=== design 1 ===
design_1/congestion.png
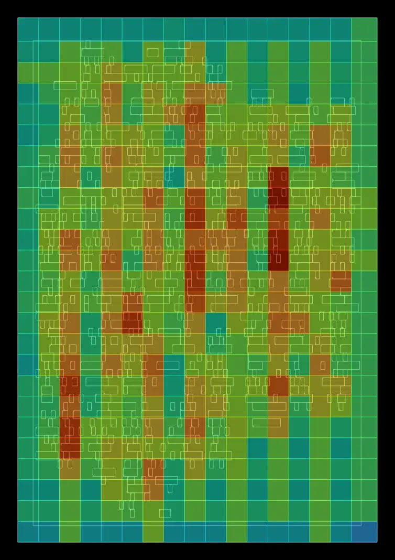

==> src/rtl/top_pkg.sv <==
// Shared types for the code-lock controller: FSM states, decoded button commands,
// code length and the digit type.
package top_pkg;

   localparam int CODE_LEN = 4;

   typedef logic [3:0] digit_t;

   typedef enum logic [2:0] {
      IDLE,
      SETUP,
      ARMED,
      ENTRY,
      BLAST,
      LOCKED
   } state_t;

   typedef enum logic [2:0] {
      CMD_NONE,
      CMD_WAIT,
      CMD_SETUP,
      CMD_READY,
      CMD_FIRE,
      CMD_CONFIRM,
      CMD_SURE
   } cmd_t;

   // Thermometer code: bit i set when more than i digits have been entered.
   function automatic logic [CODE_LEN-1:0] therm(input logic [2:0] n);
      logic [CODE_LEN-1:0] t;
      for (int i = 0; i < CODE_LEN; i++) begin
         t[i] = (int'(n) > i);
      end
      return t;
   endfunction

endpackage

==> src/rtl/key_debounce.sv <==
// Button debounce: emits a single-cycle press pulse after the key has been high for
// exactly KEY_CNT_MAX consecutive cycles, then stays quiet until the key drops.
module key_debounce
   import top_pkg::*;
#(
   parameter int KEY_CNT_MAX = 20
) (
   input  logic clk,
   input  logic rst,
   input  logic key,
   output logic pulse
);

   localparam int CW = $clog2(KEY_CNT_MAX + 1);

   logic [CW-1:0] cnt;

   // Counter saturates at KEY_CNT_MAX so a held key produces only one pulse.
   always_ff @(posedge clk) begin
      if (rst) begin
         cnt   <= '0;
         pulse <= 1'b0;
      end else if (!key) begin
         cnt   <= '0;
         pulse <= 1'b0;
      end else if (cnt != CW'(KEY_CNT_MAX)) begin
         cnt   <= cnt + 1'b1;
         pulse <= (cnt == CW'(KEY_CNT_MAX - 1));
      end else begin
         pulse <= 1'b0;
      end
   end

endmodule

==> src/rtl/top.sv <==
// Code-lock / blast controller: debounced buttons drive a setup / arm / entry FSM.
// Define DIGIT_CHECK_EN to reject confirmed digits above 9.
module top
   import top_pkg::*;
#(
   parameter int KEY_CNT_MAX = 20,
   parameter int RT_CNT_MAX  = 2
) (
   input  logic       clk,
   input  logic       rst,
   input  logic       wait_t,
   input  logic       setup,
   input  logic       ready,
   input  logic       fire,
   input  logic       sure,
   input  logic       confirm,
   input  logic [3:0] A,
   output logic [3:0] sel,
   output logic       lt,
   output logic       bt,
   output logic       rt,
   output logic       m_disp
);

   localparam int FW = $clog2(RT_CNT_MAX + 2);

   logic p_wait, p_setup, p_ready, p_fire, p_sure, p_confirm;

   key_debounce #(.KEY_CNT_MAX(KEY_CNT_MAX)) u_wait    (.clk(clk), .rst(rst), .key(wait_t),  .pulse(p_wait));
   key_debounce #(.KEY_CNT_MAX(KEY_CNT_MAX)) u_setup   (.clk(clk), .rst(rst), .key(setup),   .pulse(p_setup));
   key_debounce #(.KEY_CNT_MAX(KEY_CNT_MAX)) u_ready   (.clk(clk), .rst(rst), .key(ready),   .pulse(p_ready));
   key_debounce #(.KEY_CNT_MAX(KEY_CNT_MAX)) u_fire    (.clk(clk), .rst(rst), .key(fire),    .pulse(p_fire));
   key_debounce #(.KEY_CNT_MAX(KEY_CNT_MAX)) u_sure    (.clk(clk), .rst(rst), .key(sure),    .pulse(p_sure));
   key_debounce #(.KEY_CNT_MAX(KEY_CNT_MAX)) u_confirm (.clk(clk), .rst(rst), .key(confirm), .pulse(p_confirm));

   state_t                    state, state_n;
   logic [2:0]                dcnt, dcnt_n;
   logic [FW-1:0]             fail_cnt, fail_n;
   logic                      code_vld, code_vld_n;
   digit_t [CODE_LEN-1:0]     ent, ent_n;
   digit_t [CODE_LEN-1:0]     code, code_n;
   cmd_t                      cmd;
   logic                      digit_ok;

`ifdef DIGIT_CHECK_EN
   assign digit_ok = (A <= 4'd9);
`else
   assign digit_ok = 1'b1;
`endif

   // Only the highest-priority press of a cycle is acted on.
   always_comb begin
      cmd = CMD_NONE;
      if (p_wait)         cmd = CMD_WAIT;
      else if (p_setup)   cmd = CMD_SETUP;
      else if (p_ready)   cmd = CMD_READY;
      else if (p_fire)    cmd = CMD_FIRE;
      else if (p_confirm) cmd = CMD_CONFIRM;
      else if (p_sure)    cmd = CMD_SURE;
   end

   always_comb begin
      state_n    = state;
      dcnt_n     = dcnt;
      fail_n     = fail_cnt;
      code_vld_n = code_vld;
      ent_n      = ent;
      code_n     = code;
      case (state)
         IDLE: begin
            if (cmd == CMD_SETUP) begin
               state_n = SETUP;
               dcnt_n  = '0;
            end else if (cmd == CMD_READY && code_vld) begin
               state_n = ARMED;
            end
         end
         ARMED: begin
            if (cmd == CMD_WAIT) begin
               state_n = IDLE;
               dcnt_n  = '0;
            end else if (cmd == CMD_FIRE) begin
               state_n = ENTRY;
               dcnt_n  = '0;
            end
         end
         SETUP, ENTRY: begin
            if (cmd == CMD_WAIT) begin
               state_n = IDLE;
               dcnt_n  = '0;
            end else if (cmd == CMD_CONFIRM && digit_ok && dcnt < 3'(CODE_LEN)) begin
               ent_n[dcnt[1:0]] = A;
               dcnt_n           = dcnt + 3'd1;
            end else if (cmd == CMD_SURE && dcnt == 3'(CODE_LEN)) begin
               if (state == SETUP) begin
                  code_n     = ent;
                  code_vld_n = 1'b1;
                  fail_n     = '0;
                  dcnt_n     = '0;
                  state_n    = IDLE;
               end else if (ent == code) begin
                  state_n = BLAST;
               end else begin
                  fail_n = fail_cnt + 1'b1;
                  dcnt_n = '0;
                  if (int'(fail_cnt) + 1 > RT_CNT_MAX) state_n = LOCKED;
               end
            end
         end
         default: ;
      endcase
   end

   // Outputs are registered from the next-state values so they line up with state.
   always_ff @(posedge clk) begin
      if (rst) begin
         state    <= IDLE;
         dcnt     <= '0;
         fail_cnt <= '0;
         code_vld <= 1'b0;
         ent      <= '0;
         code     <= '0;
         sel      <= '0;
         lt       <= 1'b0;
         bt       <= 1'b0;
         rt       <= 1'b0;
         m_disp   <= 1'b0;
      end else begin
         state    <= state_n;
         dcnt     <= dcnt_n;
         fail_cnt <= fail_n;
         code_vld <= code_vld_n;
         ent      <= ent_n;
         code     <= code_n;
         bt       <= (state_n == BLAST);
         lt       <= (state_n == LOCKED);
         rt       <= (state_n == ENTRY) && (fail_n != '0);
         m_disp   <= (state_n == SETUP) || (state_n == ENTRY);
         sel      <= ((state_n == SETUP) || (state_n == ENTRY)) ? therm(dcnt_n) : '0;
      end
   end

endmodule

==> config.mk <==
export PLATFORM = sky130hd
export DESIGN_NAME = top
export DESIGN_NICKNAME = d
export VERILOG_FILES = /design/src/rtl/top_pkg.sv /design/src/rtl/key_debounce.sv /design/src/rtl/top.sv
export SDC_FILE = /design/constraint.sdc
export NUM_CORES = 1
export LEC_CHECK = 0
export ABC_AREA = 1
export CAP_MARGIN = 0
export CELL_PAD_IN_SITES_DETAIL_PLACEMENT = 2
export CELL_PAD_IN_SITES_GLOBAL_PLACEMENT = 2
export CORE_ASPECT_RATIO = 1.5
export CORE_MARGIN = 5
export CORE_UTILIZATION = 25
export CTS_CLUSTER_SIZE = 25
export DETAILED_ROUTE_END_ITERATION = 7
export PLACE_DENSITY = 0.68
export SLEW_MARGIN = 40
export SYNTH_ARGS = -nofsm -noshare
export SYNTH_HDL_FRONTEND = slang
export SYNTH_HIERARCHICAL = 1
export SYNTH_SLANG_ARGS = --single-unit
==> constraint.sdc <==
create_clock -name clk -period 5.1 [get_ports clk]
set_clock_uncertainty 0.15 [all_clocks]
set_input_delay 0.765 -clock clk [delete_from_list [all_inputs] [get_ports clk]]
set_output_delay 0.765 -clock clk [all_outputs]
set_load 0.02 [all_outputs]
=== design 2 ===
$ cat src/rtl/elevator_pkg.sv
// elevator_pkg: shared floor/direction constants, response codes and queue entry type
package elevator_pkg;
  localparam int FLOOR_W    = 3;
  localparam int NUM_FLOORS = 8;
  localparam logic DIR_UP   = 1'b1;
  localparam logic DIR_DOWN = 1'b0;
  localparam logic [1:0] RESP_NONE    = 2'b00;
  localparam logic [1:0] RESP_STORED  = 2'b01;
  localparam logic [1:0] RESP_MERGED  = 2'b10;
  localparam logic [1:0] RESP_DROPPED = 2'b11;
  typedef struct packed {
    logic               valid;
    logic [FLOOR_W-1:0] floor;
    logic               dir;
  } entry_t;
endpackage

$ cat src/rtl/call_queue_compact.sv
// call_queue_compact: drops removed entries and packs survivors toward entry 0 in order
module call_queue_compact
  import elevator_pkg::*;
#(
  parameter int DEPTH = 8
) (
  input  entry_t [DEPTH-1:0]       i_entries,
  input  logic   [DEPTH-1:0]       i_remove,
  output entry_t [DEPTH-1:0]       o_entries,
  output logic   [$clog2(DEPTH):0] o_free_idx
);
  localparam int IW = $clog2(DEPTH);
  localparam int CW = IW + 1;
  // Each surviving entry lands at the running survivor count; unused slots stay zero
  always_comb begin
    o_entries  = '0;
    o_free_idx = '0;
    for (int i = 0; i < DEPTH; i++) begin
      if (i_entries[i].valid && !i_remove[i]) begin
        o_entries[o_free_idx[IW-1:0]] = i_entries[i];
        o_free_idx = o_free_idx + CW'(1);
      end
    end
  end
endmodule

$ cat src/rtl/call_queue.sv
// call_queue: ordered, duplicate-free pending hall-call store with per-floor service removal
module call_queue
  import elevator_pkg::*;
#(
  parameter int DEPTH = 8
) (
  input  logic                  clk,
  input  logic                  rst_n,
  input  logic                  call_valid,
  input  logic [FLOOR_W-1:0]    call_floor,
  input  logic                  call_dir,
  input  logic                  serve_valid,
  input  logic [FLOOR_W-1:0]    serve_floor,
  input  logic                  clear,
  output logic [1:0]            call_resp,
  output logic                  head_valid,
  output logic [FLOOR_W-1:0]    head_floor,
  output logic                  head_dir,
  output logic [NUM_FLOORS-1:0] pending_mask,
  output logic [$clog2(DEPTH):0] count,
  output logic                  full
);
  localparam int IW = $clog2(DEPTH);
  localparam int CW = IW + 1;
  entry_t [DEPTH-1:0] r_q;
  logic   [1:0]       r_resp;
  entry_t [DEPTH-1:0] w_packed;
  entry_t [DEPTH-1:0] w_next;
  logic   [DEPTH-1:0] w_remove;
  logic   [CW-1:0]    w_free;
  logic               w_bad;
  logic               w_dup;
  logic   [1:0]       w_resp;
  logic   [CW-1:0]    w_count;
  logic   [NUM_FLOORS-1:0] w_mask;
  // Mark every valid entry on the served floor, regardless of direction
  always_comb begin
    w_remove = '0;
    for (int i = 0; i < DEPTH; i++)
      w_remove[i] = serve_valid && r_q[i].valid && (r_q[i].floor == serve_floor);
  end
  call_queue_compact #(.DEPTH(DEPTH)) u_compact (
    .i_entries  (r_q),
    .i_remove   (w_remove),
    .o_entries  (w_packed),
    .o_free_idx (w_free)
  );
  // Classify the call against the post-serve queue, then insert it at the first free slot
  always_comb begin
    w_bad = (int'(call_floor) >= NUM_FLOORS)
         || (call_dir == DIR_UP   && call_floor == FLOOR_W'(NUM_FLOORS - 1))
         || (call_dir == DIR_DOWN && call_floor == '0);
    w_dup = serve_valid && (call_floor == serve_floor);
    for (int i = 0; i < DEPTH; i++)
      if (w_packed[i].valid && w_packed[i].floor == call_floor && w_packed[i].dir == call_dir) w_dup = 1'b1;
    w_resp = !call_valid               ? RESP_NONE
           : (clear || w_bad)          ? RESP_DROPPED
           : w_dup                     ? RESP_MERGED
           : (w_free == CW'(DEPTH))    ? RESP_DROPPED
           :                             RESP_STORED;
    w_next = w_packed;
    if (w_resp == RESP_STORED) w_next[w_free[IW-1:0]] = '{valid: 1'b1, floor: call_floor, dir: call_dir};
    if (clear) w_next = '0;
  end
  // Queue state and the one-cycle call response
  always_ff @(posedge clk or negedge rst_n) begin
    if (!rst_n) begin
      r_q    <= '0;
      r_resp <= RESP_NONE;
    end else begin
      r_q    <= w_next;
      r_resp <= w_resp;
    end
  end
  // Occupancy and per-floor pending bits decoded from registered entries
  always_comb begin
    w_count = '0;
    w_mask  = '0;
    for (int i = 0; i < DEPTH; i++) begin
      w_count = w_count + CW'(r_q[i].valid);
      if (r_q[i].valid) w_mask[r_q[i].floor] = 1'b1;
    end
  end
  assign call_resp    = r_resp;
  assign head_valid   = r_q[0].valid;
  assign head_floor   = r_q[0].valid ? r_q[0].floor : '0;
  assign head_dir     = r_q[0].valid & r_q[0].dir;
  assign pending_mask = w_mask;
  assign count        = w_count;
  assign full         = (w_count == CW'(DEPTH));
endmodule
$ cat config.mk
export PLATFORM = sky130hd
export DESIGN_NAME = call_queue
export DESIGN_NICKNAME = d
export VERILOG_FILES = /design/src/rtl/elevator_pkg.sv /design/src/rtl/call_queue_compact.sv /design/src/rtl/call_queue.sv
export SDC_FILE = /design/constraint.sdc
export NUM_CORES = 1
export LEC_CHECK = 0
export ABC_AREA = 1
export ABC_CLOCK_PERIOD_IN_PS = 12650
export CAP_MARGIN = 40
export CORE_MARGIN = 1.5
export CORE_UTILIZATION = 55
export CTS_BUF_LIST = sky130_fd_sc_hd__clkbuf_8
export DETAILED_ROUTE_END_ITERATION = 16
export DONT_BUFFER_PORTS = 1
export GPL_TIMING_DRIVEN = 0
export PLACE_DENSITY = 0.7
export REMOVE_ABC_BUFFERS = 1
export SETUP_SLACK_MARGIN = 0.3
export SLEW_MARGIN = 20
export SYNTH_ARGS = -nofsm -noshare
export SYNTH_HDL_FRONTEND = slang
export SYNTH_SLANG_ARGS = --single-unit
$ cat constraint.sdc
create_clock -name clk -period 12.65 [get_ports clk]
set_input_delay 1.265 -clock clk [delete_from_list [all_inputs] [get_ports clk]]
set_output_delay 1.265 -clock clk [all_outputs]
set_load 0.03 [all_outputs]

==> notes/layouts.md <==
Pictures saved along the way, in no particular order.

Metal 2.
Bar = 20 µm.
panel A
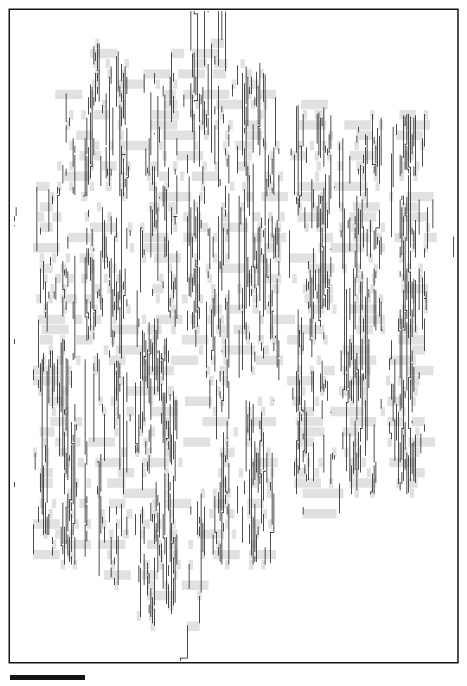
panel B
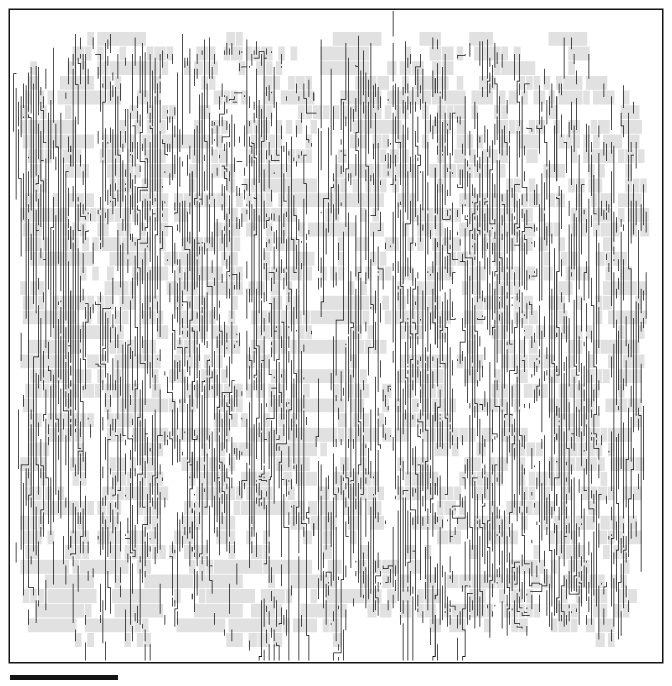
design 2: panel B
design 1: panel A

Key to panel A:
The layer carries 7,220 µm of wire. The wires run mostly vertical.

design_1/detail.png
Bar = 10 µm. Window x 39 to 79, y 32 to 72 µm. Cells in grey, sequential cells in the stronger grey; small squares are vias.
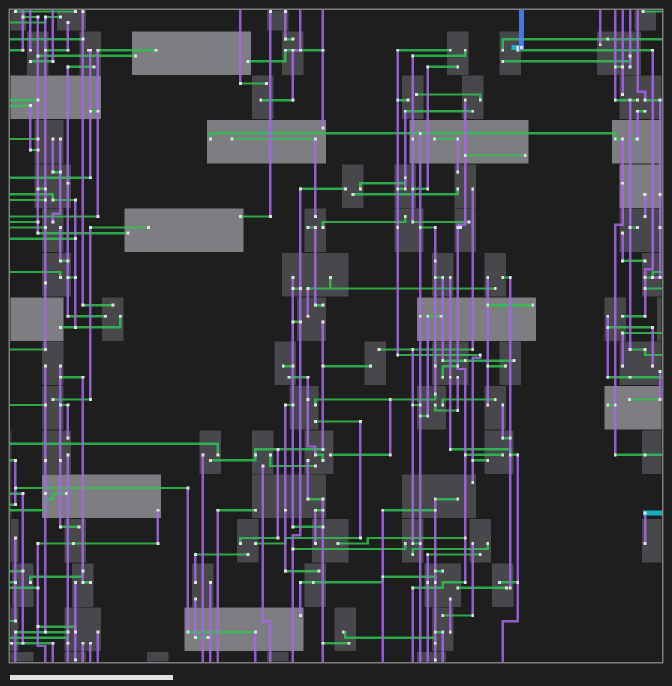
Key: purple = metal 2; cyan = metal 3; blue = metal 4; green = metal 1
Sequential cells in the window: 8. Netlist names of flops here include u_fire/cnt (3). Most frequent: nor2_1 (15), nand2_1 (12), inv_1 (11). 67 logic cells have their middle in the window.

Notes on design_1/congestion.png above:
drt wl/cell: 13.9 µm
GRT met3 Usage: 1.96%
met1 Usage GRT: 11.9%
grt met2 use: 26.3%

==> impl_metrics.tcl, design 1 <==
# flow metrics
set metrics [dict create \
    ys_seq_elements 85 \
    powerDensity_mw_per_mm2 273 \
    layout.nonclk_buf_share_pct 3.72 \
    topCellsByArea "dfxtp_1, nand2_1, nor2_1" \
    seq_area_share_pct 32.8 \
    io_pins 20 \
    grt_usage_pct 12.8 \
    combPwrFrac_pct 4.3 \
    relSlewSlack_pct 54.6 \
    yosysTopAreaCell "dfxtp_1" \
    core_mm2 0.0174 \
    status "complete, no violations" \
    hp-class "reg2reg" \
    crit_start "dcnt[0]" \
    wl_met1_mm 4.65 \
    simple_gate_area_share_pct 34.5 \
    syn-num-nets 677 \
    min-delay-start "code[3]" \
    cp_top_family "simple AND/OR/NAND/NOR gates" \
    nFillCells 2110 \
    n_clock_buffer 11 \
    routed_wl_mm 12.4 \
    xor_area_share_pct 0.197 \
]
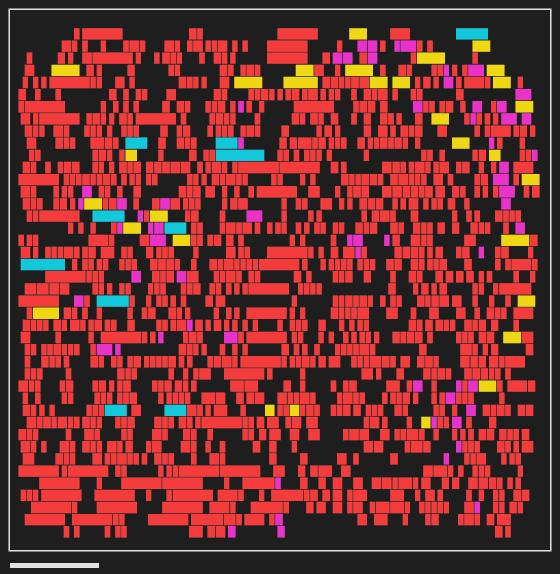
design_2/sizes.png
Bar = 20 µm.
Key: yellow = _3 and _4 cells [cells 30, most used nand2_4]; cyan = _6 and larger [cells 10, most used clkbuf_8]; red = _0 and _1 cells [cells 1,253, most used nand2_1]; magenta = _2 cells [cells 63, most used inv_2]
design area: 0.00770 mm²
area grow syn2layout: 0.687%
bufs w/o clock: 6
final worst setup slack: 4.76 ns

==> impl_metrics.tcl, design 2 <==
# flow metrics
set metrics [dict create \
    status "complete, no violations" \
    io_pins 32 \
    p_seq_share_pct 20.9 \
    finalClockPeriodUsage_pct 62.4 \
    postSynthSeqShare_pct 13.7 \
    powerDensity_mw_per_mm2 130 \
    crit_end "r_q[28]" \
    reg2reg_to "r_q[28]" \
    seq_area_share_pct 13.6 \
    drc 0 \
    relSlewSlack_pct 54.3 \
    largest_class "combinational gates" \
    nFillCells 1469 \
    crit_path_frequent_cell "nand2_1" \
    cpMaxStageDelayCell "fa_1" \
    top_cell "nand2_1" \
    num_tap_cells 176 \
    clk_path_buf_depth 2 \
    edf_count 0 \
    grt_use_met3_pct 8.55 \
    async_flop_share_pct 100 \
    synthMuxAreaShare_pct 0 \
]

=== design 3 ===
design_3/congestion.png
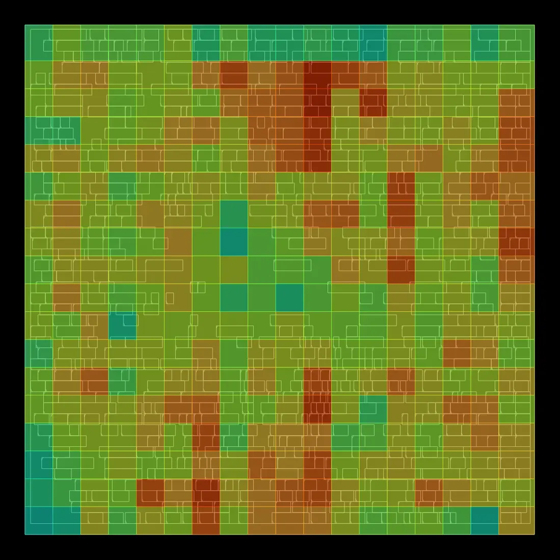

==> src/rtl/axi_lite_mem_pkg.sv <==
`default_nettype none
// +--------------------------------------------------------------------+
// | axi_lite_mem_pkg: AXI4-Lite channel types shared with the bridge    |
// | Revision: 1.0                                                      |
// +--------------------------------------------------------------------+
package axi_lite_mem_pkg;

  localparam int unsigned AXI_ADDR_WIDTH = 32;
  localparam int unsigned AXI_DATA_WIDTH = 32;

  typedef logic [AXI_ADDR_WIDTH-1:0]   axi_lite_addr_t;
  typedef logic [AXI_DATA_WIDTH-1:0]   axi_lite_data_t;
  typedef logic [AXI_DATA_WIDTH/8-1:0] axi_lite_strb_t;

  typedef struct packed {
    axi_lite_addr_t addr;
    logic [2:0]     prot;
  } axi_aw_chan_t;

  typedef struct packed {
    axi_lite_data_t data;
    axi_lite_strb_t strb;
  } axi_w_chan_t;

  typedef struct packed {
    logic [1:0] resp;
  } axi_b_chan_t;

  typedef struct packed {
    axi_lite_addr_t addr;
    logic [2:0]     prot;
  } axi_ar_chan_t;

  typedef struct packed {
    axi_lite_data_t data;
    logic [1:0]     resp;
  } axi_r_chan_t;

  typedef struct packed {
    axi_aw_chan_t aw;
    logic         aw_valid;
    axi_w_chan_t  w;
    logic         w_valid;
    logic         b_ready;
    axi_ar_chan_t ar;
    logic         ar_valid;
    logic         r_ready;
  } axi_req_t;

  typedef struct packed {
    logic        aw_ready;
    logic        w_ready;
    axi_b_chan_t b;
    logic        b_valid;
    logic        ar_ready;
    axi_r_chan_t r;
    logic        r_valid;
  } axi_resp_t;

  localparam logic [1:0] RESP_OKAY   = 2'b00;
  localparam logic [1:0] RESP_SLVERR = 2'b10;

  typedef enum logic [2:0] {
    ST_IDLE     = 3'd0,
    ST_MEM_REQ  = 3'd1,
    ST_MEM_WAIT = 3'd2,
    ST_B_RESP   = 3'd3,
    ST_R_RESP   = 3'd4
  } state_e;

endpackage
`default_nettype wire

==> src/rtl/axi_lite_to_mem_slave_slot.sv <==
`default_nettype none
// +--------------------------------------------------------------------+
// | axi_lite_slot: one-entry holding register for an AXI address/data   |
// | Revision: 1.0                                                      |
// +--------------------------------------------------------------------+
module axi_lite_slot #(
  parameter int unsigned WIDTH = 32
) (
  input  logic             clk_i,
  input  logic             rst_ni,
  input  logic             valid_i,
  input  logic [WIDTH-1:0] data_i,
  input  logic             clear_i,
  output logic             full_o,
  output logic [WIDTH-1:0] data_o
);

  logic             full_q, full_d;
  logic [WIDTH-1:0] data_q, data_d;

  always_comb begin
    full_d = full_q;
    data_d = data_q;
    if (clear_i) begin
      full_d = 1'b0;
    end else if (valid_i && !full_q) begin
      full_d = 1'b1;
      data_d = data_i;
    end
  end

  always_ff @(posedge clk_i or negedge rst_ni) begin
    if (!rst_ni) begin
      full_q <= 1'b0;
      data_q <= '0;
    end else begin
      full_q <= full_d;
      data_q <= data_d;
    end
  end

  assign full_o = full_q;
  assign data_o = data_q;

endmodule
`default_nettype wire

==> src/rtl/axi_lite_to_mem_slave.sv <==
`default_nettype none
// +--------------------------------------------------------------------+
// | axi_lite_to_mem_slave: AXI4-Lite slave onto a req/gnt/rvalid port   |
// | Revision: 1.0                                                      |
// +--------------------------------------------------------------------+
module axi_lite_to_mem_slave
  import axi_lite_mem_pkg::*;
#(
  parameter int unsigned           ADDR_WIDTH = 32,
  parameter int unsigned           DATA_WIDTH = 32,
  parameter logic [ADDR_WIDTH-1:0] BASE_ADDR  = 32'h0000_0000,
  parameter logic [ADDR_WIDTH-1:0] SIZE_BYTES = 32'h0001_0000
) (
  input  logic                    clk_i,
  input  logic                    rst_ni,
  input  axi_req_t                axi_req_i,
  output axi_resp_t               axi_resp_o,
  output logic                    mem_req_o,
  input  logic                    mem_gnt_i,
  output logic                    mem_we_o,
  output logic [ADDR_WIDTH-1:0]   mem_addr_o,
  output logic [DATA_WIDTH/8-1:0] mem_be_o,
  output logic [DATA_WIDTH-1:0]   mem_wdata_o,
  input  logic                    mem_rvalid_i,
  input  logic [DATA_WIDTH-1:0]   mem_rdata_i
);

  localparam int unsigned BE_WIDTH = DATA_WIDTH / 8;

  state_e                  state_q, state_d;
  logic                    active_q, active_d;
  logic                    prio_wr_q, prio_wr_d;
  logic                    we_q, we_d;
  logic [ADDR_WIDTH-1:0]   addr_q, addr_d;
  logic [BE_WIDTH-1:0]     be_q, be_d;
  logic [DATA_WIDTH-1:0]   wdata_q, wdata_d;
  logic [1:0]              b_resp_q, b_resp_d;
  logic [1:0]              r_resp_q, r_resp_d;
  logic [DATA_WIDTH-1:0]   r_data_q, r_data_d;

  logic                    aw_full, w_full, slot_clear;
  logic [ADDR_WIDTH-1:0]   aw_addr, ar_addr;
  logic [BE_WIDTH-1:0]     w_strb;
  logic [DATA_WIDTH-1:0]   w_data;
  logic                    write_pending, rd_req, ar_ready;
  logic                    unused_prot;

  assign unused_prot = ^{axi_req_i.aw.prot, axi_req_i.ar.prot};
  assign ar_addr     = ADDR_WIDTH'(axi_req_i.ar.addr);

  // Ready stays low until the first clock after reset release.
  axi_lite_slot #(.WIDTH(ADDR_WIDTH)) u_aw_slot (
    .clk_i   (clk_i),
    .rst_ni  (rst_ni),
    .valid_i (axi_req_i.aw_valid & active_q),
    .data_i  (ADDR_WIDTH'(axi_req_i.aw.addr)),
    .clear_i (slot_clear),
    .full_o  (aw_full),
    .data_o  (aw_addr)
  );

  axi_lite_slot #(.WIDTH(DATA_WIDTH + BE_WIDTH)) u_w_slot (
    .clk_i   (clk_i),
    .rst_ni  (rst_ni),
    .valid_i (axi_req_i.w_valid & active_q),
    .data_i  ({axi_req_i.w.strb, axi_req_i.w.data}),
    .clear_i (slot_clear),
    .full_o  (w_full),
    .data_o  ({w_strb, w_data})
  );

  // Extra top bit keeps the offset subtraction from wrapping near the top of memory.
  function automatic logic in_window(input logic [ADDR_WIDTH-1:0] a);
    logic [ADDR_WIDTH:0] ext, base, offs;
    ext  = {1'b0, a};
    base = {1'b0, BASE_ADDR};
    offs = ext - base;
    return (ext >= base) && (offs < {1'b0, SIZE_BYTES});
  endfunction

  always_comb begin
    state_d       = state_q;
    active_d      = 1'b1;
    prio_wr_d     = prio_wr_q;
    we_d          = we_q;
    addr_d        = addr_q;
    be_d          = be_q;
    wdata_d       = wdata_q;
    b_resp_d      = b_resp_q;
    r_resp_d      = r_resp_q;
    r_data_d      = r_data_q;
    slot_clear    = 1'b0;
    ar_ready      = 1'b0;
    write_pending = aw_full & w_full;
    rd_req        = active_q & axi_req_i.ar_valid;

    case (state_q)
      ST_IDLE: begin
        if (write_pending && (!rd_req || prio_wr_q)) begin
          if (rd_req) prio_wr_d = 1'b0;
          if (in_window(aw_addr)) begin
            we_d    = 1'b1;
            addr_d  = {aw_addr[ADDR_WIDTH-1:2], 2'b00};
            be_d    = w_strb;
            wdata_d = w_data;
            state_d = ST_MEM_REQ;
          end else begin
            b_resp_d = RESP_SLVERR;
            state_d  = ST_B_RESP;
          end
        end else if (rd_req) begin
          ar_ready = 1'b1;
          if (write_pending) prio_wr_d = 1'b1;
          if (in_window(ar_addr)) begin
            we_d    = 1'b0;
            addr_d  = {ar_addr[ADDR_WIDTH-1:2], 2'b00};
            be_d    = '1;
            state_d = ST_MEM_REQ;
          end else begin
            r_resp_d = RESP_SLVERR;
            r_data_d = '0;
            state_d  = ST_R_RESP;
          end
        end
      end
      ST_MEM_REQ: begin
        if (mem_gnt_i) state_d = ST_MEM_WAIT;
      end
      ST_MEM_WAIT: begin
        if (mem_rvalid_i) begin
          if (we_q) begin
            b_resp_d = RESP_OKAY;
            state_d  = ST_B_RESP;
          end else begin
            r_resp_d = RESP_OKAY;
            r_data_d = mem_rdata_i;
            state_d  = ST_R_RESP;
          end
        end
      end
      ST_B_RESP: begin
        if (axi_req_i.b_ready) begin
          slot_clear = 1'b1;
          state_d    = ST_IDLE;
        end
      end
      ST_R_RESP: begin
        if (axi_req_i.r_ready) state_d = ST_IDLE;
      end
      default: state_d = ST_IDLE;
    endcase
  end

  always_ff @(posedge clk_i or negedge rst_ni) begin
    if (!rst_ni) begin
      state_q   <= ST_IDLE;
      active_q  <= 1'b0;
      prio_wr_q <= 1'b1;
      we_q      <= 1'b0;
      addr_q    <= '0;
      be_q      <= '0;
      wdata_q   <= '0;
      b_resp_q  <= '0;
      r_resp_q  <= '0;
      r_data_q  <= '0;
    end else begin
      state_q   <= state_d;
      active_q  <= active_d;
      prio_wr_q <= prio_wr_d;
      we_q      <= we_d;
      addr_q    <= addr_d;
      be_q      <= be_d;
      wdata_q   <= wdata_d;
      b_resp_q  <= b_resp_d;
      r_resp_q  <= r_resp_d;
      r_data_q  <= r_data_d;
    end
  end

  always_comb begin
    axi_resp_o          = '0;
    axi_resp_o.aw_ready = active_q & ~aw_full;
    axi_resp_o.w_ready  = active_q & ~w_full;
    axi_resp_o.ar_ready = ar_ready;
    axi_resp_o.b_valid  = (state_q == ST_B_RESP);
    axi_resp_o.b.resp   = b_resp_q;
    axi_resp_o.r_valid  = (state_q == ST_R_RESP);
    axi_resp_o.r.resp   = r_resp_q;
    axi_resp_o.r.data   = r_data_q;
  end

  assign mem_req_o   = (state_q == ST_MEM_REQ);
  assign mem_we_o    = we_q;
  assign mem_addr_o  = addr_q;
  assign mem_be_o    = be_q;
  assign mem_wdata_o = wdata_q;

endmodule
`default_nettype wire

==> config.mk <==
export PLATFORM = sky130hd
export DESIGN_NAME = axi_lite_to_mem_slave
export DESIGN_NICKNAME = d
export VERILOG_FILES = /design/src/rtl/axi_lite_mem_pkg.sv /design/src/rtl/axi_lite_to_mem_slave_slot.sv /design/src/rtl/axi_lite_to_mem_slave.sv
export SDC_FILE = /design/constraint.sdc
export NUM_CORES = 1
export LEC_CHECK = 0
export ABC_CLOCK_PERIOD_IN_PS = 2550
export CORE_MARGIN = 1
export CORE_UTILIZATION = 44
export DETAILED_ROUTE_END_ITERATION = 8
export GPL_TIMING_DRIVEN = 0
export PLACE_DENSITY = 0.77
export SLEW_MARGIN = 10
export SYNTH_ARGS = -nofsm -noshare
export SYNTH_HDL_FRONTEND = slang
export SYNTH_SLANG_ARGS = --single-unit
==> constraint.sdc <==
create_clock -name clk_i -period 2.55 [get_ports clk_i]
set_input_delay 0.3825 -clock clk_i [delete_from_list [all_inputs] [get_ports clk_i]]
set_output_delay 0.3825 -clock clk_i [all_outputs]
set_load 0.005 [all_outputs]
=== design 4 ===
--- config.mk ---
export PLATFORM = sky130hd
export DESIGN_NAME = alu_operand_loader_flat
export DESIGN_NICKNAME = d
export VERILOG_FILES = /design/src/rtl/alu_operand_loader_if.sv /design/src/rtl/alu_operand_loader.sv /design/src/flat_wrapper.sv
export SDC_FILE = /design/constraint.sdc
export NUM_CORES = 1
export LEC_CHECK = 0
export ABC_AREA = 1
export CAP_MARGIN = 20
export CORE_ASPECT_RATIO = 1.2
export CORE_MARGIN = 4
export CORE_UTILIZATION = 53
export DETAILED_ROUTE_END_ITERATION = 8
export PLACE_DENSITY = 0.85
export SETUP_SLACK_MARGIN = 0.5
export SLEW_MARGIN = 10
export SYNTH_ARGS = -nofsm -noshare
export SYNTH_HDL_FRONTEND = slang
export SYNTH_SLANG_ARGS = --single-unit
--- constraint.sdc ---
create_clock -name clk -period 3.9 [get_ports clk]
set_clock_uncertainty 0.2 [all_clocks]
set_input_delay 0.39 -clock clk [delete_from_list [all_inputs] [get_ports clk]]
set_output_delay 0.39 -clock clk [all_outputs]
set_load 0.03 [all_outputs]
--- src/rtl/alu_operand_loader_if.sv ---
// Bus between the key/switch front-end loader and the 16-bit ALU it feeds.
// The master modport is the loader; the slave side is the board plus the ALU.
interface alu_operand_loader_if #(
    parameter int WORD_SIZE = 16,
    parameter int OP_SIZE   = 4
);
    logic                 key_ok;
    logic [WORD_SIZE-1:0] sw_in;
    logic [WORD_SIZE-1:0] alu_out;
    logic                 alu_zero_flag;
    logic [WORD_SIZE-1:0] data_1;
    logic [WORD_SIZE-1:0] data_2;
    logic [OP_SIZE-1:0]   sel;
    logic [WORD_SIZE-1:0] result;
    logic                 result_zero;
    logic                 result_valid;
    logic                 err;
    logic [2:0]           state;

    modport master (
        input  key_ok, sw_in, alu_out, alu_zero_flag,
        output data_1, data_2, sel, result, result_zero, result_valid, err, state
    );

    modport slave (
        output key_ok, sw_in, alu_out, alu_zero_flag,
        input  data_1, data_2, sel, result, result_zero, result_valid, err, state
    );
endinterface

--- src/rtl/alu_operand_loader.sv ---
// Debounced key-driven entry of operand A, operand B and opcode for the ALU,
// followed by a timed wait and a latch of the ALU result for display.
module alu_operand_loader #(
    parameter int WORD_SIZE       = 16,
    parameter int OP_SIZE         = 4,
    parameter int DEBOUNCE_CYCLES = 500000,
    parameter int ALU_LAT         = 1
) (
    input  logic clk,
    input  logic rst,
    alu_operand_loader_if.master bus
);
    localparam int DB_W = $clog2(DEBOUNCE_CYCLES + 1);
    localparam logic [DB_W-1:0] DB_LAST = DB_W'(DEBOUNCE_CYCLES - 1);

    typedef enum logic [2:0] {
        S_A    = 3'd0,
        S_B    = 3'd1,
        S_OP   = 3'd2,
        S_EXEC = 3'd3,
        S_SHOW = 3'd4,
        S_ERR  = 3'd5
    } state_t;

    logic            key_s1_q, key_s2_q;
    logic            db_level_q, db_prev_q, press_q;
    logic [DB_W-1:0] db_cnt_q;

    state_t               state_q;
    logic [WORD_SIZE-1:0] data_1_q, data_2_q, result_q;
    logic [OP_SIZE-1:0]   sel_q;
    logic                 result_zero_q, result_valid_q, err_q;
    logic [3:0]           wait_q;
    logic                 op_valid_d;

    // Key is active-low, so every key register idles at the released level.
    always_ff @(posedge clk or posedge rst) begin
        if (rst) begin
            key_s1_q   <= 1'b1;
            key_s2_q   <= 1'b1;
            db_level_q <= 1'b1;
            db_prev_q  <= 1'b1;
            db_cnt_q   <= '0;
            press_q    <= 1'b0;
        end else begin
            key_s1_q  <= bus.key_ok;
            key_s2_q  <= key_s1_q;
            db_prev_q <= db_level_q;
            press_q   <= db_prev_q & ~db_level_q;
            if (key_s2_q == db_level_q) begin
                db_cnt_q <= '0;
            end else if (db_cnt_q == DB_LAST) begin
                db_cnt_q   <= '0;
                db_level_q <= key_s2_q;
            end else begin
                db_cnt_q <= db_cnt_q + 1'b1;
            end
        end
    end

    always_comb begin
        op_valid_d = bus.sw_in[OP_SIZE-1:0] inside
                     {OP_SIZE'(5), OP_SIZE'(6), OP_SIZE'(7), OP_SIZE'(8), OP_SIZE'(9)};
    end

    always_ff @(posedge clk or posedge rst) begin
        if (rst) begin
            state_q        <= S_A;
            data_1_q       <= '0;
            data_2_q       <= '0;
            sel_q          <= '0;
            result_q       <= '0;
            result_zero_q  <= 1'b0;
            result_valid_q <= 1'b0;
            err_q          <= 1'b0;
            wait_q         <= '0;
        end else begin
            case (state_q)
                S_A, S_SHOW: begin
                    if (press_q) begin
                        data_1_q       <= bus.sw_in;
                        result_valid_q <= 1'b0;
                        err_q          <= 1'b0;
                        state_q        <= S_B;
                    end
                end
                S_B: begin
                    if (press_q) begin
                        data_2_q <= bus.sw_in;
                        state_q  <= S_OP;
                    end
                end
                S_OP: begin
                    if (press_q) begin
                        if (op_valid_d) begin
                            sel_q   <= bus.sw_in[OP_SIZE-1:0];
                            wait_q  <= 4'(ALU_LAT);
                            state_q <= S_EXEC;
                        end else begin
                            err_q   <= 1'b1;
                            state_q <= S_ERR;
                        end
                    end
                end
                // Presses arriving while the ALU settles are dropped.
                S_EXEC: begin
                    if (wait_q == 4'd0) begin
                        result_q       <= bus.alu_out;
                        result_zero_q  <= bus.alu_zero_flag;
                        result_valid_q <= 1'b1;
                        state_q        <= S_SHOW;
                    end else begin
                        wait_q <= wait_q - 4'd1;
                    end
                end
                S_ERR: begin
                    if (press_q) begin
                        err_q   <= 1'b0;
                        state_q <= S_A;
                    end
                end
                default: state_q <= S_A;
            endcase
        end
    end

    assign bus.data_1       = data_1_q;
    assign bus.data_2       = data_2_q;
    assign bus.sel          = sel_q;
    assign bus.result       = result_q;
    assign bus.result_zero  = result_zero_q;
    assign bus.result_valid = result_valid_q;
    assign bus.err          = err_q;
    assign bus.state        = state_q;
endmodule
--- src/flat_wrapper.sv ---
// flat-port wrapper written by rule: the top's interface ports become plain ports
module alu_operand_loader_flat 
#(
    parameter int WORD_SIZE       = 16,
    parameter int OP_SIZE         = 4,
    parameter int DEBOUNCE_CYCLES = 500000,
    parameter int ALU_LAT         = 1
)
  (clk, rst, bus_key_ok, bus_sw_in, bus_alu_out, bus_alu_zero_flag, bus_data_1, bus_data_2, bus_sel, bus_result, bus_result_zero, bus_result_valid, bus_err, bus_state);
  alu_operand_loader_if #(.WORD_SIZE(WORD_SIZE), .OP_SIZE(OP_SIZE)) bus_i ();
  input  logic clk;
  input  logic rst;
  input wire logic [$bits(bus_i.key_ok)-1:0] bus_key_ok;
  input wire logic [$bits(bus_i.sw_in)-1:0] bus_sw_in;
  input wire logic [$bits(bus_i.alu_out)-1:0] bus_alu_out;
  input wire logic [$bits(bus_i.alu_zero_flag)-1:0] bus_alu_zero_flag;
  output wire logic [$bits(bus_i.data_1)-1:0] bus_data_1;
  output wire logic [$bits(bus_i.data_2)-1:0] bus_data_2;
  output wire logic [$bits(bus_i.sel)-1:0] bus_sel;
  output wire logic [$bits(bus_i.result)-1:0] bus_result;
  output wire logic [$bits(bus_i.result_zero)-1:0] bus_result_zero;
  output wire logic [$bits(bus_i.result_valid)-1:0] bus_result_valid;
  output wire logic [$bits(bus_i.err)-1:0] bus_err;
  output wire logic [$bits(bus_i.state)-1:0] bus_state;
  assign bus_i.key_ok = bus_key_ok;
  assign bus_i.sw_in = bus_sw_in;
  assign bus_i.alu_out = bus_alu_out;
  assign bus_i.alu_zero_flag = bus_alu_zero_flag;
  assign bus_data_1 = bus_i.data_1;
  assign bus_data_2 = bus_i.data_2;
  assign bus_sel = bus_i.sel;
  assign bus_result = bus_i.result;
  assign bus_result_zero = bus_i.result_zero;
  assign bus_result_valid = bus_i.result_valid;
  assign bus_err = bus_i.err;
  assign bus_state = bus_i.state;
  alu_operand_loader #(.WORD_SIZE(WORD_SIZE), .OP_SIZE(OP_SIZE), .DEBOUNCE_CYCLES(DEBOUNCE_CYCLES), .ALU_LAT(ALU_LAT)) u_core (.clk(clk), .rst(rst), .bus(bus_i));
endmodule
=== design 5 ===
**config.mk**
```make
export PLATFORM = sky130hd
export DESIGN_NAME = flp_add_sched
export DESIGN_NICKNAME = d
export VERILOG_FILES = /design/src/rtl/flp_sched_pkg.sv /design/src/rtl/flp_rr_arb.sv /design/src/rtl/flp_add_sched.sv
export SDC_FILE = /design/constraint.sdc
export NUM_CORES = 1
export LEC_CHECK = 0
export CORE_AREA = 2 2 156 158
export CTS_BUF_LIST = sky130_fd_sc_hd__clkbuf_2
export DETAILED_ROUTE_END_ITERATION = 16
export DIE_AREA = 0 0 158 160
export SLEW_MARGIN = 20
export SYNTH_ARGS = -nofsm -noshare
export SYNTH_HDL_FRONTEND = slang
export SYNTH_SLANG_ARGS = --single-unit
```
**constraint.sdc**
```tcl
create_clock -name clk -period 4.4 [get_ports clk]
set_input_delay 1.32 -clock clk [delete_from_list [all_inputs] [get_ports clk]]
set_output_delay 1.32 -clock clk [all_outputs]
set_load 0.05 [all_outputs]
```
**src/rtl/flp_sched_pkg.sv**
```systemverilog
// Shared definitions for shared-unit schedulers: FSM encoding, FP32 widths, tag sizing.
package flp_sched_pkg;

  typedef enum logic [1:0] {
    RUN   = 2'd0,
    DRAIN = 2'd1,
    HALT  = 2'd2
  } sched_state_e;

  localparam int FP32_EWIDTH = 8;
  localparam int FP32_SWIDTH = 23;

  // Tag width for n requesters; never below 1 so a tag field always exists.
  function automatic int clog2(input int n);
    int r;
    r = 0;
    while ((1 << r) < n) r = r + 1;
    return (r < 1) ? 1 : r;
  endfunction

endpackage

```
**src/rtl/flp_rr_arb.sv**
```systemverilog
// Combinational round-robin arbiter: first request at or above ptr (mod NREQ) wins.
module flp_rr_arb #(
  parameter int NREQ = 4,
  parameter int IDW  = 2
) (
  input  logic            en,
  input  logic [NREQ-1:0] req,
  input  logic [IDW-1:0]  ptr,
  output logic [NREQ-1:0] gnt,
  output logic [IDW-1:0]  gnt_id,
  output logic            any,
  output logic [IDW-1:0]  nxt_ptr
);

  always_comb begin
    logic [IDW:0] idx;
    gnt     = '0;
    gnt_id  = '0;
    any     = 1'b0;
    nxt_ptr = ptr;
    for (int i = 0; i < NREQ; i++) begin
      idx = {1'b0, ptr} + (IDW+1)'(i);
      if (idx >= (IDW+1)'(NREQ)) idx = idx - (IDW+1)'(NREQ);
      if (en && !any && req[idx[IDW-1:0]]) begin
        any                 = 1'b1;
        gnt[idx[IDW-1:0]]   = 1'b1;
        gnt_id              = idx[IDW-1:0];
        nxt_ptr             = (idx[IDW-1:0] == IDW'(NREQ-1)) ? '0 : idx[IDW-1:0] + IDW'(1);
      end
    end
  end

endmodule

```
**src/rtl/flp_add_sched.sv**
```systemverilog
// Round-robin scheduler sharing one LAT-cycle pipelined FP adder between NREQ requesters.
// Optional performance counters are enabled by defining FLP_ADD_SCHED_PERF_EN.
module flp_add_sched
  import flp_sched_pkg::*;
#(
  parameter int NREQ   = 4,
  parameter int EWIDTH = FP32_EWIDTH,
  parameter int SWIDTH = FP32_SWIDTH,
  parameter int LAT    = 3,
  localparam int W     = 1 + EWIDTH + SWIDTH,
  localparam int IDW   = clog2(NREQ)
) (
  input  logic                    clk,
  input  logic                    rst,
  input  logic [NREQ-1:0]         i_req_valid,
  input  logic [NREQ-1:0][W-1:0]  i_req_a,
  input  logic [NREQ-1:0][W-1:0]  i_req_b,
  output logic [NREQ-1:0]         o_req_ready,
  output logic [W-1:0]            o_add_a,
  output logic [W-1:0]            o_add_b,
  output logic                    o_add_valid,
  input  logic [W-1:0]            i_add_p,
  output logic [NREQ-1:0]         o_res_valid,
  output logic [W-1:0]            o_res_p,
`ifdef FLP_ADD_SCHED_PERF_EN
  output logic [31:0]             o_perf_issued,
  output logic [31:0]             o_perf_stall,
`endif
  input  logic                    i_drain,
  output logic                    o_halted
);

  sched_state_e            state, state_nxt;
  logic [IDW-1:0]          ptr, ptr_nxt, gnt_id, add_id;
  logic                    gnt_any, arb_en, pipe_busy, res_vld;
  logic [LAT-1:0]          vld_pipe;
  logic [LAT-1:0][IDW-1:0] id_pipe;

  // Drain wins over a grant in the cycle it rises.
  assign arb_en = (state == RUN) && !i_drain && !rst;

  flp_rr_arb #(.NREQ(NREQ), .IDW(IDW)) u_arb (
    .en      (arb_en),
    .req     (i_req_valid),
    .ptr     (ptr),
    .gnt     (o_req_ready),
    .gnt_id  (gnt_id),
    .any     (gnt_any),
    .nxt_ptr (ptr_nxt)
  );

  always_ff @(posedge clk) begin
    if (rst) begin
      ptr         <= '0;
      o_add_valid <= 1'b0;
      o_add_a     <= '0;
      o_add_b     <= '0;
      add_id      <= '0;
    end else begin
      o_add_valid <= gnt_any;
      if (gnt_any) begin
        o_add_a <= i_req_a[gnt_id];
        o_add_b <= i_req_b[gnt_id];
        add_id  <= gnt_id;
        ptr     <= ptr_nxt;
      end
    end
  end

  // Tag shadow pipe tracks the adder with no backpressure.
  always_ff @(posedge clk) begin
    if (rst) begin
      vld_pipe <= '0;
      id_pipe  <= '0;
    end else begin
      vld_pipe[0] <= o_add_valid;
      id_pipe[0]  <= add_id;
      for (int s = 1; s < LAT; s++) begin
        vld_pipe[s] <= vld_pipe[s-1];
        id_pipe[s]  <= id_pipe[s-1];
      end
    end
  end

  assign res_vld = vld_pipe[LAT-1] && !rst;
  assign o_res_p = res_vld ? i_add_p : '0;

  for (genvar k = 0; k < NREQ; k++) begin : g_res
    assign o_res_valid[k] = res_vld && (id_pipe[LAT-1] == IDW'(k));
  end

  // Busy means something is still in flight after this cycle; the last stage retires now,
  // so HALT is reached the cycle after the final result.
  assign pipe_busy = o_add_valid || (|(vld_pipe << 1));

  always_ff @(posedge clk) begin
    if (rst) state <= RUN;
    else     state <= state_nxt;
  end

  always_comb begin
    state_nxt = state;
    case (state)
      RUN:     if (i_drain) state_nxt = DRAIN;
      DRAIN:   if (!pipe_busy) state_nxt = i_drain ? HALT : RUN;
      HALT:    if (!i_drain) state_nxt = RUN;
      default: state_nxt = RUN;
    endcase
  end

  assign o_halted = (state == HALT) && !rst;

`ifdef FLP_ADD_SCHED_PERF_EN
  always_ff @(posedge clk) begin
    if (rst) begin
      o_perf_issued <= '0;
      o_perf_stall  <= '0;
    end else begin
      if (gnt_any && !(&o_perf_issued)) o_perf_issued <= o_perf_issued + 32'd1;
      if ((|i_req_valid) && ((state != RUN) || i_drain) && !(&o_perf_stall))
        o_perf_stall <= o_perf_stall + 32'd1;
    end
  end
`endif

endmodule
```
=== design 6 ===
--- src/rtl/sysid_chk_pkg.sv ---
// Shared types and constants for the system-ID checker master: FSM state
// encoding, slave word offsets and status-vector bit positions.
package sysid_chk_pkg;

    typedef enum logic [1:0] {
        IDLE   = 2'd0,
        RD_ID  = 2'd1,
        RD_TS  = 2'd2,
        REPORT = 2'd3
    } state_e;

    localparam logic [31:0] OFS_ID = 32'd0;
    localparam logic [31:0] OFS_TS = 32'd4;

    localparam int STAT_ID_OK   = 0;
    localparam int STAT_TS_OK   = 1;
    localparam int STAT_TIMEOUT = 2;
    localparam int STAT_W       = 3;

endpackage

--- src/rtl/sysid_chk_timer.sv ---
// Loadable down-counter that parks at zero and flags expiry while at zero.
// Serves the waitrequest timeout and the optional periodic recheck.
module sysid_chk_timer #(
    parameter int           W    = 32,
    parameter logic [W-1:0] INIT = '0
) (
    input  logic         clk,
    input  logic         reset,
    input  logic         load,
    input  logic [W-1:0] load_value,
    input  logic         dec,
    output logic         expired
);

    logic [W-1:0] count;

    always_ff @(posedge clk or posedge reset) begin
        if (reset) begin
            count <= INIT;
        end else if (load) begin
            count <= load_value;
        end else if (dec && (count != '0)) begin
            count <= count - W'(1);
        end
    end

    assign expired = (count == '0);

endmodule

--- src/rtl/sysid_checker_master.sv ---
// Avalon-MM read master that fetches the system-ID and timestamp words and
// compares them with build-time values. Optional macro: SYSID_PERIODIC_EN.
module sysid_checker_master
    import sysid_chk_pkg::*;
#(
    parameter int                ADDR_W         = 32,
    parameter logic [ADDR_W-1:0] SYSID_BASE     = '0,
    parameter logic [31:0]       EXPECTED_ID    = 32'h70AB_1BF0,
    parameter logic [31:0]       EXPECTED_TS    = 32'h4F35_D104,
    parameter int                TIMEOUT_CYCLES = 256,
    parameter int                AUTO_START     = 1
`ifdef SYSID_PERIODIC_EN
    ,
    parameter int                RECHECK_CYCLES = 2**24
`endif
) (
    input  logic              clk,
    input  logic              reset,
    input  logic              start,
    output logic [ADDR_W-1:0] master_address,
    output logic              master_read,
    input  logic              master_waitrequest,
    input  logic [31:0]       master_readdata,
    output logic              busy,
    output logic              done,
    output logic              id_ok,
    output logic              ts_ok,
    output logic              timeout,
    output logic [31:0]       id_value,
    output logic [31:0]       ts_value
);

    localparam int CNT_W = 32;

    localparam logic [1:0] ST_IDLE   = 2'(IDLE);
    localparam logic [1:0] ST_RD_ID  = 2'(RD_ID);
    localparam logic [1:0] ST_RD_TS  = 2'(RD_TS);
    localparam logic [1:0] ST_REPORT = 2'(REPORT);

    logic [1:0]        state;
    logic              boot;
    logic [STAT_W-1:0] status;
    logic              go;
    logic              accept;
    logic              stall;
    logic              abort;
    logic              to_load;
    logic              to_expired;

    function automatic logic [STAT_W-1:0] timeout_status();
        logic [STAT_W-1:0] s;
        s               = '0;
        s[STAT_TIMEOUT] = 1'b1;
        return s;
    endfunction

    assign accept = master_read && !master_waitrequest;
    assign stall  = master_read && master_waitrequest;
    // Only a read that is still stalled when the budget runs out aborts; a
    // grant on the final cycle wins.
    assign abort  = stall && to_expired;

`ifdef SYSID_PERIODIC_EN
    logic rc_expired;

    assign go = (state == ST_IDLE) && (start || boot || rc_expired);

    sysid_chk_timer #(
        .W    (CNT_W),
        .INIT (CNT_W'(RECHECK_CYCLES - 1))
    ) u_recheck (
        .clk        (clk),
        .reset      (reset),
        .load       (go),
        .load_value (CNT_W'(RECHECK_CYCLES - 1)),
        .dec        (state == ST_IDLE),
        .expired    (rc_expired)
    );
`else
    assign go = (state == ST_IDLE) && (start || boot);
`endif

    // Reload at every read assertion: entry to RD_ID and the end of the gap.
    assign to_load = go || ((state == ST_RD_TS) && !master_read);

    sysid_chk_timer #(
        .W (CNT_W)
    ) u_timeout (
        .clk        (clk),
        .reset      (reset),
        .load       (to_load),
        .load_value (CNT_W'(TIMEOUT_CYCLES - 1)),
        .dec        (stall),
        .expired    (to_expired)
    );

    always_ff @(posedge clk or posedge reset) begin
        if (reset) begin
            state          <= ST_IDLE;
            boot           <= (AUTO_START != 0);
            master_read    <= 1'b0;
            master_address <= SYSID_BASE;
            busy           <= 1'b0;
            done           <= 1'b0;
            status         <= '0;
            id_value       <= '0;
            ts_value       <= '0;
        end else begin
            boot <= 1'b0;
            done <= 1'b0;
            case (state)
                ST_IDLE: begin
                    if (go) begin
                        state          <= ST_RD_ID;
                        busy           <= 1'b1;
                        master_read    <= 1'b1;
                        master_address <= SYSID_BASE + ADDR_W'(OFS_ID);
                        status         <= '0;
                    end
                end
                ST_RD_ID: begin
                    if (accept) begin
                        id_value    <= master_readdata;
                        master_read <= 1'b0;
                        state       <= ST_RD_TS;
                    end else if (abort) begin
                        master_read <= 1'b0;
                        status      <= timeout_status();
                        done        <= 1'b1;
                        state       <= ST_REPORT;
                    end
                end
                ST_RD_TS: begin
                    if (!master_read) begin
                        master_read    <= 1'b1;
                        master_address <= SYSID_BASE + ADDR_W'(OFS_TS);
                    end else if (accept) begin
                        ts_value             <= master_readdata;
                        master_read          <= 1'b0;
                        status[STAT_ID_OK]   <= (id_value == EXPECTED_ID);
                        status[STAT_TS_OK]   <= (master_readdata == EXPECTED_TS);
                        status[STAT_TIMEOUT] <= 1'b0;
                        done                 <= 1'b1;
                        state                <= ST_REPORT;
                    end else if (abort) begin
                        master_read <= 1'b0;
                        status      <= timeout_status();
                        done        <= 1'b1;
                        state       <= ST_REPORT;
                    end
                end
                default: begin
                    state <= ST_IDLE;
                    busy  <= 1'b0;
                end
            endcase
        end
    end

    assign id_ok   = status[STAT_ID_OK];
    assign ts_ok   = status[STAT_TS_OK];
    assign timeout = status[STAT_TIMEOUT];

endmodule
--- config.mk ---
export PLATFORM = sky130hd
export DESIGN_NAME = sysid_checker_master
export DESIGN_NICKNAME = d
export VERILOG_FILES = /design/src/rtl/sysid_chk_pkg.sv /design/src/rtl/sysid_chk_timer.sv /design/src/rtl/sysid_checker_master.sv
export SDC_FILE = /design/constraint.sdc
export NUM_CORES = 1
export LEC_CHECK = 0
export ABC_AREA = 1
export ABC_CLOCK_PERIOD_IN_PS = 8400
export CORE_AREA = 2 2 121 93
export CTS_BUF_LIST = sky130_fd_sc_hd__clkbuf_8
export DETAILED_ROUTE_END_ITERATION = 10
export DIE_AREA = 0 0 123 95
export HOLD_SLACK_MARGIN = 0.03
export MAX_ROUTING_LAYER = met4
export PLACE_DENSITY = 0.86
export SLEW_MARGIN = 30
export SYNTH_ARGS = -nofsm -noshare
export SYNTH_HDL_FRONTEND = slang
export SYNTH_SLANG_ARGS = --single-unit
--- constraint.sdc ---
create_clock -name clk -period 8.4 [get_ports clk]
set_input_delay 2.1 -clock clk [delete_from_list [all_inputs] [get_ports clk]]
set_output_delay 2.1 -clock clk [all_outputs]
set_load 0.03 [all_outputs]
design_6/layer_met2.png
Bar = 20 µm.
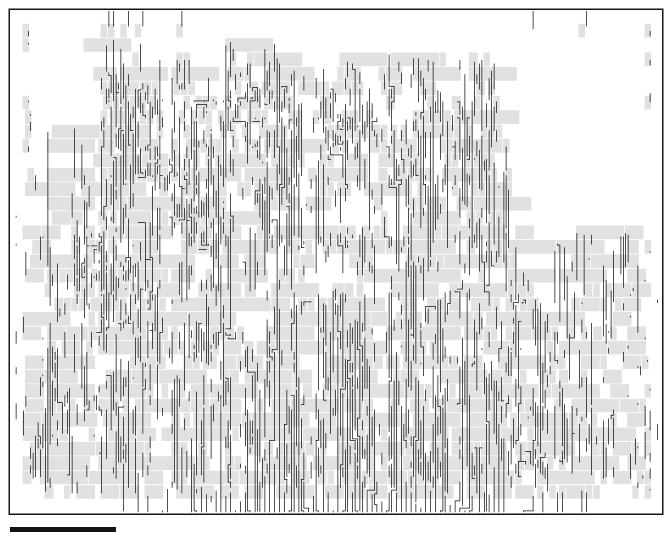
707 nets have wire on it. The layer holds 45% of the routed length.
detailed-route wire length: 13.9 mm
grt met2 use: 38.9%

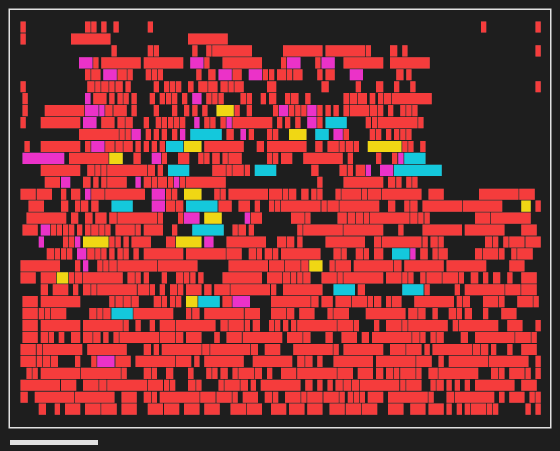
design_6/sizes.png
Bar = 20 µm.
Key: yellow = _3 and _4 cells [cells 13, most used nand2_4]; cyan = _6 and larger [cells 16, most used clkbuf_8]; red = _0 and _1 cells [cells 738, most used nand2_1]; magenta = _2 cells [cells 45, most used inv_2]

==> impl_metrics.tcl, design 6 <==
# flow metrics
set metrics [dict create \
    layout-drive-gt1-share_pct 9.11 \
    comb_share_pct 35.8 \
    cellInternalPower_uw 1220 \
    grt_overflow_total 0 \
    ir_worst_vdd_uv 221 \
    cp_top_family "AND-OR/OR-AND gates" \
    cts_setup_buffers 0 \
    common_cells "nand2_1, dfrtp_1, inv_1, nor2_1, o21ai_0" \
    clk_path_buf_depth 2 \
    largest_class "flip-flops and latches" \
    final_area_mm2 0.00692 \
    cap_violations 0 \
    edf_count 0 \
    grt_usage_pct 25.7 \
    report.final.slew_viol_count 0 \
    critPathLaunchType "primary input" \
    grt_util_met1_pct 36.4 \
    ff_count 106 \
    viasPerCell 5.21 \
    clk_pin_slew_worst_paths_ns 0.11 \
    reg2reg_to "u_timeout.count[4]" \
    status "complete, no violations" \
    num_tap_cells 140 \
    ys.flop_type "dfrtp_1" \
    lay_top_cells "nand2_1, clkdlybuf4s50_1, dfrtp_1" \
]
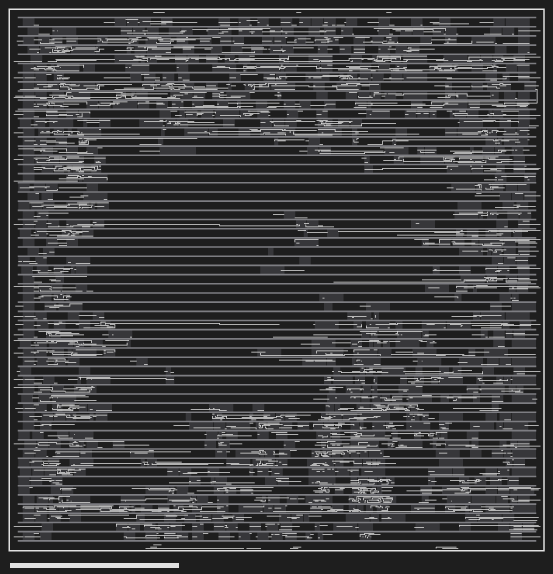
design_5/layer_met1.png
Bar = 50 µm. Supply wires on this layer in grey.
1,011 nets have wire on it. The longest straight run is 44.6 µm. The layer carries 7,720 µm of wire. The wires run mostly horizontal. The layer holds 36% of the routed length.

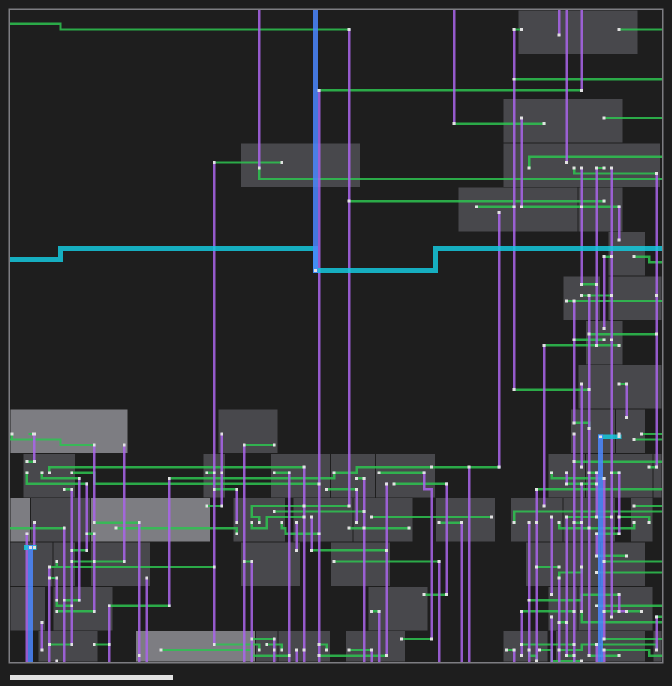
design_5/detail.png
Bar = 10 µm. Window x 59 to 99, y 28 to 68 µm. Cells in grey, sequential cells in the stronger grey; small squares are vias.
Key: cyan = metal 3; blue = metal 4; green = metal 1; purple = metal 2
51 logic cells have their middle in the window. Netlist names of flops here include o_add_b (2), o_add_a (1). Most frequent: clkdlybuf4s50_1 (11), buf_4 (6), mux2i_1 (5). Sequential cells in the window: 3.

==> impl_metrics.tcl, design 5 <==
# flow metrics
set metrics [dict create \
    status "complete, no violations" \
    fin_ws_ns 0.167 \
    grt_max_degree 41 \
    cts_resized 11 \
    topCombFamilyByArea "multiplexers" \
    antenna_found_initial 3 \
    hp-class "reg2reg" \
    ir_worst_vdd_uv 128 \
    reg_top3 "o_add_a: 32 flops, o_add_b: 32 flops, id_pipe: 6 flops" \
    cp.required_ns 3.08 \
    holdPathEnd "id_pipe[2]" \
    clk_pin_slew_worst_paths_ns 0.20 \
    routed_wl_mm 21.2 \
    p_switching_uw 929 \
    yosysTopAreaCell "dfxtp_1" \
    antenna_cells 2 \
    io_pins 401 \
    fin_cells 1240 \
    insertion_delay_ns 0.58 \
    grt_usage_pct 16.3 \
    comb_share_pct 30.4 \
    synth_cell_types 44 \
    gr-usage-met2_pct 30.4 \
    min-delay-start "id_pipe[0]" \
    ctsHtreeMaxLevel 3 \
    simple_gate_area_share_pct 15.7 \
    place_congestion 0.836 \
    worst-setup-path-type "in2out" \
    layout-drive-gt1-share_pct 14.1 \
    combPwrFrac_pct 48.2 \
    power_uw 2440 \
    comb_cells 372 \
    p_clk_share_pct 16.6 \
]
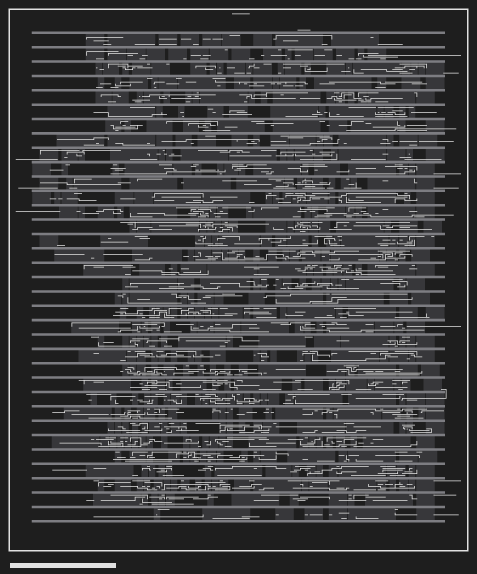
design_4/layer_met1.png
Bar = 20 µm. Supply wires on this layer in grey.
The layer carries 3,550 µm of wire. The wires run mostly horizontal. The longest straight run is 25.3 µm. The layer holds 40% of the routed length.
detailed-route wire length: 8.97 mm
vias: 3,278
met1 Usage GRT: 26.2%

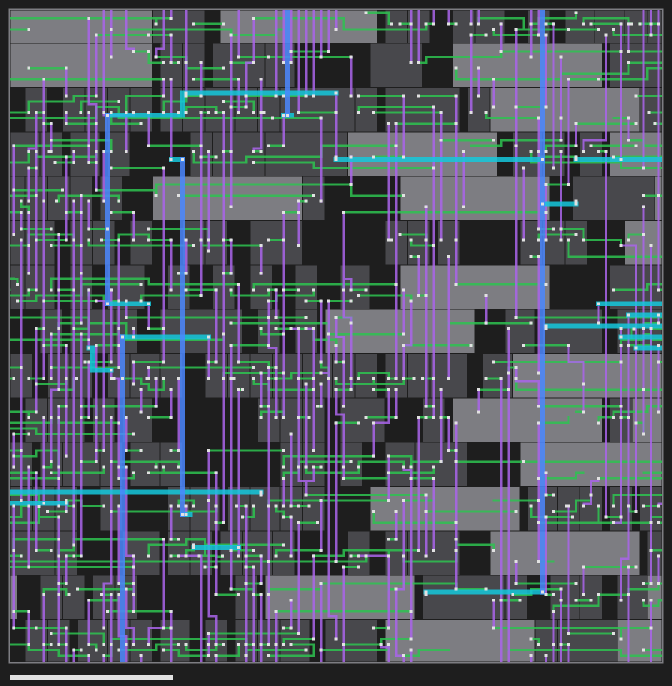
design_4/detail.png
Bar = 10 µm. Window x 23 to 63, y 11 to 51 µm. Cells in grey, sequential cells in the stronger grey; small squares are vias.
Key: cyan = metal 3; blue = metal 4; purple = metal 2; green = metal 1
Most frequent: nand2_1 (49), nor2_1 (41), inv_1 (22). Sequential cells in the window: 17. 185 logic cells have their middle in the window. Netlist names of flops here include u_core.db_cnt_q (9), u_core.bus.sel (3), u_core.bus.data_1 (2).

==> impl_metrics.tcl, design 4 <==
# flow metrics
set metrics [dict create \
    finalClockPeriodUsage_pct 56.2 \
    die_h_um 102 \
    status "complete, no violations" \
    cts_tree "done" \
    simple_gate_area_share_pct 24.6 \
    fp-utilization_pct 54.2 \
    p_clk_share_pct 40.7 \
    buffers 95 \
    synthAdderAreaFrac_pct 0.638 \
    hold_viol 0 \
    combPwrFrac_pct 4.9 \
    setup_viol 0 \
    layout-drive-gt1-share_pct 9.43 \
    placed_cells 636 \
    first_global_vias 3238 \
    grt_pass1_wl_mm 14.9 \
    report.final.slew_viol_count 0 \
    ys_cells 462 \
    comb_share_pct 28.2 \
    synthAoiAreaFrac_pct 9.89 \
    clock_cell_area_share_pct 4.11 \
    ys_seq_elements 86 \
    met3_length_um 572 \
    worst_pin_slew_ns 0.999 \
    cap_violations 0 \
    largest_class "flip-flops and latches" \
    comb_cells 300 \
    hp-class "in2async" \
    cts_resized 0 \
]
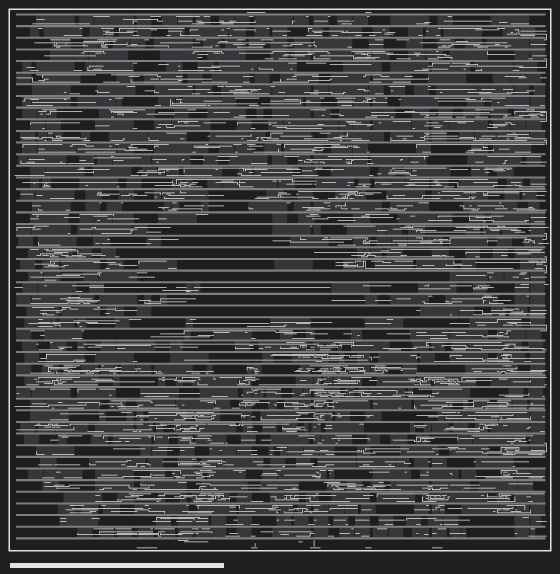
design_3/layer_met1.png
Bar = 50 µm. Supply wires on this layer in grey.
788 nets have wire on it. The layer holds 42% of the routed length. The layer carries 7,080 µm of wire.
detailed-route wire length: 17.0 mm
met1 Usage GRT: 27.9%

Notes on design_3/congestion.png above:
GRT met3 Usage: 5.99%
fin util: 66.6%
grt met2 use: 37.7%
All-Layer GR Usage: 22.3%

==> impl_metrics.tcl, design 3 <==
# flow metrics
set metrics [dict create \
    comb_cells 263 \
    yosysWarnings 0 \
    status "complete, no violations" \
    io_pins 258 \
    cts_resized 2 \
    cellInternalPower_uw 6640 \
    die_h_um 126 \
    syn_area_mm2 0.00678 \
    hold_viol 0 \
    max_freq_mhz 413 \
    power_uw 9240 \
    relSlewSlack_pct 57.5 \
    reg2reg_to "mem_addr_o[9]" \
    warning_count 36 \
    switching_share_pct 28.1 \
    powerDensity_mw_per_mm2 916 \
    layout.cells.most_common "clkdlybuf4s50_1" \
    nNetsFinal 883 \
    cp_top_family "simple AND/OR/NAND/NOR gates" \
    largest_class "flip-flops and latches" \
    place_ws_ns -0.447 \
    fin_ws_ns 0.131 \
    cpMaxStageDelayCell "or3_4" \
    ant_nets 0 \
    postSynthSeqShare_pct 64.2 \
    skew_ns 0.00825 \
    p_clk_share_pct 25.6 \
    largest_reg_flops 36 \
    first_global_vias 4950 \
    common_cells "dfrtp_1, mux2_2, a22o_1, a21oi_1, and2_1" \
    routedWlPerCell_um 18.1 \
    rr_worst_depth 7 \
    synthMuxAreaShare_pct 18.5 \
    critPathLaunchType "flip-flop" \
    r2r-start "u_aw_slot.data_o[19]" \
    place_hpwl_mm 12.6 \
    combPwrFrac_pct 30.0 \
    ir_worst_vdd_uv 512 \
    r2r_slack_ns 0.27 \
    port_buffers 243 \
    top_usage_layer "met2" \
    simple_gate_area_share_pct 6.55 \
    finalSetupTns_ns 0 \
]

==> screenshots <==
Track usage over the die.
picture 1
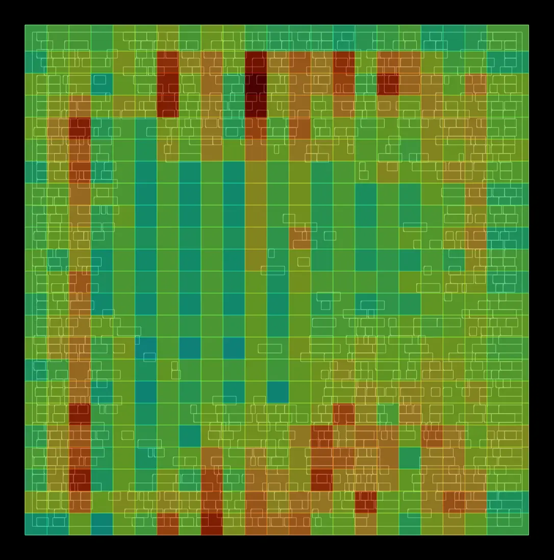
picture 2
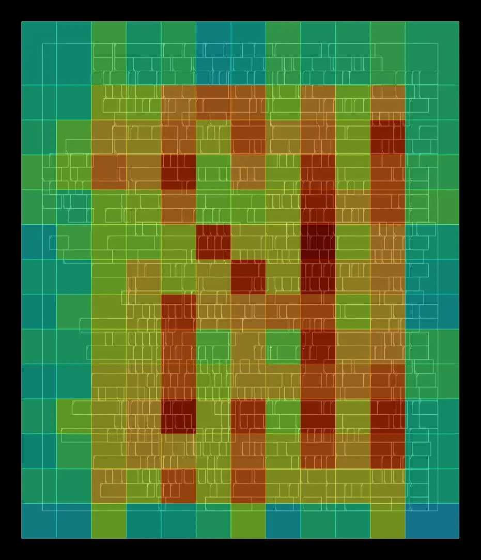
picture 3
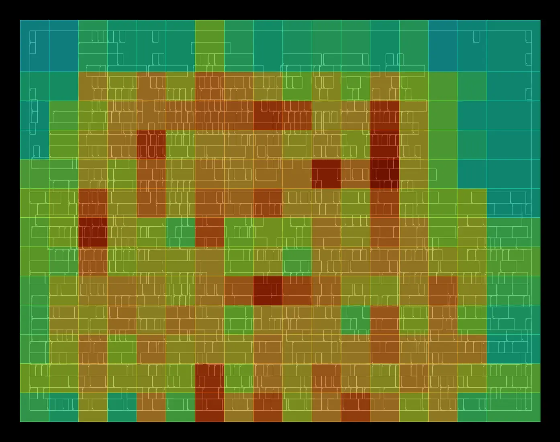
Picture 3 comes from design 6.
Picture 2 comes from design 4.
Picture 1 comes from design 5.


=== design 7 ===
[config.mk]
export PLATFORM = sky130hd
export DESIGN_NAME = router_out_ctrl
export DESIGN_NICKNAME = d
export VERILOG_FILES = /design/src/rtl/router_out_ctrl.sv
export SDC_FILE = /design/constraint.sdc
export NUM_CORES = 1
export LEC_CHECK = 0
export ABC_AREA = 1
export CAP_MARGIN = 20
export CELL_PAD_IN_SITES_DETAIL_PLACEMENT = 0
export CELL_PAD_IN_SITES_GLOBAL_PLACEMENT = 1
export CORE_UTILIZATION = 40
export CTS_CLUSTER_SIZE = 25
export DETAILED_ROUTE_END_ITERATION = 8
export PLACE_DENSITY = 0.77
export SLEW_MARGIN = 10
export SYNTH_ARGS = -nofsm -noshare
export SYNTH_HDL_FRONTEND = slang
export SYNTH_SLANG_ARGS = --single-unit
[constraint.sdc]
create_clock -name clock -period 4.2 [get_ports clock]
set_input_delay 1.26 -clock clock [delete_from_list [all_inputs] [get_ports clock]]
set_output_delay 1.26 -clock clock [all_outputs]
set_load 0.05 [all_outputs]
[src/rtl/router_out_ctrl.sv]
// Read-side controller for one 1x3 router output FIFO: frames packets, streams them on
// valid/ready, flushes the FIFO on destination stall. Optional parity check: PARITY_CHECK_EN.
module router_out_ctrl #(
    parameter int unsigned TIMEOUT = 30,
    parameter int unsigned TO_W    = 5
) (
    input  logic       clock,
    input  logic       resetn,
    input  logic       fifo_empty,
    input  logic [7:0] fifo_data,
    output logic       fifo_read_enb,
    output logic       soft_reset,
    input  logic       dst_ready,
    output logic       vld_out,
    output logic [7:0] data_out,
    output logic       sop,
    output logic       eop,
    output logic       parity_err
);

    typedef enum logic [2:0] {StIdle, StHdr, StBody, StDrain, StFlush} state_e;

    state_e          state_q, state_d;
    logic [1:0]      occ_q, occ_d;
    logic            inflight_q, inflight_d;
    logic [6:0]      req_left_q, req_left_d;
    logic [TO_W-1:0] stall_cnt_q, stall_cnt_d;
    logic            soft_reset_q, soft_reset_d;
    // Skid entries: {eop, sop, data}; entry 0 is the head.
    logic [9:0]      ent0_q, ent0_d, ent1_q, ent1_d;

    logic       beat, stall, timeout, rd, push;
    logic [9:0] push_ent;
    logic [1:0] occ_mid;
    logic [2:0] fill;

    assign vld_out       = (occ_q != 2'd0);
    assign data_out      = ent0_q[7:0];
    assign sop           = vld_out & ent0_q[8];
    assign eop           = vld_out & ent0_q[9];
    assign soft_reset    = soft_reset_q;
    assign fifo_read_enb = rd;

    assign beat    = vld_out & dst_ready;
    assign stall   = vld_out & ~dst_ready;
    assign timeout = stall && (stall_cnt_q == TO_W'(TIMEOUT - 1));
    assign occ_mid = occ_q - {1'b0, beat};
    assign fill    = {1'b0, occ_q} + {2'b0, inflight_q} - {2'b0, beat};

    always_comb begin
        state_d      = state_q;
        req_left_d   = req_left_q;
        rd           = 1'b0;
        push         = 1'b0;
        push_ent     = {2'b00, fifo_data};
        soft_reset_d = timeout;
        stall_cnt_d  = stall ? stall_cnt_q + TO_W'(1) : '0;

        unique case (state_q)
            StIdle: begin
                rd = ~fifo_empty;
                if (rd) state_d = StHdr;
            end
            StHdr: begin
                push       = inflight_q;
                push_ent   = {2'b01, fifo_data};
                req_left_d = 7'(fifo_data[7:2]) + 7'd1;
                state_d    = StBody;
            end
            StBody: begin
                rd = ~fifo_empty && (req_left_q != 7'd0) && (fill < 3'd2);
                if (inflight_q) begin
                    push     = 1'b1;
                    push_ent = {(req_left_q == 7'd0), 1'b0, fifo_data};
                end
                if (rd) req_left_d = req_left_q - 7'd1;
                if ((req_left_q == 7'd0) && !inflight_q) state_d = StDrain;
            end
            StDrain: begin
                if (occ_q == 2'd0) state_d = StIdle;
            end
            StFlush: begin
                state_d = StIdle;
            end
            default: state_d = StIdle;
        endcase

        // No new reads while the FIFO is about to be flushed or held in reset.
        rd = rd & ~timeout & resetn;

        ent0_d = beat ? ent1_q : ent0_q;
        ent1_d = ent1_q;
        if (push) begin
            if (occ_mid == 2'd0) ent0_d = push_ent;
            else                 ent1_d = push_ent;
        end
        occ_d      = occ_mid + {1'b0, push};
        inflight_d = rd;

        if (timeout) begin
            state_d     = StFlush;
            occ_d       = 2'd0;
            inflight_d  = 1'b0;
            stall_cnt_d = '0;
        end
    end

    always_ff @(posedge clock) begin
        if (!resetn) begin
            state_q      <= StIdle;
            occ_q        <= 2'd0;
            inflight_q   <= 1'b0;
            req_left_q   <= 7'd0;
            stall_cnt_q  <= '0;
            soft_reset_q <= 1'b0;
            ent0_q       <= 10'd0;
            ent1_q       <= 10'd0;
        end else begin
            state_q      <= state_d;
            occ_q        <= occ_d;
            inflight_q   <= inflight_d;
            req_left_q   <= req_left_d;
            stall_cnt_q  <= stall_cnt_d;
            soft_reset_q <= soft_reset_d;
            ent0_q       <= ent0_d;
            ent1_q       <= ent1_d;
        end
    end

`ifdef PARITY_CHECK_EN
    logic [7:0] acc_q, acc_d;
    logic       perr_q, perr_d;

    // Accumulator seeded by the header; the byte arriving with no reads left is parity.
    always_comb begin
        acc_d  = acc_q;
        perr_d = perr_q;
        if (inflight_q && (state_q == StHdr)) begin
            acc_d  = fifo_data;
            perr_d = 1'b0;
        end else if (inflight_q && (state_q == StBody)) begin
            if (req_left_q == 7'd0) perr_d = (acc_q != fifo_data);
            else                    acc_d  = acc_q ^ fifo_data;
        end
    end

    always_ff @(posedge clock) begin
        if (!resetn) begin
            acc_q  <= 8'd0;
            perr_q <= 1'b0;
        end else begin
            acc_q  <= acc_d;
            perr_q <= perr_d;
        end
    end

    assign parity_err = perr_q;
`else
    assign parity_err = 1'b0;
`endif

endmodule

=== design 8 ===
$ cat src/rtl/pipe_stage_reg.sv
// pipe_stage_reg: parametrised pipeline stage register carrying pc, instr,
// a delay-slot flag and a DATA_W-bit payload between two pipeline stages.
//
// Handshake: an item moves across an interface on a rising clock edge only
// when its valid and ready are both high in that cycle (in_valid & in_ready
// upstream, out_valid & out_ready downstream). Valid never waits on ready;
// nothing moves in a cycle where flush (or reset) is high.
//
// SKID=0 keeps one entry and in_ready is combinational from out_ready.
// SKID=1 adds a second (skid) entry so in_ready is a flop: while the main
// entry is stalled, one extra item parks in the skid entry, and the stage
// stops accepting only when both entries are occupied.
module pipe_stage_reg #(
    parameter int DATA_W  = 128,
    parameter int SKID    = 1,
    parameter int KEEP_PC = 1
) (
    input  logic              clk,
    input  logic              reset,
    input  logic              flush,
    input  logic              in_valid,
    output logic              in_ready,
    input  logic [31:0]       in_pc,
    input  logic [31:0]       in_instr,
    input  logic              in_bd,
    input  logic [DATA_W-1:0] in_data,
    output logic              out_valid,
    input  logic              out_ready,
    output logic [31:0]       out_pc,
    output logic [31:0]       out_instr,
    output logic              out_bd,
    output logic [DATA_W-1:0] out_data
);

    typedef struct packed {
        logic [31:0]       pc;
        logic [31:0]       instr;
        logic              bd;
        logic [DATA_W-1:0] data;
    } entry_t;

    // Main entry drives the outputs; skid entry holds the one item that
    // arrived while the main entry was stalled.
    entry_t mainEntry;
    logic   mainValid;
    entry_t skidEntry;
    logic   skidValid;
    logic   readyQ;

    entry_t inEntry;
    logic   stageReady;
    logic   inXfer;
    logic   outXfer;

    assign inEntry = '{pc: in_pc, instr: in_instr, bd: in_bd, data: in_data};

    // With a skid entry the ready is the registered "skid empty"; without one
    // the stage can take an item whenever its single entry is empty or leaving.
    assign stageReady = (SKID != 0) ? readyQ : (~mainValid | out_ready);

    // Flush kills both transfers for the cycle.
    assign inXfer  = in_valid & stageReady & ~flush;
    assign outXfer = mainValid & out_ready & ~flush;

    // Entry storage and occupancy update; reset wins over flush, flush over transfers.
    always_ff @(posedge clk) begin
        if (reset) begin
            mainEntry <= '0;
            mainValid <= 1'b0;
            skidEntry <= '0;
            skidValid <= 1'b0;
            readyQ    <= 1'b1;
        end else if (flush) begin
            // The bubble carries a nop and zero payload; pc/bd optionally
            // track the incoming item so CP0 still sees a sensible pc.
            mainValid       <= 1'b0;
            mainEntry.instr <= '0;
            mainEntry.data  <= '0;
            if (KEEP_PC != 0) begin
                if (in_valid) begin
                    mainEntry.pc <= in_pc;
                    mainEntry.bd <= in_bd;
                end
            end else begin
                mainEntry.pc <= '0;
                mainEntry.bd <= 1'b0;
            end
            skidEntry <= '0;
            skidValid <= 1'b0;
            readyQ    <= 1'b1;
        end else if (SKID != 0) begin
            if (outXfer && skidValid) begin
                // Drain: the parked item moves forward. readyQ is low here,
                // so no new item can arrive in the same cycle.
                mainEntry <= skidEntry;
                skidValid <= 1'b0;
                readyQ    <= 1'b1;
            end else if (inXfer && mainValid && !outXfer) begin
                // Main is stalled: park the new item and stop accepting.
                skidEntry <= inEntry;
                skidValid <= 1'b1;
                readyQ    <= 1'b0;
            end else if (inXfer) begin
                // Main is empty or emptying this cycle: load it directly.
                mainEntry <= inEntry;
                mainValid <= 1'b1;
            end else if (outXfer) begin
                mainValid <= 1'b0;
            end
        end else begin
            if (inXfer) begin
                mainEntry <= inEntry;
                mainValid <= 1'b1;
            end else if (outXfer) begin
                mainValid <= 1'b0;
            end
        end
    end

    assign in_ready  = stageReady;
    assign out_valid = mainValid;
    assign out_pc    = mainEntry.pc;
    assign out_instr = mainEntry.instr;
    assign out_bd    = mainEntry.bd;
    assign out_data  = mainEntry.data;

endmodule

$ cat config.mk
export PLATFORM = sky130hd
export DESIGN_NAME = pipe_stage_reg
export DESIGN_NICKNAME = d
export VERILOG_FILES = /design/src/rtl/pipe_stage_reg.sv
export SDC_FILE = /design/constraint.sdc
export NUM_CORES = 1
export LEC_CHECK = 0
export ABC_CLOCK_PERIOD_IN_PS = 1700
export CORE_UTILIZATION = 32
export CTS_BUF_LIST = sky130_fd_sc_hd__clkbuf_4 sky130_fd_sc_hd__clkbuf_8
export CTS_CLUSTER_DIAMETER = 50
export DETAILED_ROUTE_END_ITERATION = 6
export PLACE_DENSITY = 0.54
export SYNTH_ARGS = -nofsm -noshare
export SYNTH_HDL_FRONTEND = slang
export SYNTH_SLANG_ARGS = --single-unit
$ cat constraint.sdc
create_clock -name clk -period 1.7 [get_ports clk]
set_input_delay 0.34 -clock clk [delete_from_list [all_inputs] [get_ports clk]]
set_output_delay 0.34 -clock clk [all_outputs]
set_load 0.1 [all_outputs]
=== design 9 ===
File: src/rtl/sram_block_fetch.sv
// rtl/sram_block_fetch.sv - copies one coefficient block per Start from SRAM into a ping-pong DP-RAM
// Walks Y, U, V blocks in raster order; the matrix engine consumes the opposite bank.
module sram_block_fetch #(
  parameter int BLOCK_DIM     = 8,
  parameter int DATA_W        = 16,
  parameter int ADDR_W        = 18,
  parameter int DP_ADDR_W     = 7,
  parameter int SRAM_LATENCY  = 2,
  parameter int Y_WIDTH       = 320,
  parameter int Y_HEIGHT      = 240,
  parameter int PRE_IDCT_BASE = 76800
) (
  input  logic                 Clock,
  input  logic                 Reset,
  input  logic                 Start,
  output logic                 Busy,
  output logic                 Done,
  output logic                 Frame_done,
  output logic                 Bank,
  output logic [1:0]           Plane,
  output logic [7:0]           Block_col,
  output logic [7:0]           Block_row,
  output logic [ADDR_W-1:0]    SRAM_address,
  input  logic [DATA_W-1:0]    SRAM_read_data,
  output logic                 SRAM_we_n,
  output logic [DP_ADDR_W-1:0] DP_address,
  output logic [31:0]          DP_write_data,
  output logic                 DP_write_enable
);
  localparam int LOG2_DIM = $clog2(BLOCK_DIM);
  localparam int CNT_W    = 2 * LOG2_DIM;
  localparam int NPIX     = BLOCK_DIM * BLOCK_DIM;

  localparam logic [CNT_W-1:0]     LAST_IDX    = CNT_W'(NPIX - 1);
  localparam logic [CNT_W-1:0]     DRAIN_LAST  = CNT_W'(SRAM_LATENCY - 1);
  localparam logic [7:0]           Y_LAST_COL  = 8'(Y_WIDTH / BLOCK_DIM - 1);
  localparam logic [7:0]           UV_LAST_COL = 8'(Y_WIDTH / 2 / BLOCK_DIM - 1);
  localparam logic [7:0]           LAST_ROW    = 8'(Y_HEIGHT / BLOCK_DIM - 1);
  localparam logic [ADDR_W-1:0]    Y_W         = ADDR_W'(Y_WIDTH);
  localparam logic [ADDR_W-1:0]    UV_W        = ADDR_W'(Y_WIDTH / 2);
  localparam logic [ADDR_W-1:0]    Y_BASE      = ADDR_W'(PRE_IDCT_BASE);
  localparam logic [ADDR_W-1:0]    U_BASE      = ADDR_W'(PRE_IDCT_BASE + Y_WIDTH * Y_HEIGHT);
  localparam logic [ADDR_W-1:0]    V_BASE      = ADDR_W'(PRE_IDCT_BASE + Y_WIDTH * Y_HEIGHT
                                                         + (Y_WIDTH / 2) * Y_HEIGHT);
  localparam logic [ADDR_W-1:0]    DIM_A       = ADDR_W'(BLOCK_DIM);
  localparam logic [DP_ADDR_W-1:0] BANK_OFS    = DP_ADDR_W'(NPIX);

  typedef enum logic [1:0] {S_IDLE, S_ISSUE, S_DRAIN, S_DONE} state_t;

  state_t             state_q, state_d;
  logic [CNT_W-1:0]   cnt_q, cnt_d;
  logic [ADDR_W-1:0]  addr_q, addr_d;
  logic               bank_q, bank_d;
  logic [1:0]         plane_q, plane_d;
  logic [7:0]         col_q, col_d;
  logic [7:0]         row_q, row_d;
  logic               issue_load;
  logic [7:0]         last_col;
  logic [LOG2_DIM-1:0] r_idx, c_idx;
  logic [ADDR_W-1:0]  plane_w, plane_base, line_a;

  logic [SRAM_LATENCY-1:0] tag_v_q;
  logic [CNT_W-1:0]        tag_idx_q [SRAM_LATENCY];

  always_ff @(posedge Clock or posedge Reset) begin
    if (Reset) state_q <= S_IDLE;
    else       state_q <= state_d;
  end

  always_comb begin
    state_d    = state_q;
    cnt_d      = cnt_q;
    addr_d     = addr_q;
    bank_d     = bank_q;
    plane_d    = plane_q;
    col_d      = col_q;
    row_d      = row_q;
    issue_load = 1'b0;
    Busy       = 1'b0;
    Done       = 1'b0;
    Frame_done = 1'b0;
    last_col   = (plane_q == 2'd0) ? Y_LAST_COL : UV_LAST_COL;

    case (state_q)
      S_IDLE: begin
        if (Start) begin
          state_d    = S_ISSUE;
          cnt_d      = '0;
          issue_load = 1'b1;
        end
      end
      S_ISSUE: begin
        Busy = 1'b1;
        if (cnt_q == LAST_IDX) begin
          state_d = S_DRAIN;
          cnt_d   = '0;
        end else begin
          cnt_d      = cnt_q + CNT_W'(1);
          issue_load = 1'b1;
        end
      end
      S_DRAIN: begin
        Busy = 1'b1;
        if (cnt_q == DRAIN_LAST) state_d = S_DONE;
        else                     cnt_d   = cnt_q + CNT_W'(1);
      end
      S_DONE: begin
        Done    = 1'b1;
        state_d = S_IDLE;
        bank_d  = ~bank_q;
        // Raster advance: column, then row, then plane; wrapping out of V ends the frame.
        if (col_q != last_col) begin
          col_d = col_q + 8'd1;
        end else begin
          col_d = '0;
          if (row_q != LAST_ROW) begin
            row_d = row_q + 8'd1;
          end else begin
            row_d = '0;
            if (plane_q == 2'd2) begin
              plane_d    = 2'd0;
              Frame_done = 1'b1;
            end else begin
              plane_d = plane_q + 2'd1;
            end
          end
        end
      end
      default: state_d = S_IDLE;
    endcase

    // Address for the sample index being registered this edge (cnt_d), so it appears next cycle.
    r_idx      = cnt_d[CNT_W-1:LOG2_DIM];
    c_idx      = cnt_d[LOG2_DIM-1:0];
    plane_w    = (plane_q == 2'd0) ? Y_W : UV_W;
    plane_base = (plane_q == 2'd0) ? Y_BASE : ((plane_q == 2'd1) ? U_BASE : V_BASE);
    line_a     = ADDR_W'(row_q) * DIM_A + ADDR_W'(r_idx);
    if (issue_load)
      addr_d = plane_base + line_a * plane_w + ADDR_W'(col_q) * DIM_A + ADDR_W'(c_idx);
  end

  always_ff @(posedge Clock or posedge Reset) begin
    if (Reset) begin
      cnt_q   <= '0;
      addr_q  <= '0;
      bank_q  <= 1'b0;
      plane_q <= 2'd0;
      col_q   <= '0;
      row_q   <= '0;
      tag_v_q <= '0;
      for (int i = 0; i < SRAM_LATENCY; i++) tag_idx_q[i] <= '0;
    end else begin
      cnt_q   <= cnt_d;
      addr_q  <= addr_d;
      bank_q  <= bank_d;
      plane_q <= plane_d;
      col_q   <= col_d;
      row_q   <= row_d;
      // Tag for the address on the bus this cycle; it reaches the head as its data returns.
      tag_v_q[0]   <= (state_q == S_ISSUE);
      tag_idx_q[0] <= cnt_q;
      for (int i = 1; i < SRAM_LATENCY; i++) begin
        tag_v_q[i]   <= tag_v_q[i-1];
        tag_idx_q[i] <= tag_idx_q[i-1];
      end
    end
  end

  assign Bank            = bank_q;
  assign Plane           = plane_q;
  assign Block_col       = col_q;
  assign Block_row       = row_q;
  assign SRAM_address    = addr_q;
  assign SRAM_we_n       = 1'b1;
  assign DP_write_enable = tag_v_q[SRAM_LATENCY-1];
  assign DP_address      = tag_v_q[SRAM_LATENCY-1]
                           ? ((bank_q ? BANK_OFS : '0) + DP_ADDR_W'(tag_idx_q[SRAM_LATENCY-1]))
                           : '0;
  assign DP_write_data   = tag_v_q[SRAM_LATENCY-1]
                           ? {{(32-DATA_W){SRAM_read_data[DATA_W-1]}}, SRAM_read_data}
                           : '0;

endmodule

File: config.mk
export PLATFORM = sky130hd
export DESIGN_NAME = sram_block_fetch
export DESIGN_NICKNAME = d
export VERILOG_FILES = /design/src/rtl/sram_block_fetch.sv
export SDC_FILE = /design/constraint.sdc
export NUM_CORES = 1
export LEC_CHECK = 0
export ABC_AREA = 1
export CAP_MARGIN = 20
export CORE_MARGIN = 2
export CORE_UTILIZATION = 52
export CTS_CLUSTER_SIZE = 14
export DETAILED_ROUTE_END_ITERATION = 6
export PLACE_DENSITY = 0.86
export SETUP_SLACK_MARGIN = 0.05
export SLEW_MARGIN = 20
export SYNTH_ARGS = -nofsm -noshare
export SYNTH_HDL_FRONTEND = slang
export SYNTH_SLANG_ARGS = --single-unit
export TNS_END_PERCENT = 5
File: constraint.sdc
create_clock -name Clock -period 5.8 [get_ports Clock]
set_input_delay 1.16 -clock Clock [delete_from_list [all_inputs] [get_ports Clock]]
set_output_delay 1.16 -clock Clock [all_outputs]
set_load 0.02 [all_outputs]
design_8/congestion.png
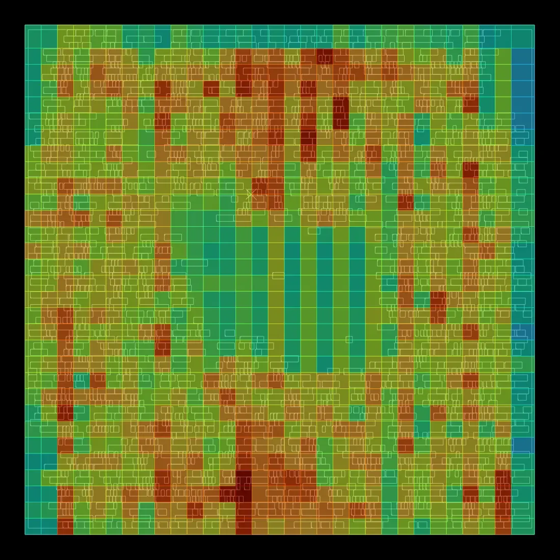
fin util: 52.5%
drt wl/cell: 17.0 µm
met1 Usage GRT: 26.6%
All-Layer GR Usage: 21.3%
grt met2 use: 34.6%

==> impl_metrics.tcl, design 8 <==
# flow metrics
set metrics [dict create \
    status "finished, violations left" \
    violations "design-rule violations" \
    worstPathMaxFanout 35 \
    arrival_ns 2.13 \
    skew_ns 0.0268 \
    yosysWarnings 0 \
    hp-class "in2reg" \
    wl_met1_mm 21.8 \
    crit_end "out_data[106]" \
    topCombFamilyByArea "AND-OR/OR-AND gates" \
    power_uw 22500 \
    inverters 1 \
    place_hpwl_mm 35.2 \
    cp.required_ns 2.22 \
    clkSinkCount 389 \
    synth_cells 1932 \
    powerDensity_mw_per_mm2 943 \
    layout-drive-gt1-share_pct 19.1 \
    end_kind "flip-flop" \
    met2_length_mm 24.4 \
    cp_cell_sequence "nor2b_2 -> a211oi_4 -> buf_6 -> buf_12 -> o21ai_0 -> a31oi_1" \
    ant_nets 0 \
    finalSetupTns_ns 0 \
    slowest_delay_ns 0.37 \
    max_freq_mhz 619 \
    clk_path_buf_depth 3 \
    timing.final.crit_period_ns 1.62 \
    routed-via-count 14900 \
    avgSynthCellArea_um2 7.65 \
    r2r-start "out_valid" \
    critPathBufInv 2 \
    port_buffers 392 \
    pg_comb_uw 3590 \
    final-comb-area_mm2 0.00626 \
    cts_tree "done" \
    yosysTopAreaCell "dfxtp_1" \
    postSynthSeqShare_pct 52.7 \
    numCtsBuffers 70 \
    report.final.slew_viol_count 0 \
    first_global_vias 14500 \
    routed_wl_mm 51.2 \
    antenna_cells 5 \
    common_cells "nand2_1, dfxtp_1, a21oi_1, a31oi_1, o21ai_0" \
    layout.cells.most_common "nand2_1" \
    grt_max_degree 88 \
    clk-power_uw 9410 \
    fin_ws_ns 0.0838 \
    core_mm2 0.0455 \
    nFillCells 4221 \
    syn_area_mm2 0.0148 \
    yosysTopAreaCellShare_pct 52.7 \
    cellInternalPower_uw 16300 \
    io_pins 393 \
    topCellsByArea "dfxtp_1, nand2_1, a21oi_1" \
    worst_pin_slew_ns 0.479 \
    fp-utilization_pct 32.5 \
    edf_count 0 \
    clk_pin_slew_worst_paths_ns 0.06 \
    top_usage_layer "met2" \
    crit_start "out_valid" \
    switching_share_pct 27.6 \
    drc 1 \
    finalClockPeriodUsage_pct 95.1 \
    ys_chip_area_mm2 0.0148 \
    n_clock_buffer 114 \
    holdPathEnd "skidEntry[173]" \
]
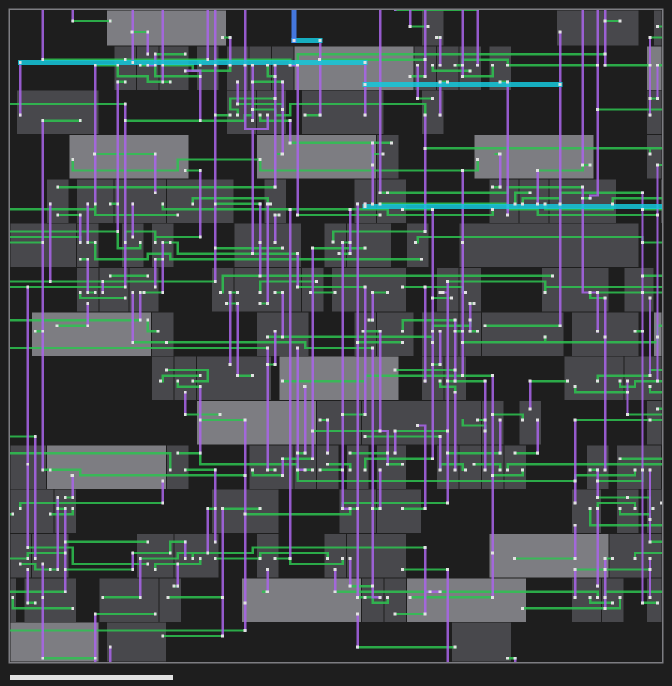
design_7/detail.png
Bar = 10 µm. Window x 18 to 58, y 3 to 43 µm. Cells in grey, sequential cells in the stronger grey; small squares are vias.
Key: purple = metal 2; green = metal 1; blue = metal 4; cyan = metal 3
121 logic cells have their middle in the window. Most frequent: nor2_1 (20), inv_1 (15), nand2_1 (15). Sequential cells in the window: 13. Netlist names of flops here include ent0_q (2), ent1_q (2), occ_q (2).

==> impl_metrics.tcl, design 7 <==
# flow metrics
set metrics [dict create \
    status "complete, no violations" \
    antenna_cells 0 \
    die_h_um 76.5 \
    grt_overflow_total 0 \
    crit_end "fifo_read_enb" \
    clkSinkCount 39 \
    yosysWarnings 0 \
    reg_top3 "ent0_q: 10 flops, ent1_q: 10 flops, req_left_q: 7 flops" \
    switching_share_pct 42.2 \
    ir_worst_vdd_uv 272 \
    relSlewSlack_pct 66.3 \
    cap_violations 0 \
    layout-drive-gt1-share_pct 11.6 \
    finalClockPeriodUsage_pct 97.7 \
    topCombFamilyByArea "simple AND/OR/NAND/NOR gates" \
    antenna_found_initial 0 \
    common_cells "nor2_1, nand2_1, dfxtp_1, inv_1, nand3_1" \
    clock_cell_area_share_pct 4.66 \
    critPathLaunchType "primary input" \
]
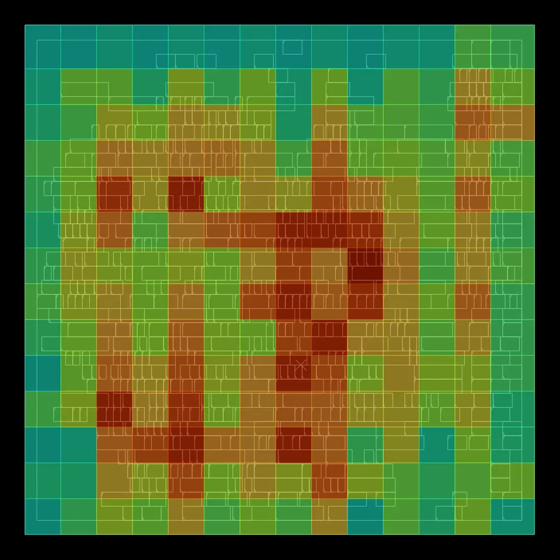
design_9/congestion.png
GRT met3 Usage: 5.51%
All-Layer GR Usage: 21.8%

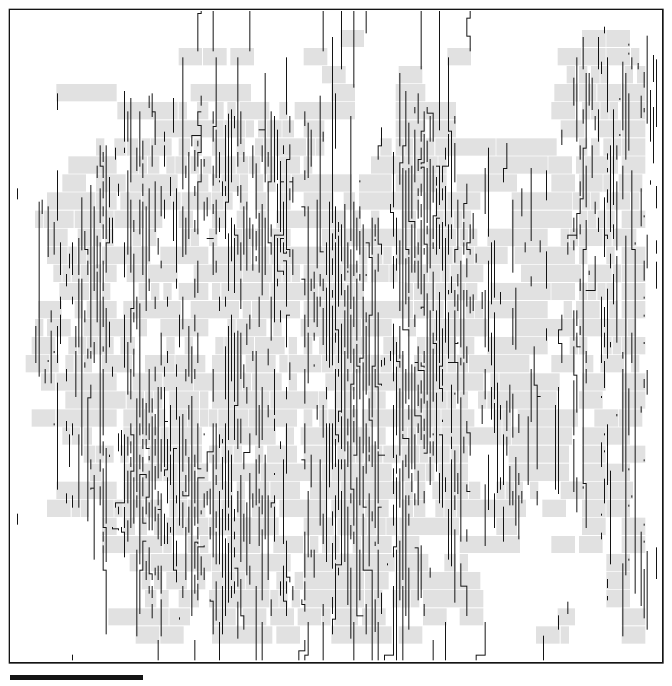
design_9/layer_met2.png
Bar = 20 µm.
The wires run mostly vertical. The layer holds 53% of the routed length. 636 nets have wire on it. The layer carries 5,310 µm of wire.

==> impl_metrics.tcl, design 9 <==
# flow metrics
set metrics [dict create \
    ys.flop_type "dfrtp_1" \
    antenna_cells 0 \
    clockRootBuffer "clkbuf_8" \
    violations "design-rule violations" \
    dieArea_mm2 0.00963 \
    rows 34 \
    slowest_delay_ns 0.54 \
    min-delay-start "tag_v_q[0]" \
    clk_pin_slew_worst_paths_ns 0.07 \
    path_depth 22 \
    place_hpwl_mm 7.93 \
    final_area_mm2 0.00573 \
    syn_area_mm2 0.00461 \
    routedWlPerCell_um 12.9 \
    max_freq_mhz 181 \
    r2r-start "cnt_q[0]" \
    status "finished, violations left" \
    fin_cells 779 \
    io_pins 100 \
    drc 1 \
    layout.nonclk_buf_share_pct 17.5 \
]

=== design 10 ===
design_10/layer_met1.png
Bar = 50 µm. Supply wires on this layer in grey.
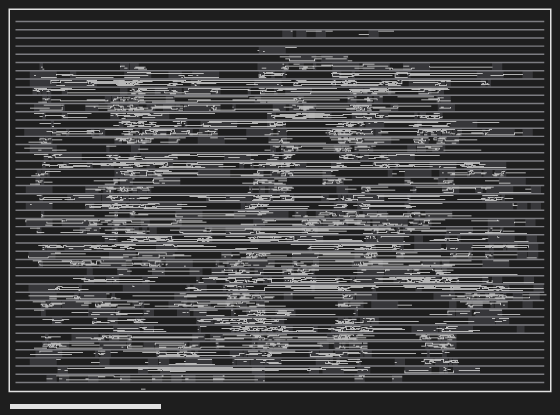

[config.mk]
export PLATFORM = sky130hd
export DESIGN_NAME = alu_stage
export DESIGN_NICKNAME = d
export VERILOG_FILES = /design/src/rtl/alu_stage.sv
export SDC_FILE = /design/constraint.sdc
export NUM_CORES = 1
export LEC_CHECK = 0
export CAP_MARGIN = 0
export CORE_ASPECT_RATIO = 0.7
export CORE_MARGIN = 1.5
export CORE_UTILIZATION = 30
export CTS_CLUSTER_DIAMETER = 150
export DETAILED_ROUTE_END_ITERATION = 16
export GPL_ROUTABILITY_DRIVEN = 0
export HOLD_SLACK_MARGIN = 0.02
export PLACE_DENSITY = 0.43
export SETUP_SLACK_MARGIN = 0.02
export SLEW_MARGIN = 20
export SYNTH_ARGS = -nofsm -noshare
export SYNTH_HDL_FRONTEND = slang
export SYNTH_SLANG_ARGS = --single-unit
[constraint.sdc]
create_clock -name clk -period 8.77 [get_ports clk]
set_input_delay 2.631 -clock clk [delete_from_list [all_inputs] [get_ports clk]]
set_output_delay 2.631 -clock clk [all_outputs]
set_load 0.03 [all_outputs]
[src/rtl/alu_stage.sv]
// alu_stage: arithmetic/logic execute stage between the operand decoder and
// the tx result stage.
//
// ADD/SUB/CLR/AND/OR/XOR finish on the accept edge. MUL/MAC run an iterative
// shift-add multiply for MUL_ITERS cycles. An 18-bit MAC accumulator is kept
// here. Each accepted op produces exactly one result transfer to tx.
//
// Ports
//   clk, rst_n           clock, asynchronous active-low reset
//   in_valid / in_ready  op handshake from the decoder
//   opcode, op_a, op_b   op and operands, sampled on accept
//   res_data, res_carry  18-bit result and carry/borrow/overflow to tx
//   res_valid/res_ready  result handshake to tx
//   busy                 high while multiplying or holding a result
module alu_stage #(
    parameter int MUL_ITERS = 8
) (
    input  logic        clk,
    input  logic        rst_n,
    input  logic        in_valid,
    output logic        in_ready,
    input  logic [2:0]  opcode,
    input  logic [7:0]  op_a,
    input  logic [7:0]  op_b,
    output logic [17:0] res_data,
    output logic        res_carry,
    output logic        res_valid,
    input  logic        res_ready,
    output logic        busy
);

    localparam logic [2:0] OP_ADD = 3'b000;
    localparam logic [2:0] OP_SUB = 3'b001;
    localparam logic [2:0] OP_MUL = 3'b010;
    localparam logic [2:0] OP_MAC = 3'b011;
    localparam logic [2:0] OP_CLR = 3'b100;
    localparam logic [2:0] OP_AND = 3'b101;
    localparam logic [2:0] OP_OR  = 3'b110;
    localparam logic [2:0] OP_XOR = 3'b111;

    localparam logic [3:0] LAST_ITER = 4'(MUL_ITERS - 1);

    typedef enum logic [1:0] {IDLE, MULT, HOLD} state_t;

    state_t      state;
    logic        mac_q;     // current multiply is a MAC
    logic [15:0] mcand;     // multiplicand, shifted left each iteration
    logic [7:0]  mplier;    // multiplier, shifted right each iteration
    logic [15:0] prod;      // partial product
    logic [3:0]  cnt;       // iterations completed
    logic [17:0] acc;

    logic        accept;
    logic [8:0]  sum9;
    logic [8:0]  diff9;
    logic [17:0] quick_data;
    logic        quick_carry;
    logic [15:0] prod_nxt;
    logic [18:0] mac_sum;

    // tx can take the held result and a new op can enter on the same edge,
    // so in_ready looks straight through to res_ready while holding.
    assign in_ready  = (state == IDLE) | ((state == HOLD) & res_ready);
    assign accept    = in_valid & in_ready;
    assign res_valid = (state == HOLD);
    assign busy      = (state == MULT) | (state == HOLD);

    // Single-cycle results, computed straight from the live inputs so they
    // can be registered on the accept edge.
    always_comb begin
        quick_data  = '0;
        quick_carry = 1'b0;
        // Both are 9 bits wide: bit 8 is the carry of the add and the
        // borrow (a < b) of the subtract.
        sum9        = {1'b0, op_a} + {1'b0, op_b};
        diff9       = {1'b0, op_a} - {1'b0, op_b};
        case (opcode)
            OP_ADD: begin
                quick_data  = {10'b0, sum9[7:0]};
                quick_carry = sum9[8];
            end
            OP_SUB: begin
                quick_data  = {10'b0, diff9[7:0]};
                quick_carry = diff9[8];
            end
            OP_AND:  quick_data = {10'b0, op_a & op_b};
            OP_OR:   quick_data = {10'b0, op_a | op_b};
            OP_XOR:  quick_data = {10'b0, op_a ^ op_b};
            default: quick_data = '0;   // CLR; MUL/MAC never use this path
        endcase
    end

    // One shift-add iteration, plus the accumulate for the final edge.
    always_comb begin
        prod_nxt = prod + (mplier[0] ? mcand : 16'd0);
        mac_sum  = {1'b0, acc} + {3'b0, prod_nxt};
    end

    always_ff @(posedge clk or negedge rst_n) begin
        if (!rst_n) begin
            state     <= IDLE;
            mac_q     <= 1'b0;
            mcand     <= '0;
            mplier    <= '0;
            prod      <= '0;
            cnt       <= '0;
            acc       <= '0;
            res_data  <= '0;
            res_carry <= 1'b0;
        end else begin
            case (state)
                IDLE, HOLD: begin
                    if (accept) begin
                        if (opcode == OP_MUL || opcode == OP_MAC) begin
                            mac_q  <= (opcode == OP_MAC);
                            mcand  <= {8'b0, op_a};
                            mplier <= op_b;
                            prod   <= '0;
                            cnt    <= '0;
                            state  <= MULT;
                        end else begin
                            res_data  <= quick_data;
                            res_carry <= quick_carry;
                            if (opcode == OP_CLR)
                                acc <= '0;
                            state <= HOLD;
                        end
                    end else if (state == HOLD && res_ready) begin
                        state <= IDLE;
                    end
                end
                MULT: begin
                    prod   <= prod_nxt;
                    mcand  <= mcand << 1;
                    mplier <= mplier >> 1;
                    if (cnt == LAST_ITER) begin
                        cnt <= '0;
                        if (mac_q) begin
                            res_data  <= mac_sum[17:0];
                            res_carry <= mac_sum[18];
                            acc       <= mac_sum[17:0];   // wraps mod 2^18
                        end else begin
                            res_data  <= {2'b0, prod_nxt};
                            res_carry <= 1'b0;
                        end
                        state <= HOLD;
                    end else begin
                        cnt <= cnt + 4'd1;
                    end
                end
                default: state <= IDLE;
            endcase
        end
    end

endmodule

=== design 11 ===
[config.mk]
export PLATFORM = sky130hd
export DESIGN_NAME = parity_frame_tx
export DESIGN_NICKNAME = d
export VERILOG_FILES = /design/src/rtl/parity_frame_tx.sv
export SDC_FILE = /design/constraint.sdc
export NUM_CORES = 1
export LEC_CHECK = 0
export CAP_MARGIN = 25
export CORE_MARGIN = 4
export CORE_UTILIZATION = 40
export DETAILED_ROUTE_END_ITERATION = 6
export GPL_TIMING_DRIVEN = 0
export PLACE_DENSITY = 0.66
export SKIP_LAST_GASP = 1
export SLEW_MARGIN = 0
export SYNTH_ARGS = -nofsm -noshare
export SYNTH_HDL_FRONTEND = slang
export SYNTH_SLANG_ARGS = --single-unit
[constraint.sdc]
create_clock -name clk -period 2.33 [get_ports clk]
set_input_delay 0.466 -clock clk [delete_from_list [all_inputs] [get_ports clk]]
set_output_delay 0.466 -clock clk [all_outputs]
set_load 0.01 [all_outputs]
[src/rtl/parity_frame_tx.sv]
// Serialises one DATA_W-bit word per valid/ready handshake as start(0), data LSB-first,
// parity, stop(1); every bit held BIT_CYCLES clocks, all outputs registered.
module parity_frame_tx #(
  parameter int DATA_W     = 4,
  parameter int PARITY_ODD = 0,
  parameter int BIT_CYCLES = 1
) (
  input  logic              clk,
  input  logic              rst,
  input  logic [DATA_W-1:0] in_data,
  input  logic              in_valid,
  output logic              in_ready,
  output logic              tx,
  output logic              busy,
  output logic              frame_done
);

  localparam int IW = (DATA_W > 1) ? $clog2(DATA_W) : 1;
  localparam int CW = (BIT_CYCLES > 1) ? $clog2(BIT_CYCLES) : 1;
  localparam logic [IW-1:0] IDX_LAST = IW'(DATA_W - 1);
  localparam logic [CW-1:0] CNT_LAST = CW'(BIT_CYCLES - 1);
  localparam logic ODD = (PARITY_ODD != 0);

  typedef enum logic [2:0] {IDLE, START, DATA, PARITY, STOP} state_t;

  state_t            state, state_n;
  logic [CW-1:0]     cnt, cnt_n;
  logic [IW-1:0]     idx, idx_n;
  logic [DATA_W-1:0] data, data_n;
  logic              par, par_n;
  logic              tx_n, frame_done_n, bit_end;

  always_ff @(posedge clk or posedge rst) begin
    if (rst) begin
      state      <= IDLE;
      cnt        <= '0;
      idx        <= '0;
      data       <= '0;
      par        <= 1'b0;
      tx         <= 1'b1;
      in_ready   <= 1'b1;
      busy       <= 1'b0;
      frame_done <= 1'b0;
    end else begin
      state      <= state_n;
      cnt        <= cnt_n;
      idx        <= idx_n;
      data       <= data_n;
      par        <= par_n;
      tx         <= tx_n;
      in_ready   <= (state_n == IDLE);
      busy       <= (state_n != IDLE);
      frame_done <= frame_done_n;
    end
  end

  always_comb begin
    state_n = state;
    cnt_n   = cnt;
    idx_n   = idx;
    data_n  = data;
    par_n   = par;
    bit_end = (cnt == CNT_LAST);

    // Cycle counter wraps at every bit boundary; it rests at 0 while idle.
    if (state != IDLE) cnt_n = bit_end ? '0 : cnt + CW'(1);

    case (state)
      IDLE: begin
        if (in_valid && in_ready) begin
          data_n  = in_data;
          par_n   = (^in_data) ^ ODD;
          state_n = START;
          cnt_n   = '0;
          idx_n   = '0;
        end
      end
      START:  if (bit_end) state_n = DATA;
      DATA: begin
        if (bit_end) begin
          if (idx == IDX_LAST) begin
            state_n = PARITY;
            idx_n   = '0;
          end else begin
            idx_n = idx + IW'(1);
          end
        end
      end
      PARITY: if (bit_end) state_n = STOP;
      STOP:   if (bit_end) state_n = IDLE;
      default: state_n = IDLE;
    endcase

    // Outputs are registered, so they are derived from the next-state values.
    case (state_n)
      START:   tx_n = 1'b0;
      DATA:    tx_n = data_n[idx_n];
      PARITY:  tx_n = par_n;
      default: tx_n = 1'b1;
    endcase
    frame_done_n = (state_n == STOP) && (cnt_n == CNT_LAST);
  end

endmodule

design_11/layer_met2.png
Bar = 20 µm.
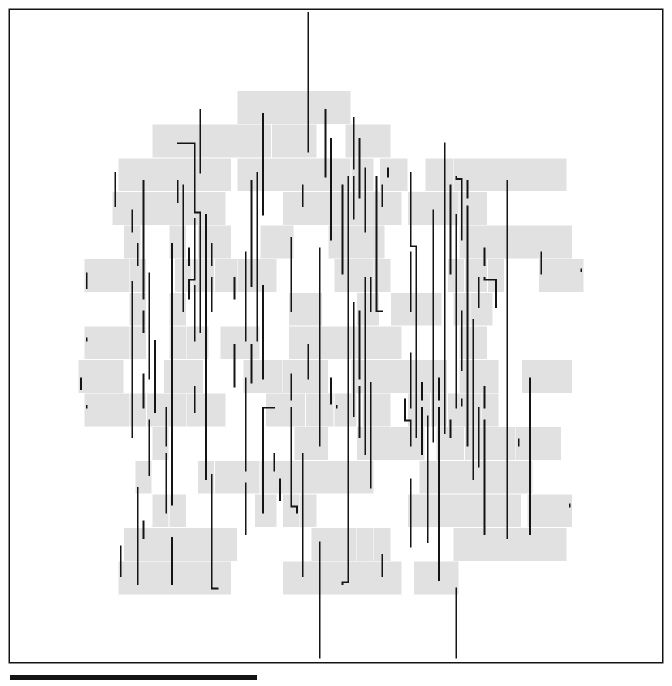
83 nets have wire on it. The layer carries 715 µm of wire. The wires run mostly vertical.

==> impl_metrics.tcl, design 11 <==
# flow metrics
set metrics [dict create \
    status "complete, no violations" \
    cellInternalPower_uw 829 \
    xor_area_share_pct 5.46 \
    critPathBufInv 2 \
    synthAdderAreaFrac_pct 1.56 \
    r2r-start "state[0]" \
    num_tap_cells 25 \
    reg2reg_to "tx" \
    yosysWarnings 0 \
    cts_setup_buffers 0 \
    fin_ws_ns 0.471 \
    viasPerCell 4.77 \
    n_clock_buffer 4 \
    synthAoiAreaFrac_pct 11.2 \
    ys_chip_area_um2 802 \
    fp-utilization_pct 44.1 \
    routed_wl_mm 1.37 \
    area_growth_pct 19.7 \
    comb_share_pct 40.0 \
    hold_viol 0 \
    slowest_delay_ns 0.48 \
    inverters 2 \
    syn_area_um2 802 \
    hp-class "reg2reg" \
    final-comb-area_um2 384 \
    end_kind "flip-flop" \
    grt_overflow_total 0 \
    lay_top_cells "nand2_1, dfrtp_1, clkdlybuf4s50_1" \
    topCombFamilyByArea "simple AND/OR/NAND/NOR gates" \
    layout.cells.most_common "nand2_1" \
    grt_usage_pct 11.8 \
    insertion_delay_ns 0.27 \
    place_ws_ns 0.199 \
    placed_area_um2 933 \
    ant_nets 0 \
    clk-power_uw 139 \
    cp_top_family "buffers and inverters" \
]
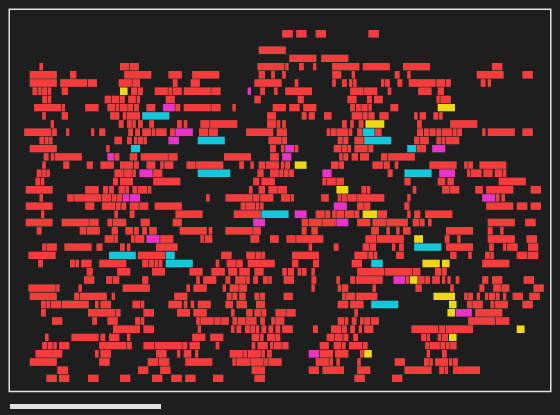
design_10/sizes.png
Bar = 50 µm.
Key: magenta = _2 cells [cells 22, most used mux2_2]; cyan = _6 and larger [cells 15, most used clkbuf_16]; yellow = _3 and _4 cells [cells 16, most used buf_4]; red = _0 and _1 cells [cells 730, most used nand2_1]
bufs w/o clock: 51
final worst setup slack: 2.15 ns
area grow syn2layout: 15.7%
design area: 0.00753 mm²

## Picture notes: design_10/layer_met1.png
791 nets have wire on it. The layer carries 10,600 µm of wire. The wires run mostly horizontal. The layer holds 56% of the routed length.
met1 Usage GRT: 27.6%
vias: 5,644

==> impl_metrics.tcl, design 10 <==
# flow metrics
set metrics [dict create \
    seq_area_share_pct 27.9 \
    xor_area_share_pct 4.31 \
    grt_overflow_total 0 \
    postSynthSeqShare_pct 32.3 \
    finalClockPeriodUsage_pct 75.4 \
    core_mm2 0.0210 \
    layout.nonclk_buf_share_pct 6.52 \
    lay_top_cells "nand2_1, dfrtp_1, o21ai_0" \
    grt_usage_pct 17.7 \
    r2r_slack_ns 4.23 \
    p_seq_share_pct 31.7 \
    relSlewSlack_pct 25.0 \
    power_uw 1680 \
    ys_seq_elements 84 \
    ys_cells 753 \
    ant_nets 0 \
    cap_violations 0 \
    clk-power_uw 416 \
    cpMaxStageDelayCell "clkdlybuf4s50_1" \
    powerDensity_mw_per_mm2 223 \
    wl_met1_mm 10.6 \
    arrival_ns 3.99 \
    antenna_cells 0 \
    place_hpwl_mm 14.0 \
    synth_cells 753 \
    n_clock_buffer 9 \
    nFillCells 2122 \
    whs_ns 0.481 \
    io_pins 45 \
    num_tap_cells 276 \
    fin_util_pct 35.9 \
    cp.required_ns 6.14 \
    pg_comb_uw 730 \
    status "complete, no violations" \
    cts_resized 0 \
    top_usage_layer "met1" \
    async_flop_share_pct 100 \
]


## Gallery

Track usage over the die.
image #1
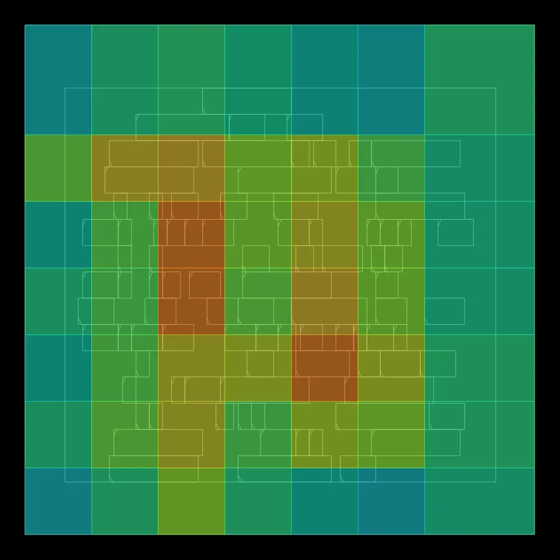
image #2
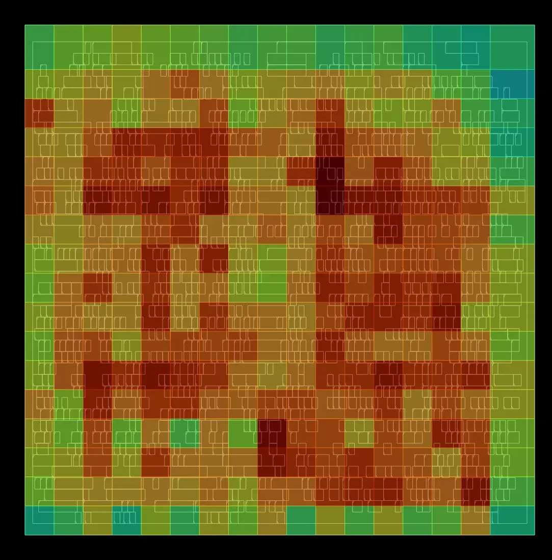
image #3
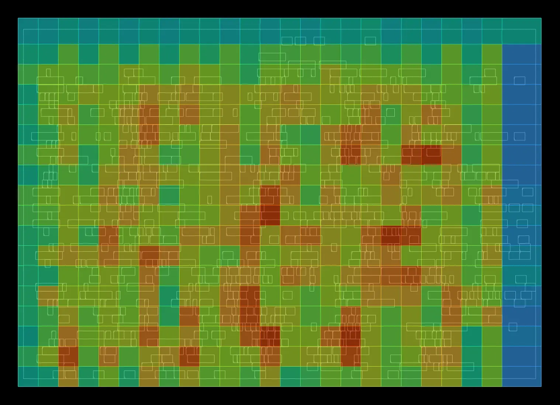
image #4
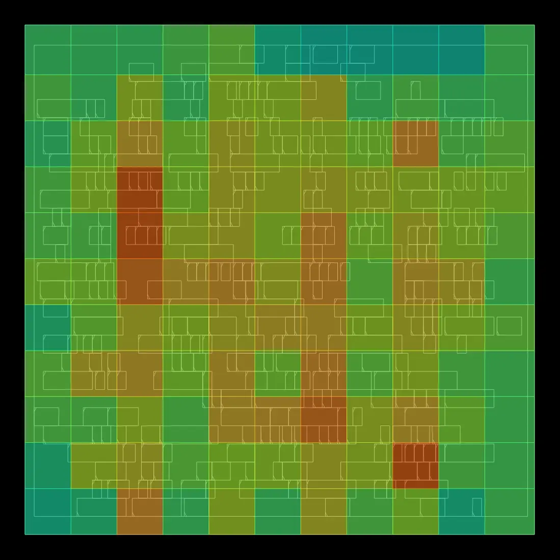
image #1 -> design 11
image #2 -> design 2
image #3 -> design 10
image #4 -> design 7


==> layout pictures side by side <==
Metal 2.
(a)
Bar = 50 µm.
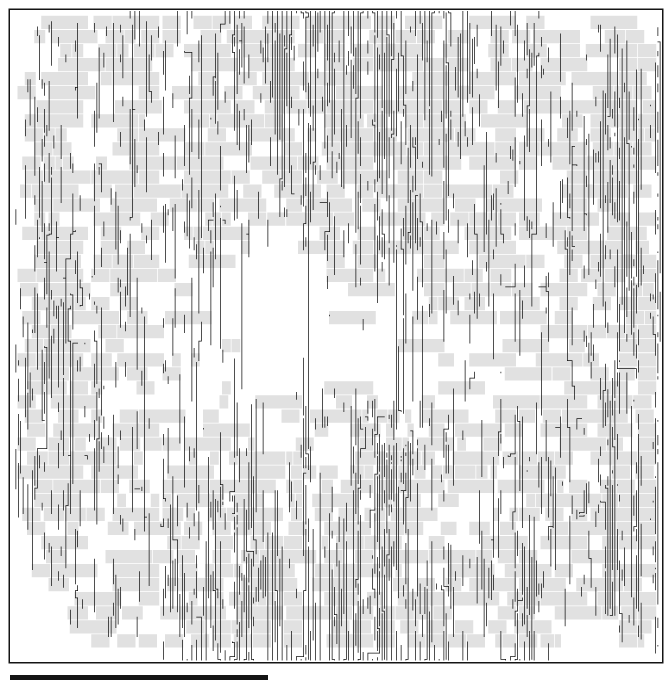
(b)
Bar = 50 µm.
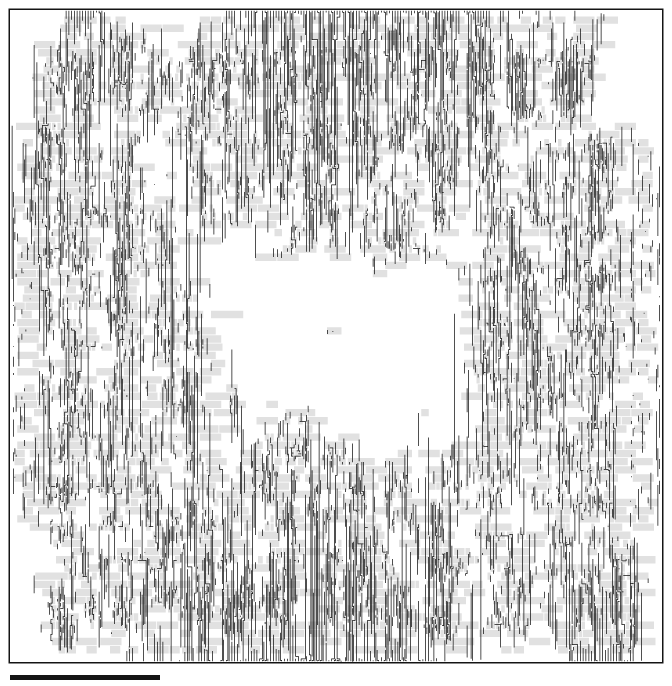
(c)
Bar = 50 µm.
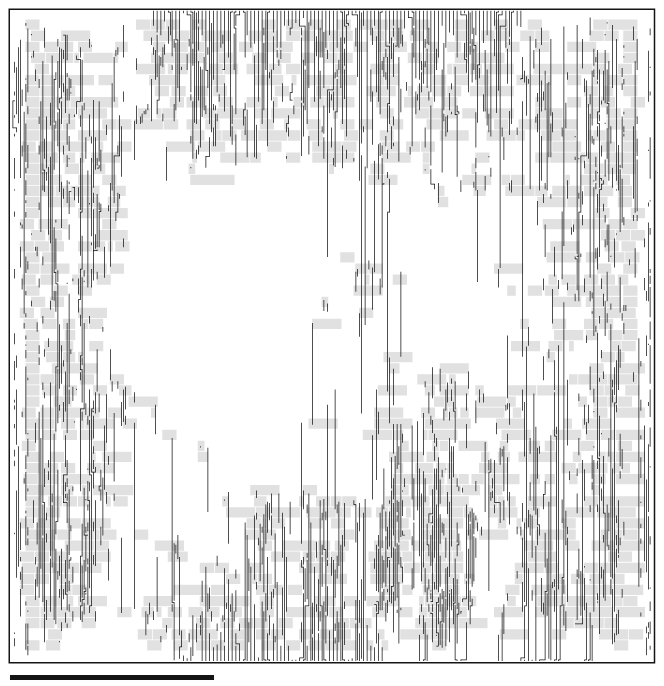
(d)
Bar = 20 µm.
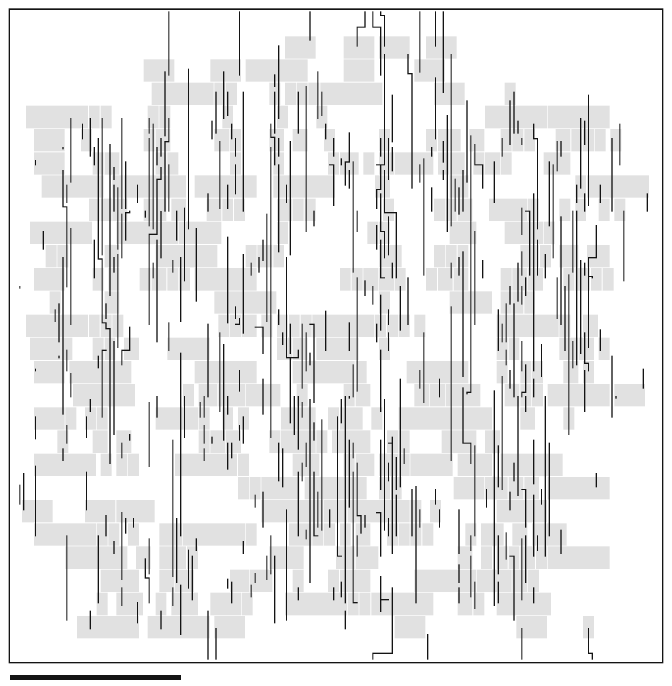
(e)
Bar = 50 µm.
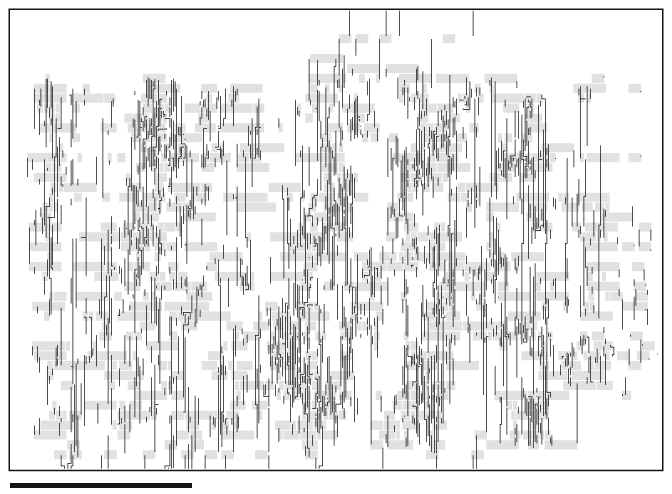
(f)
Bar = 20 µm.
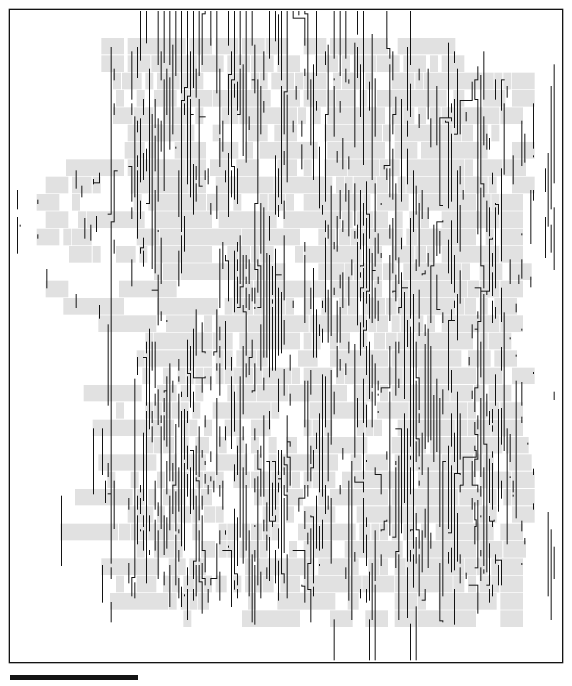
design 3: (a)
design 4: (f)
design 5: (c)
design 10: (e)
design 8: (b)
design 7: (d)

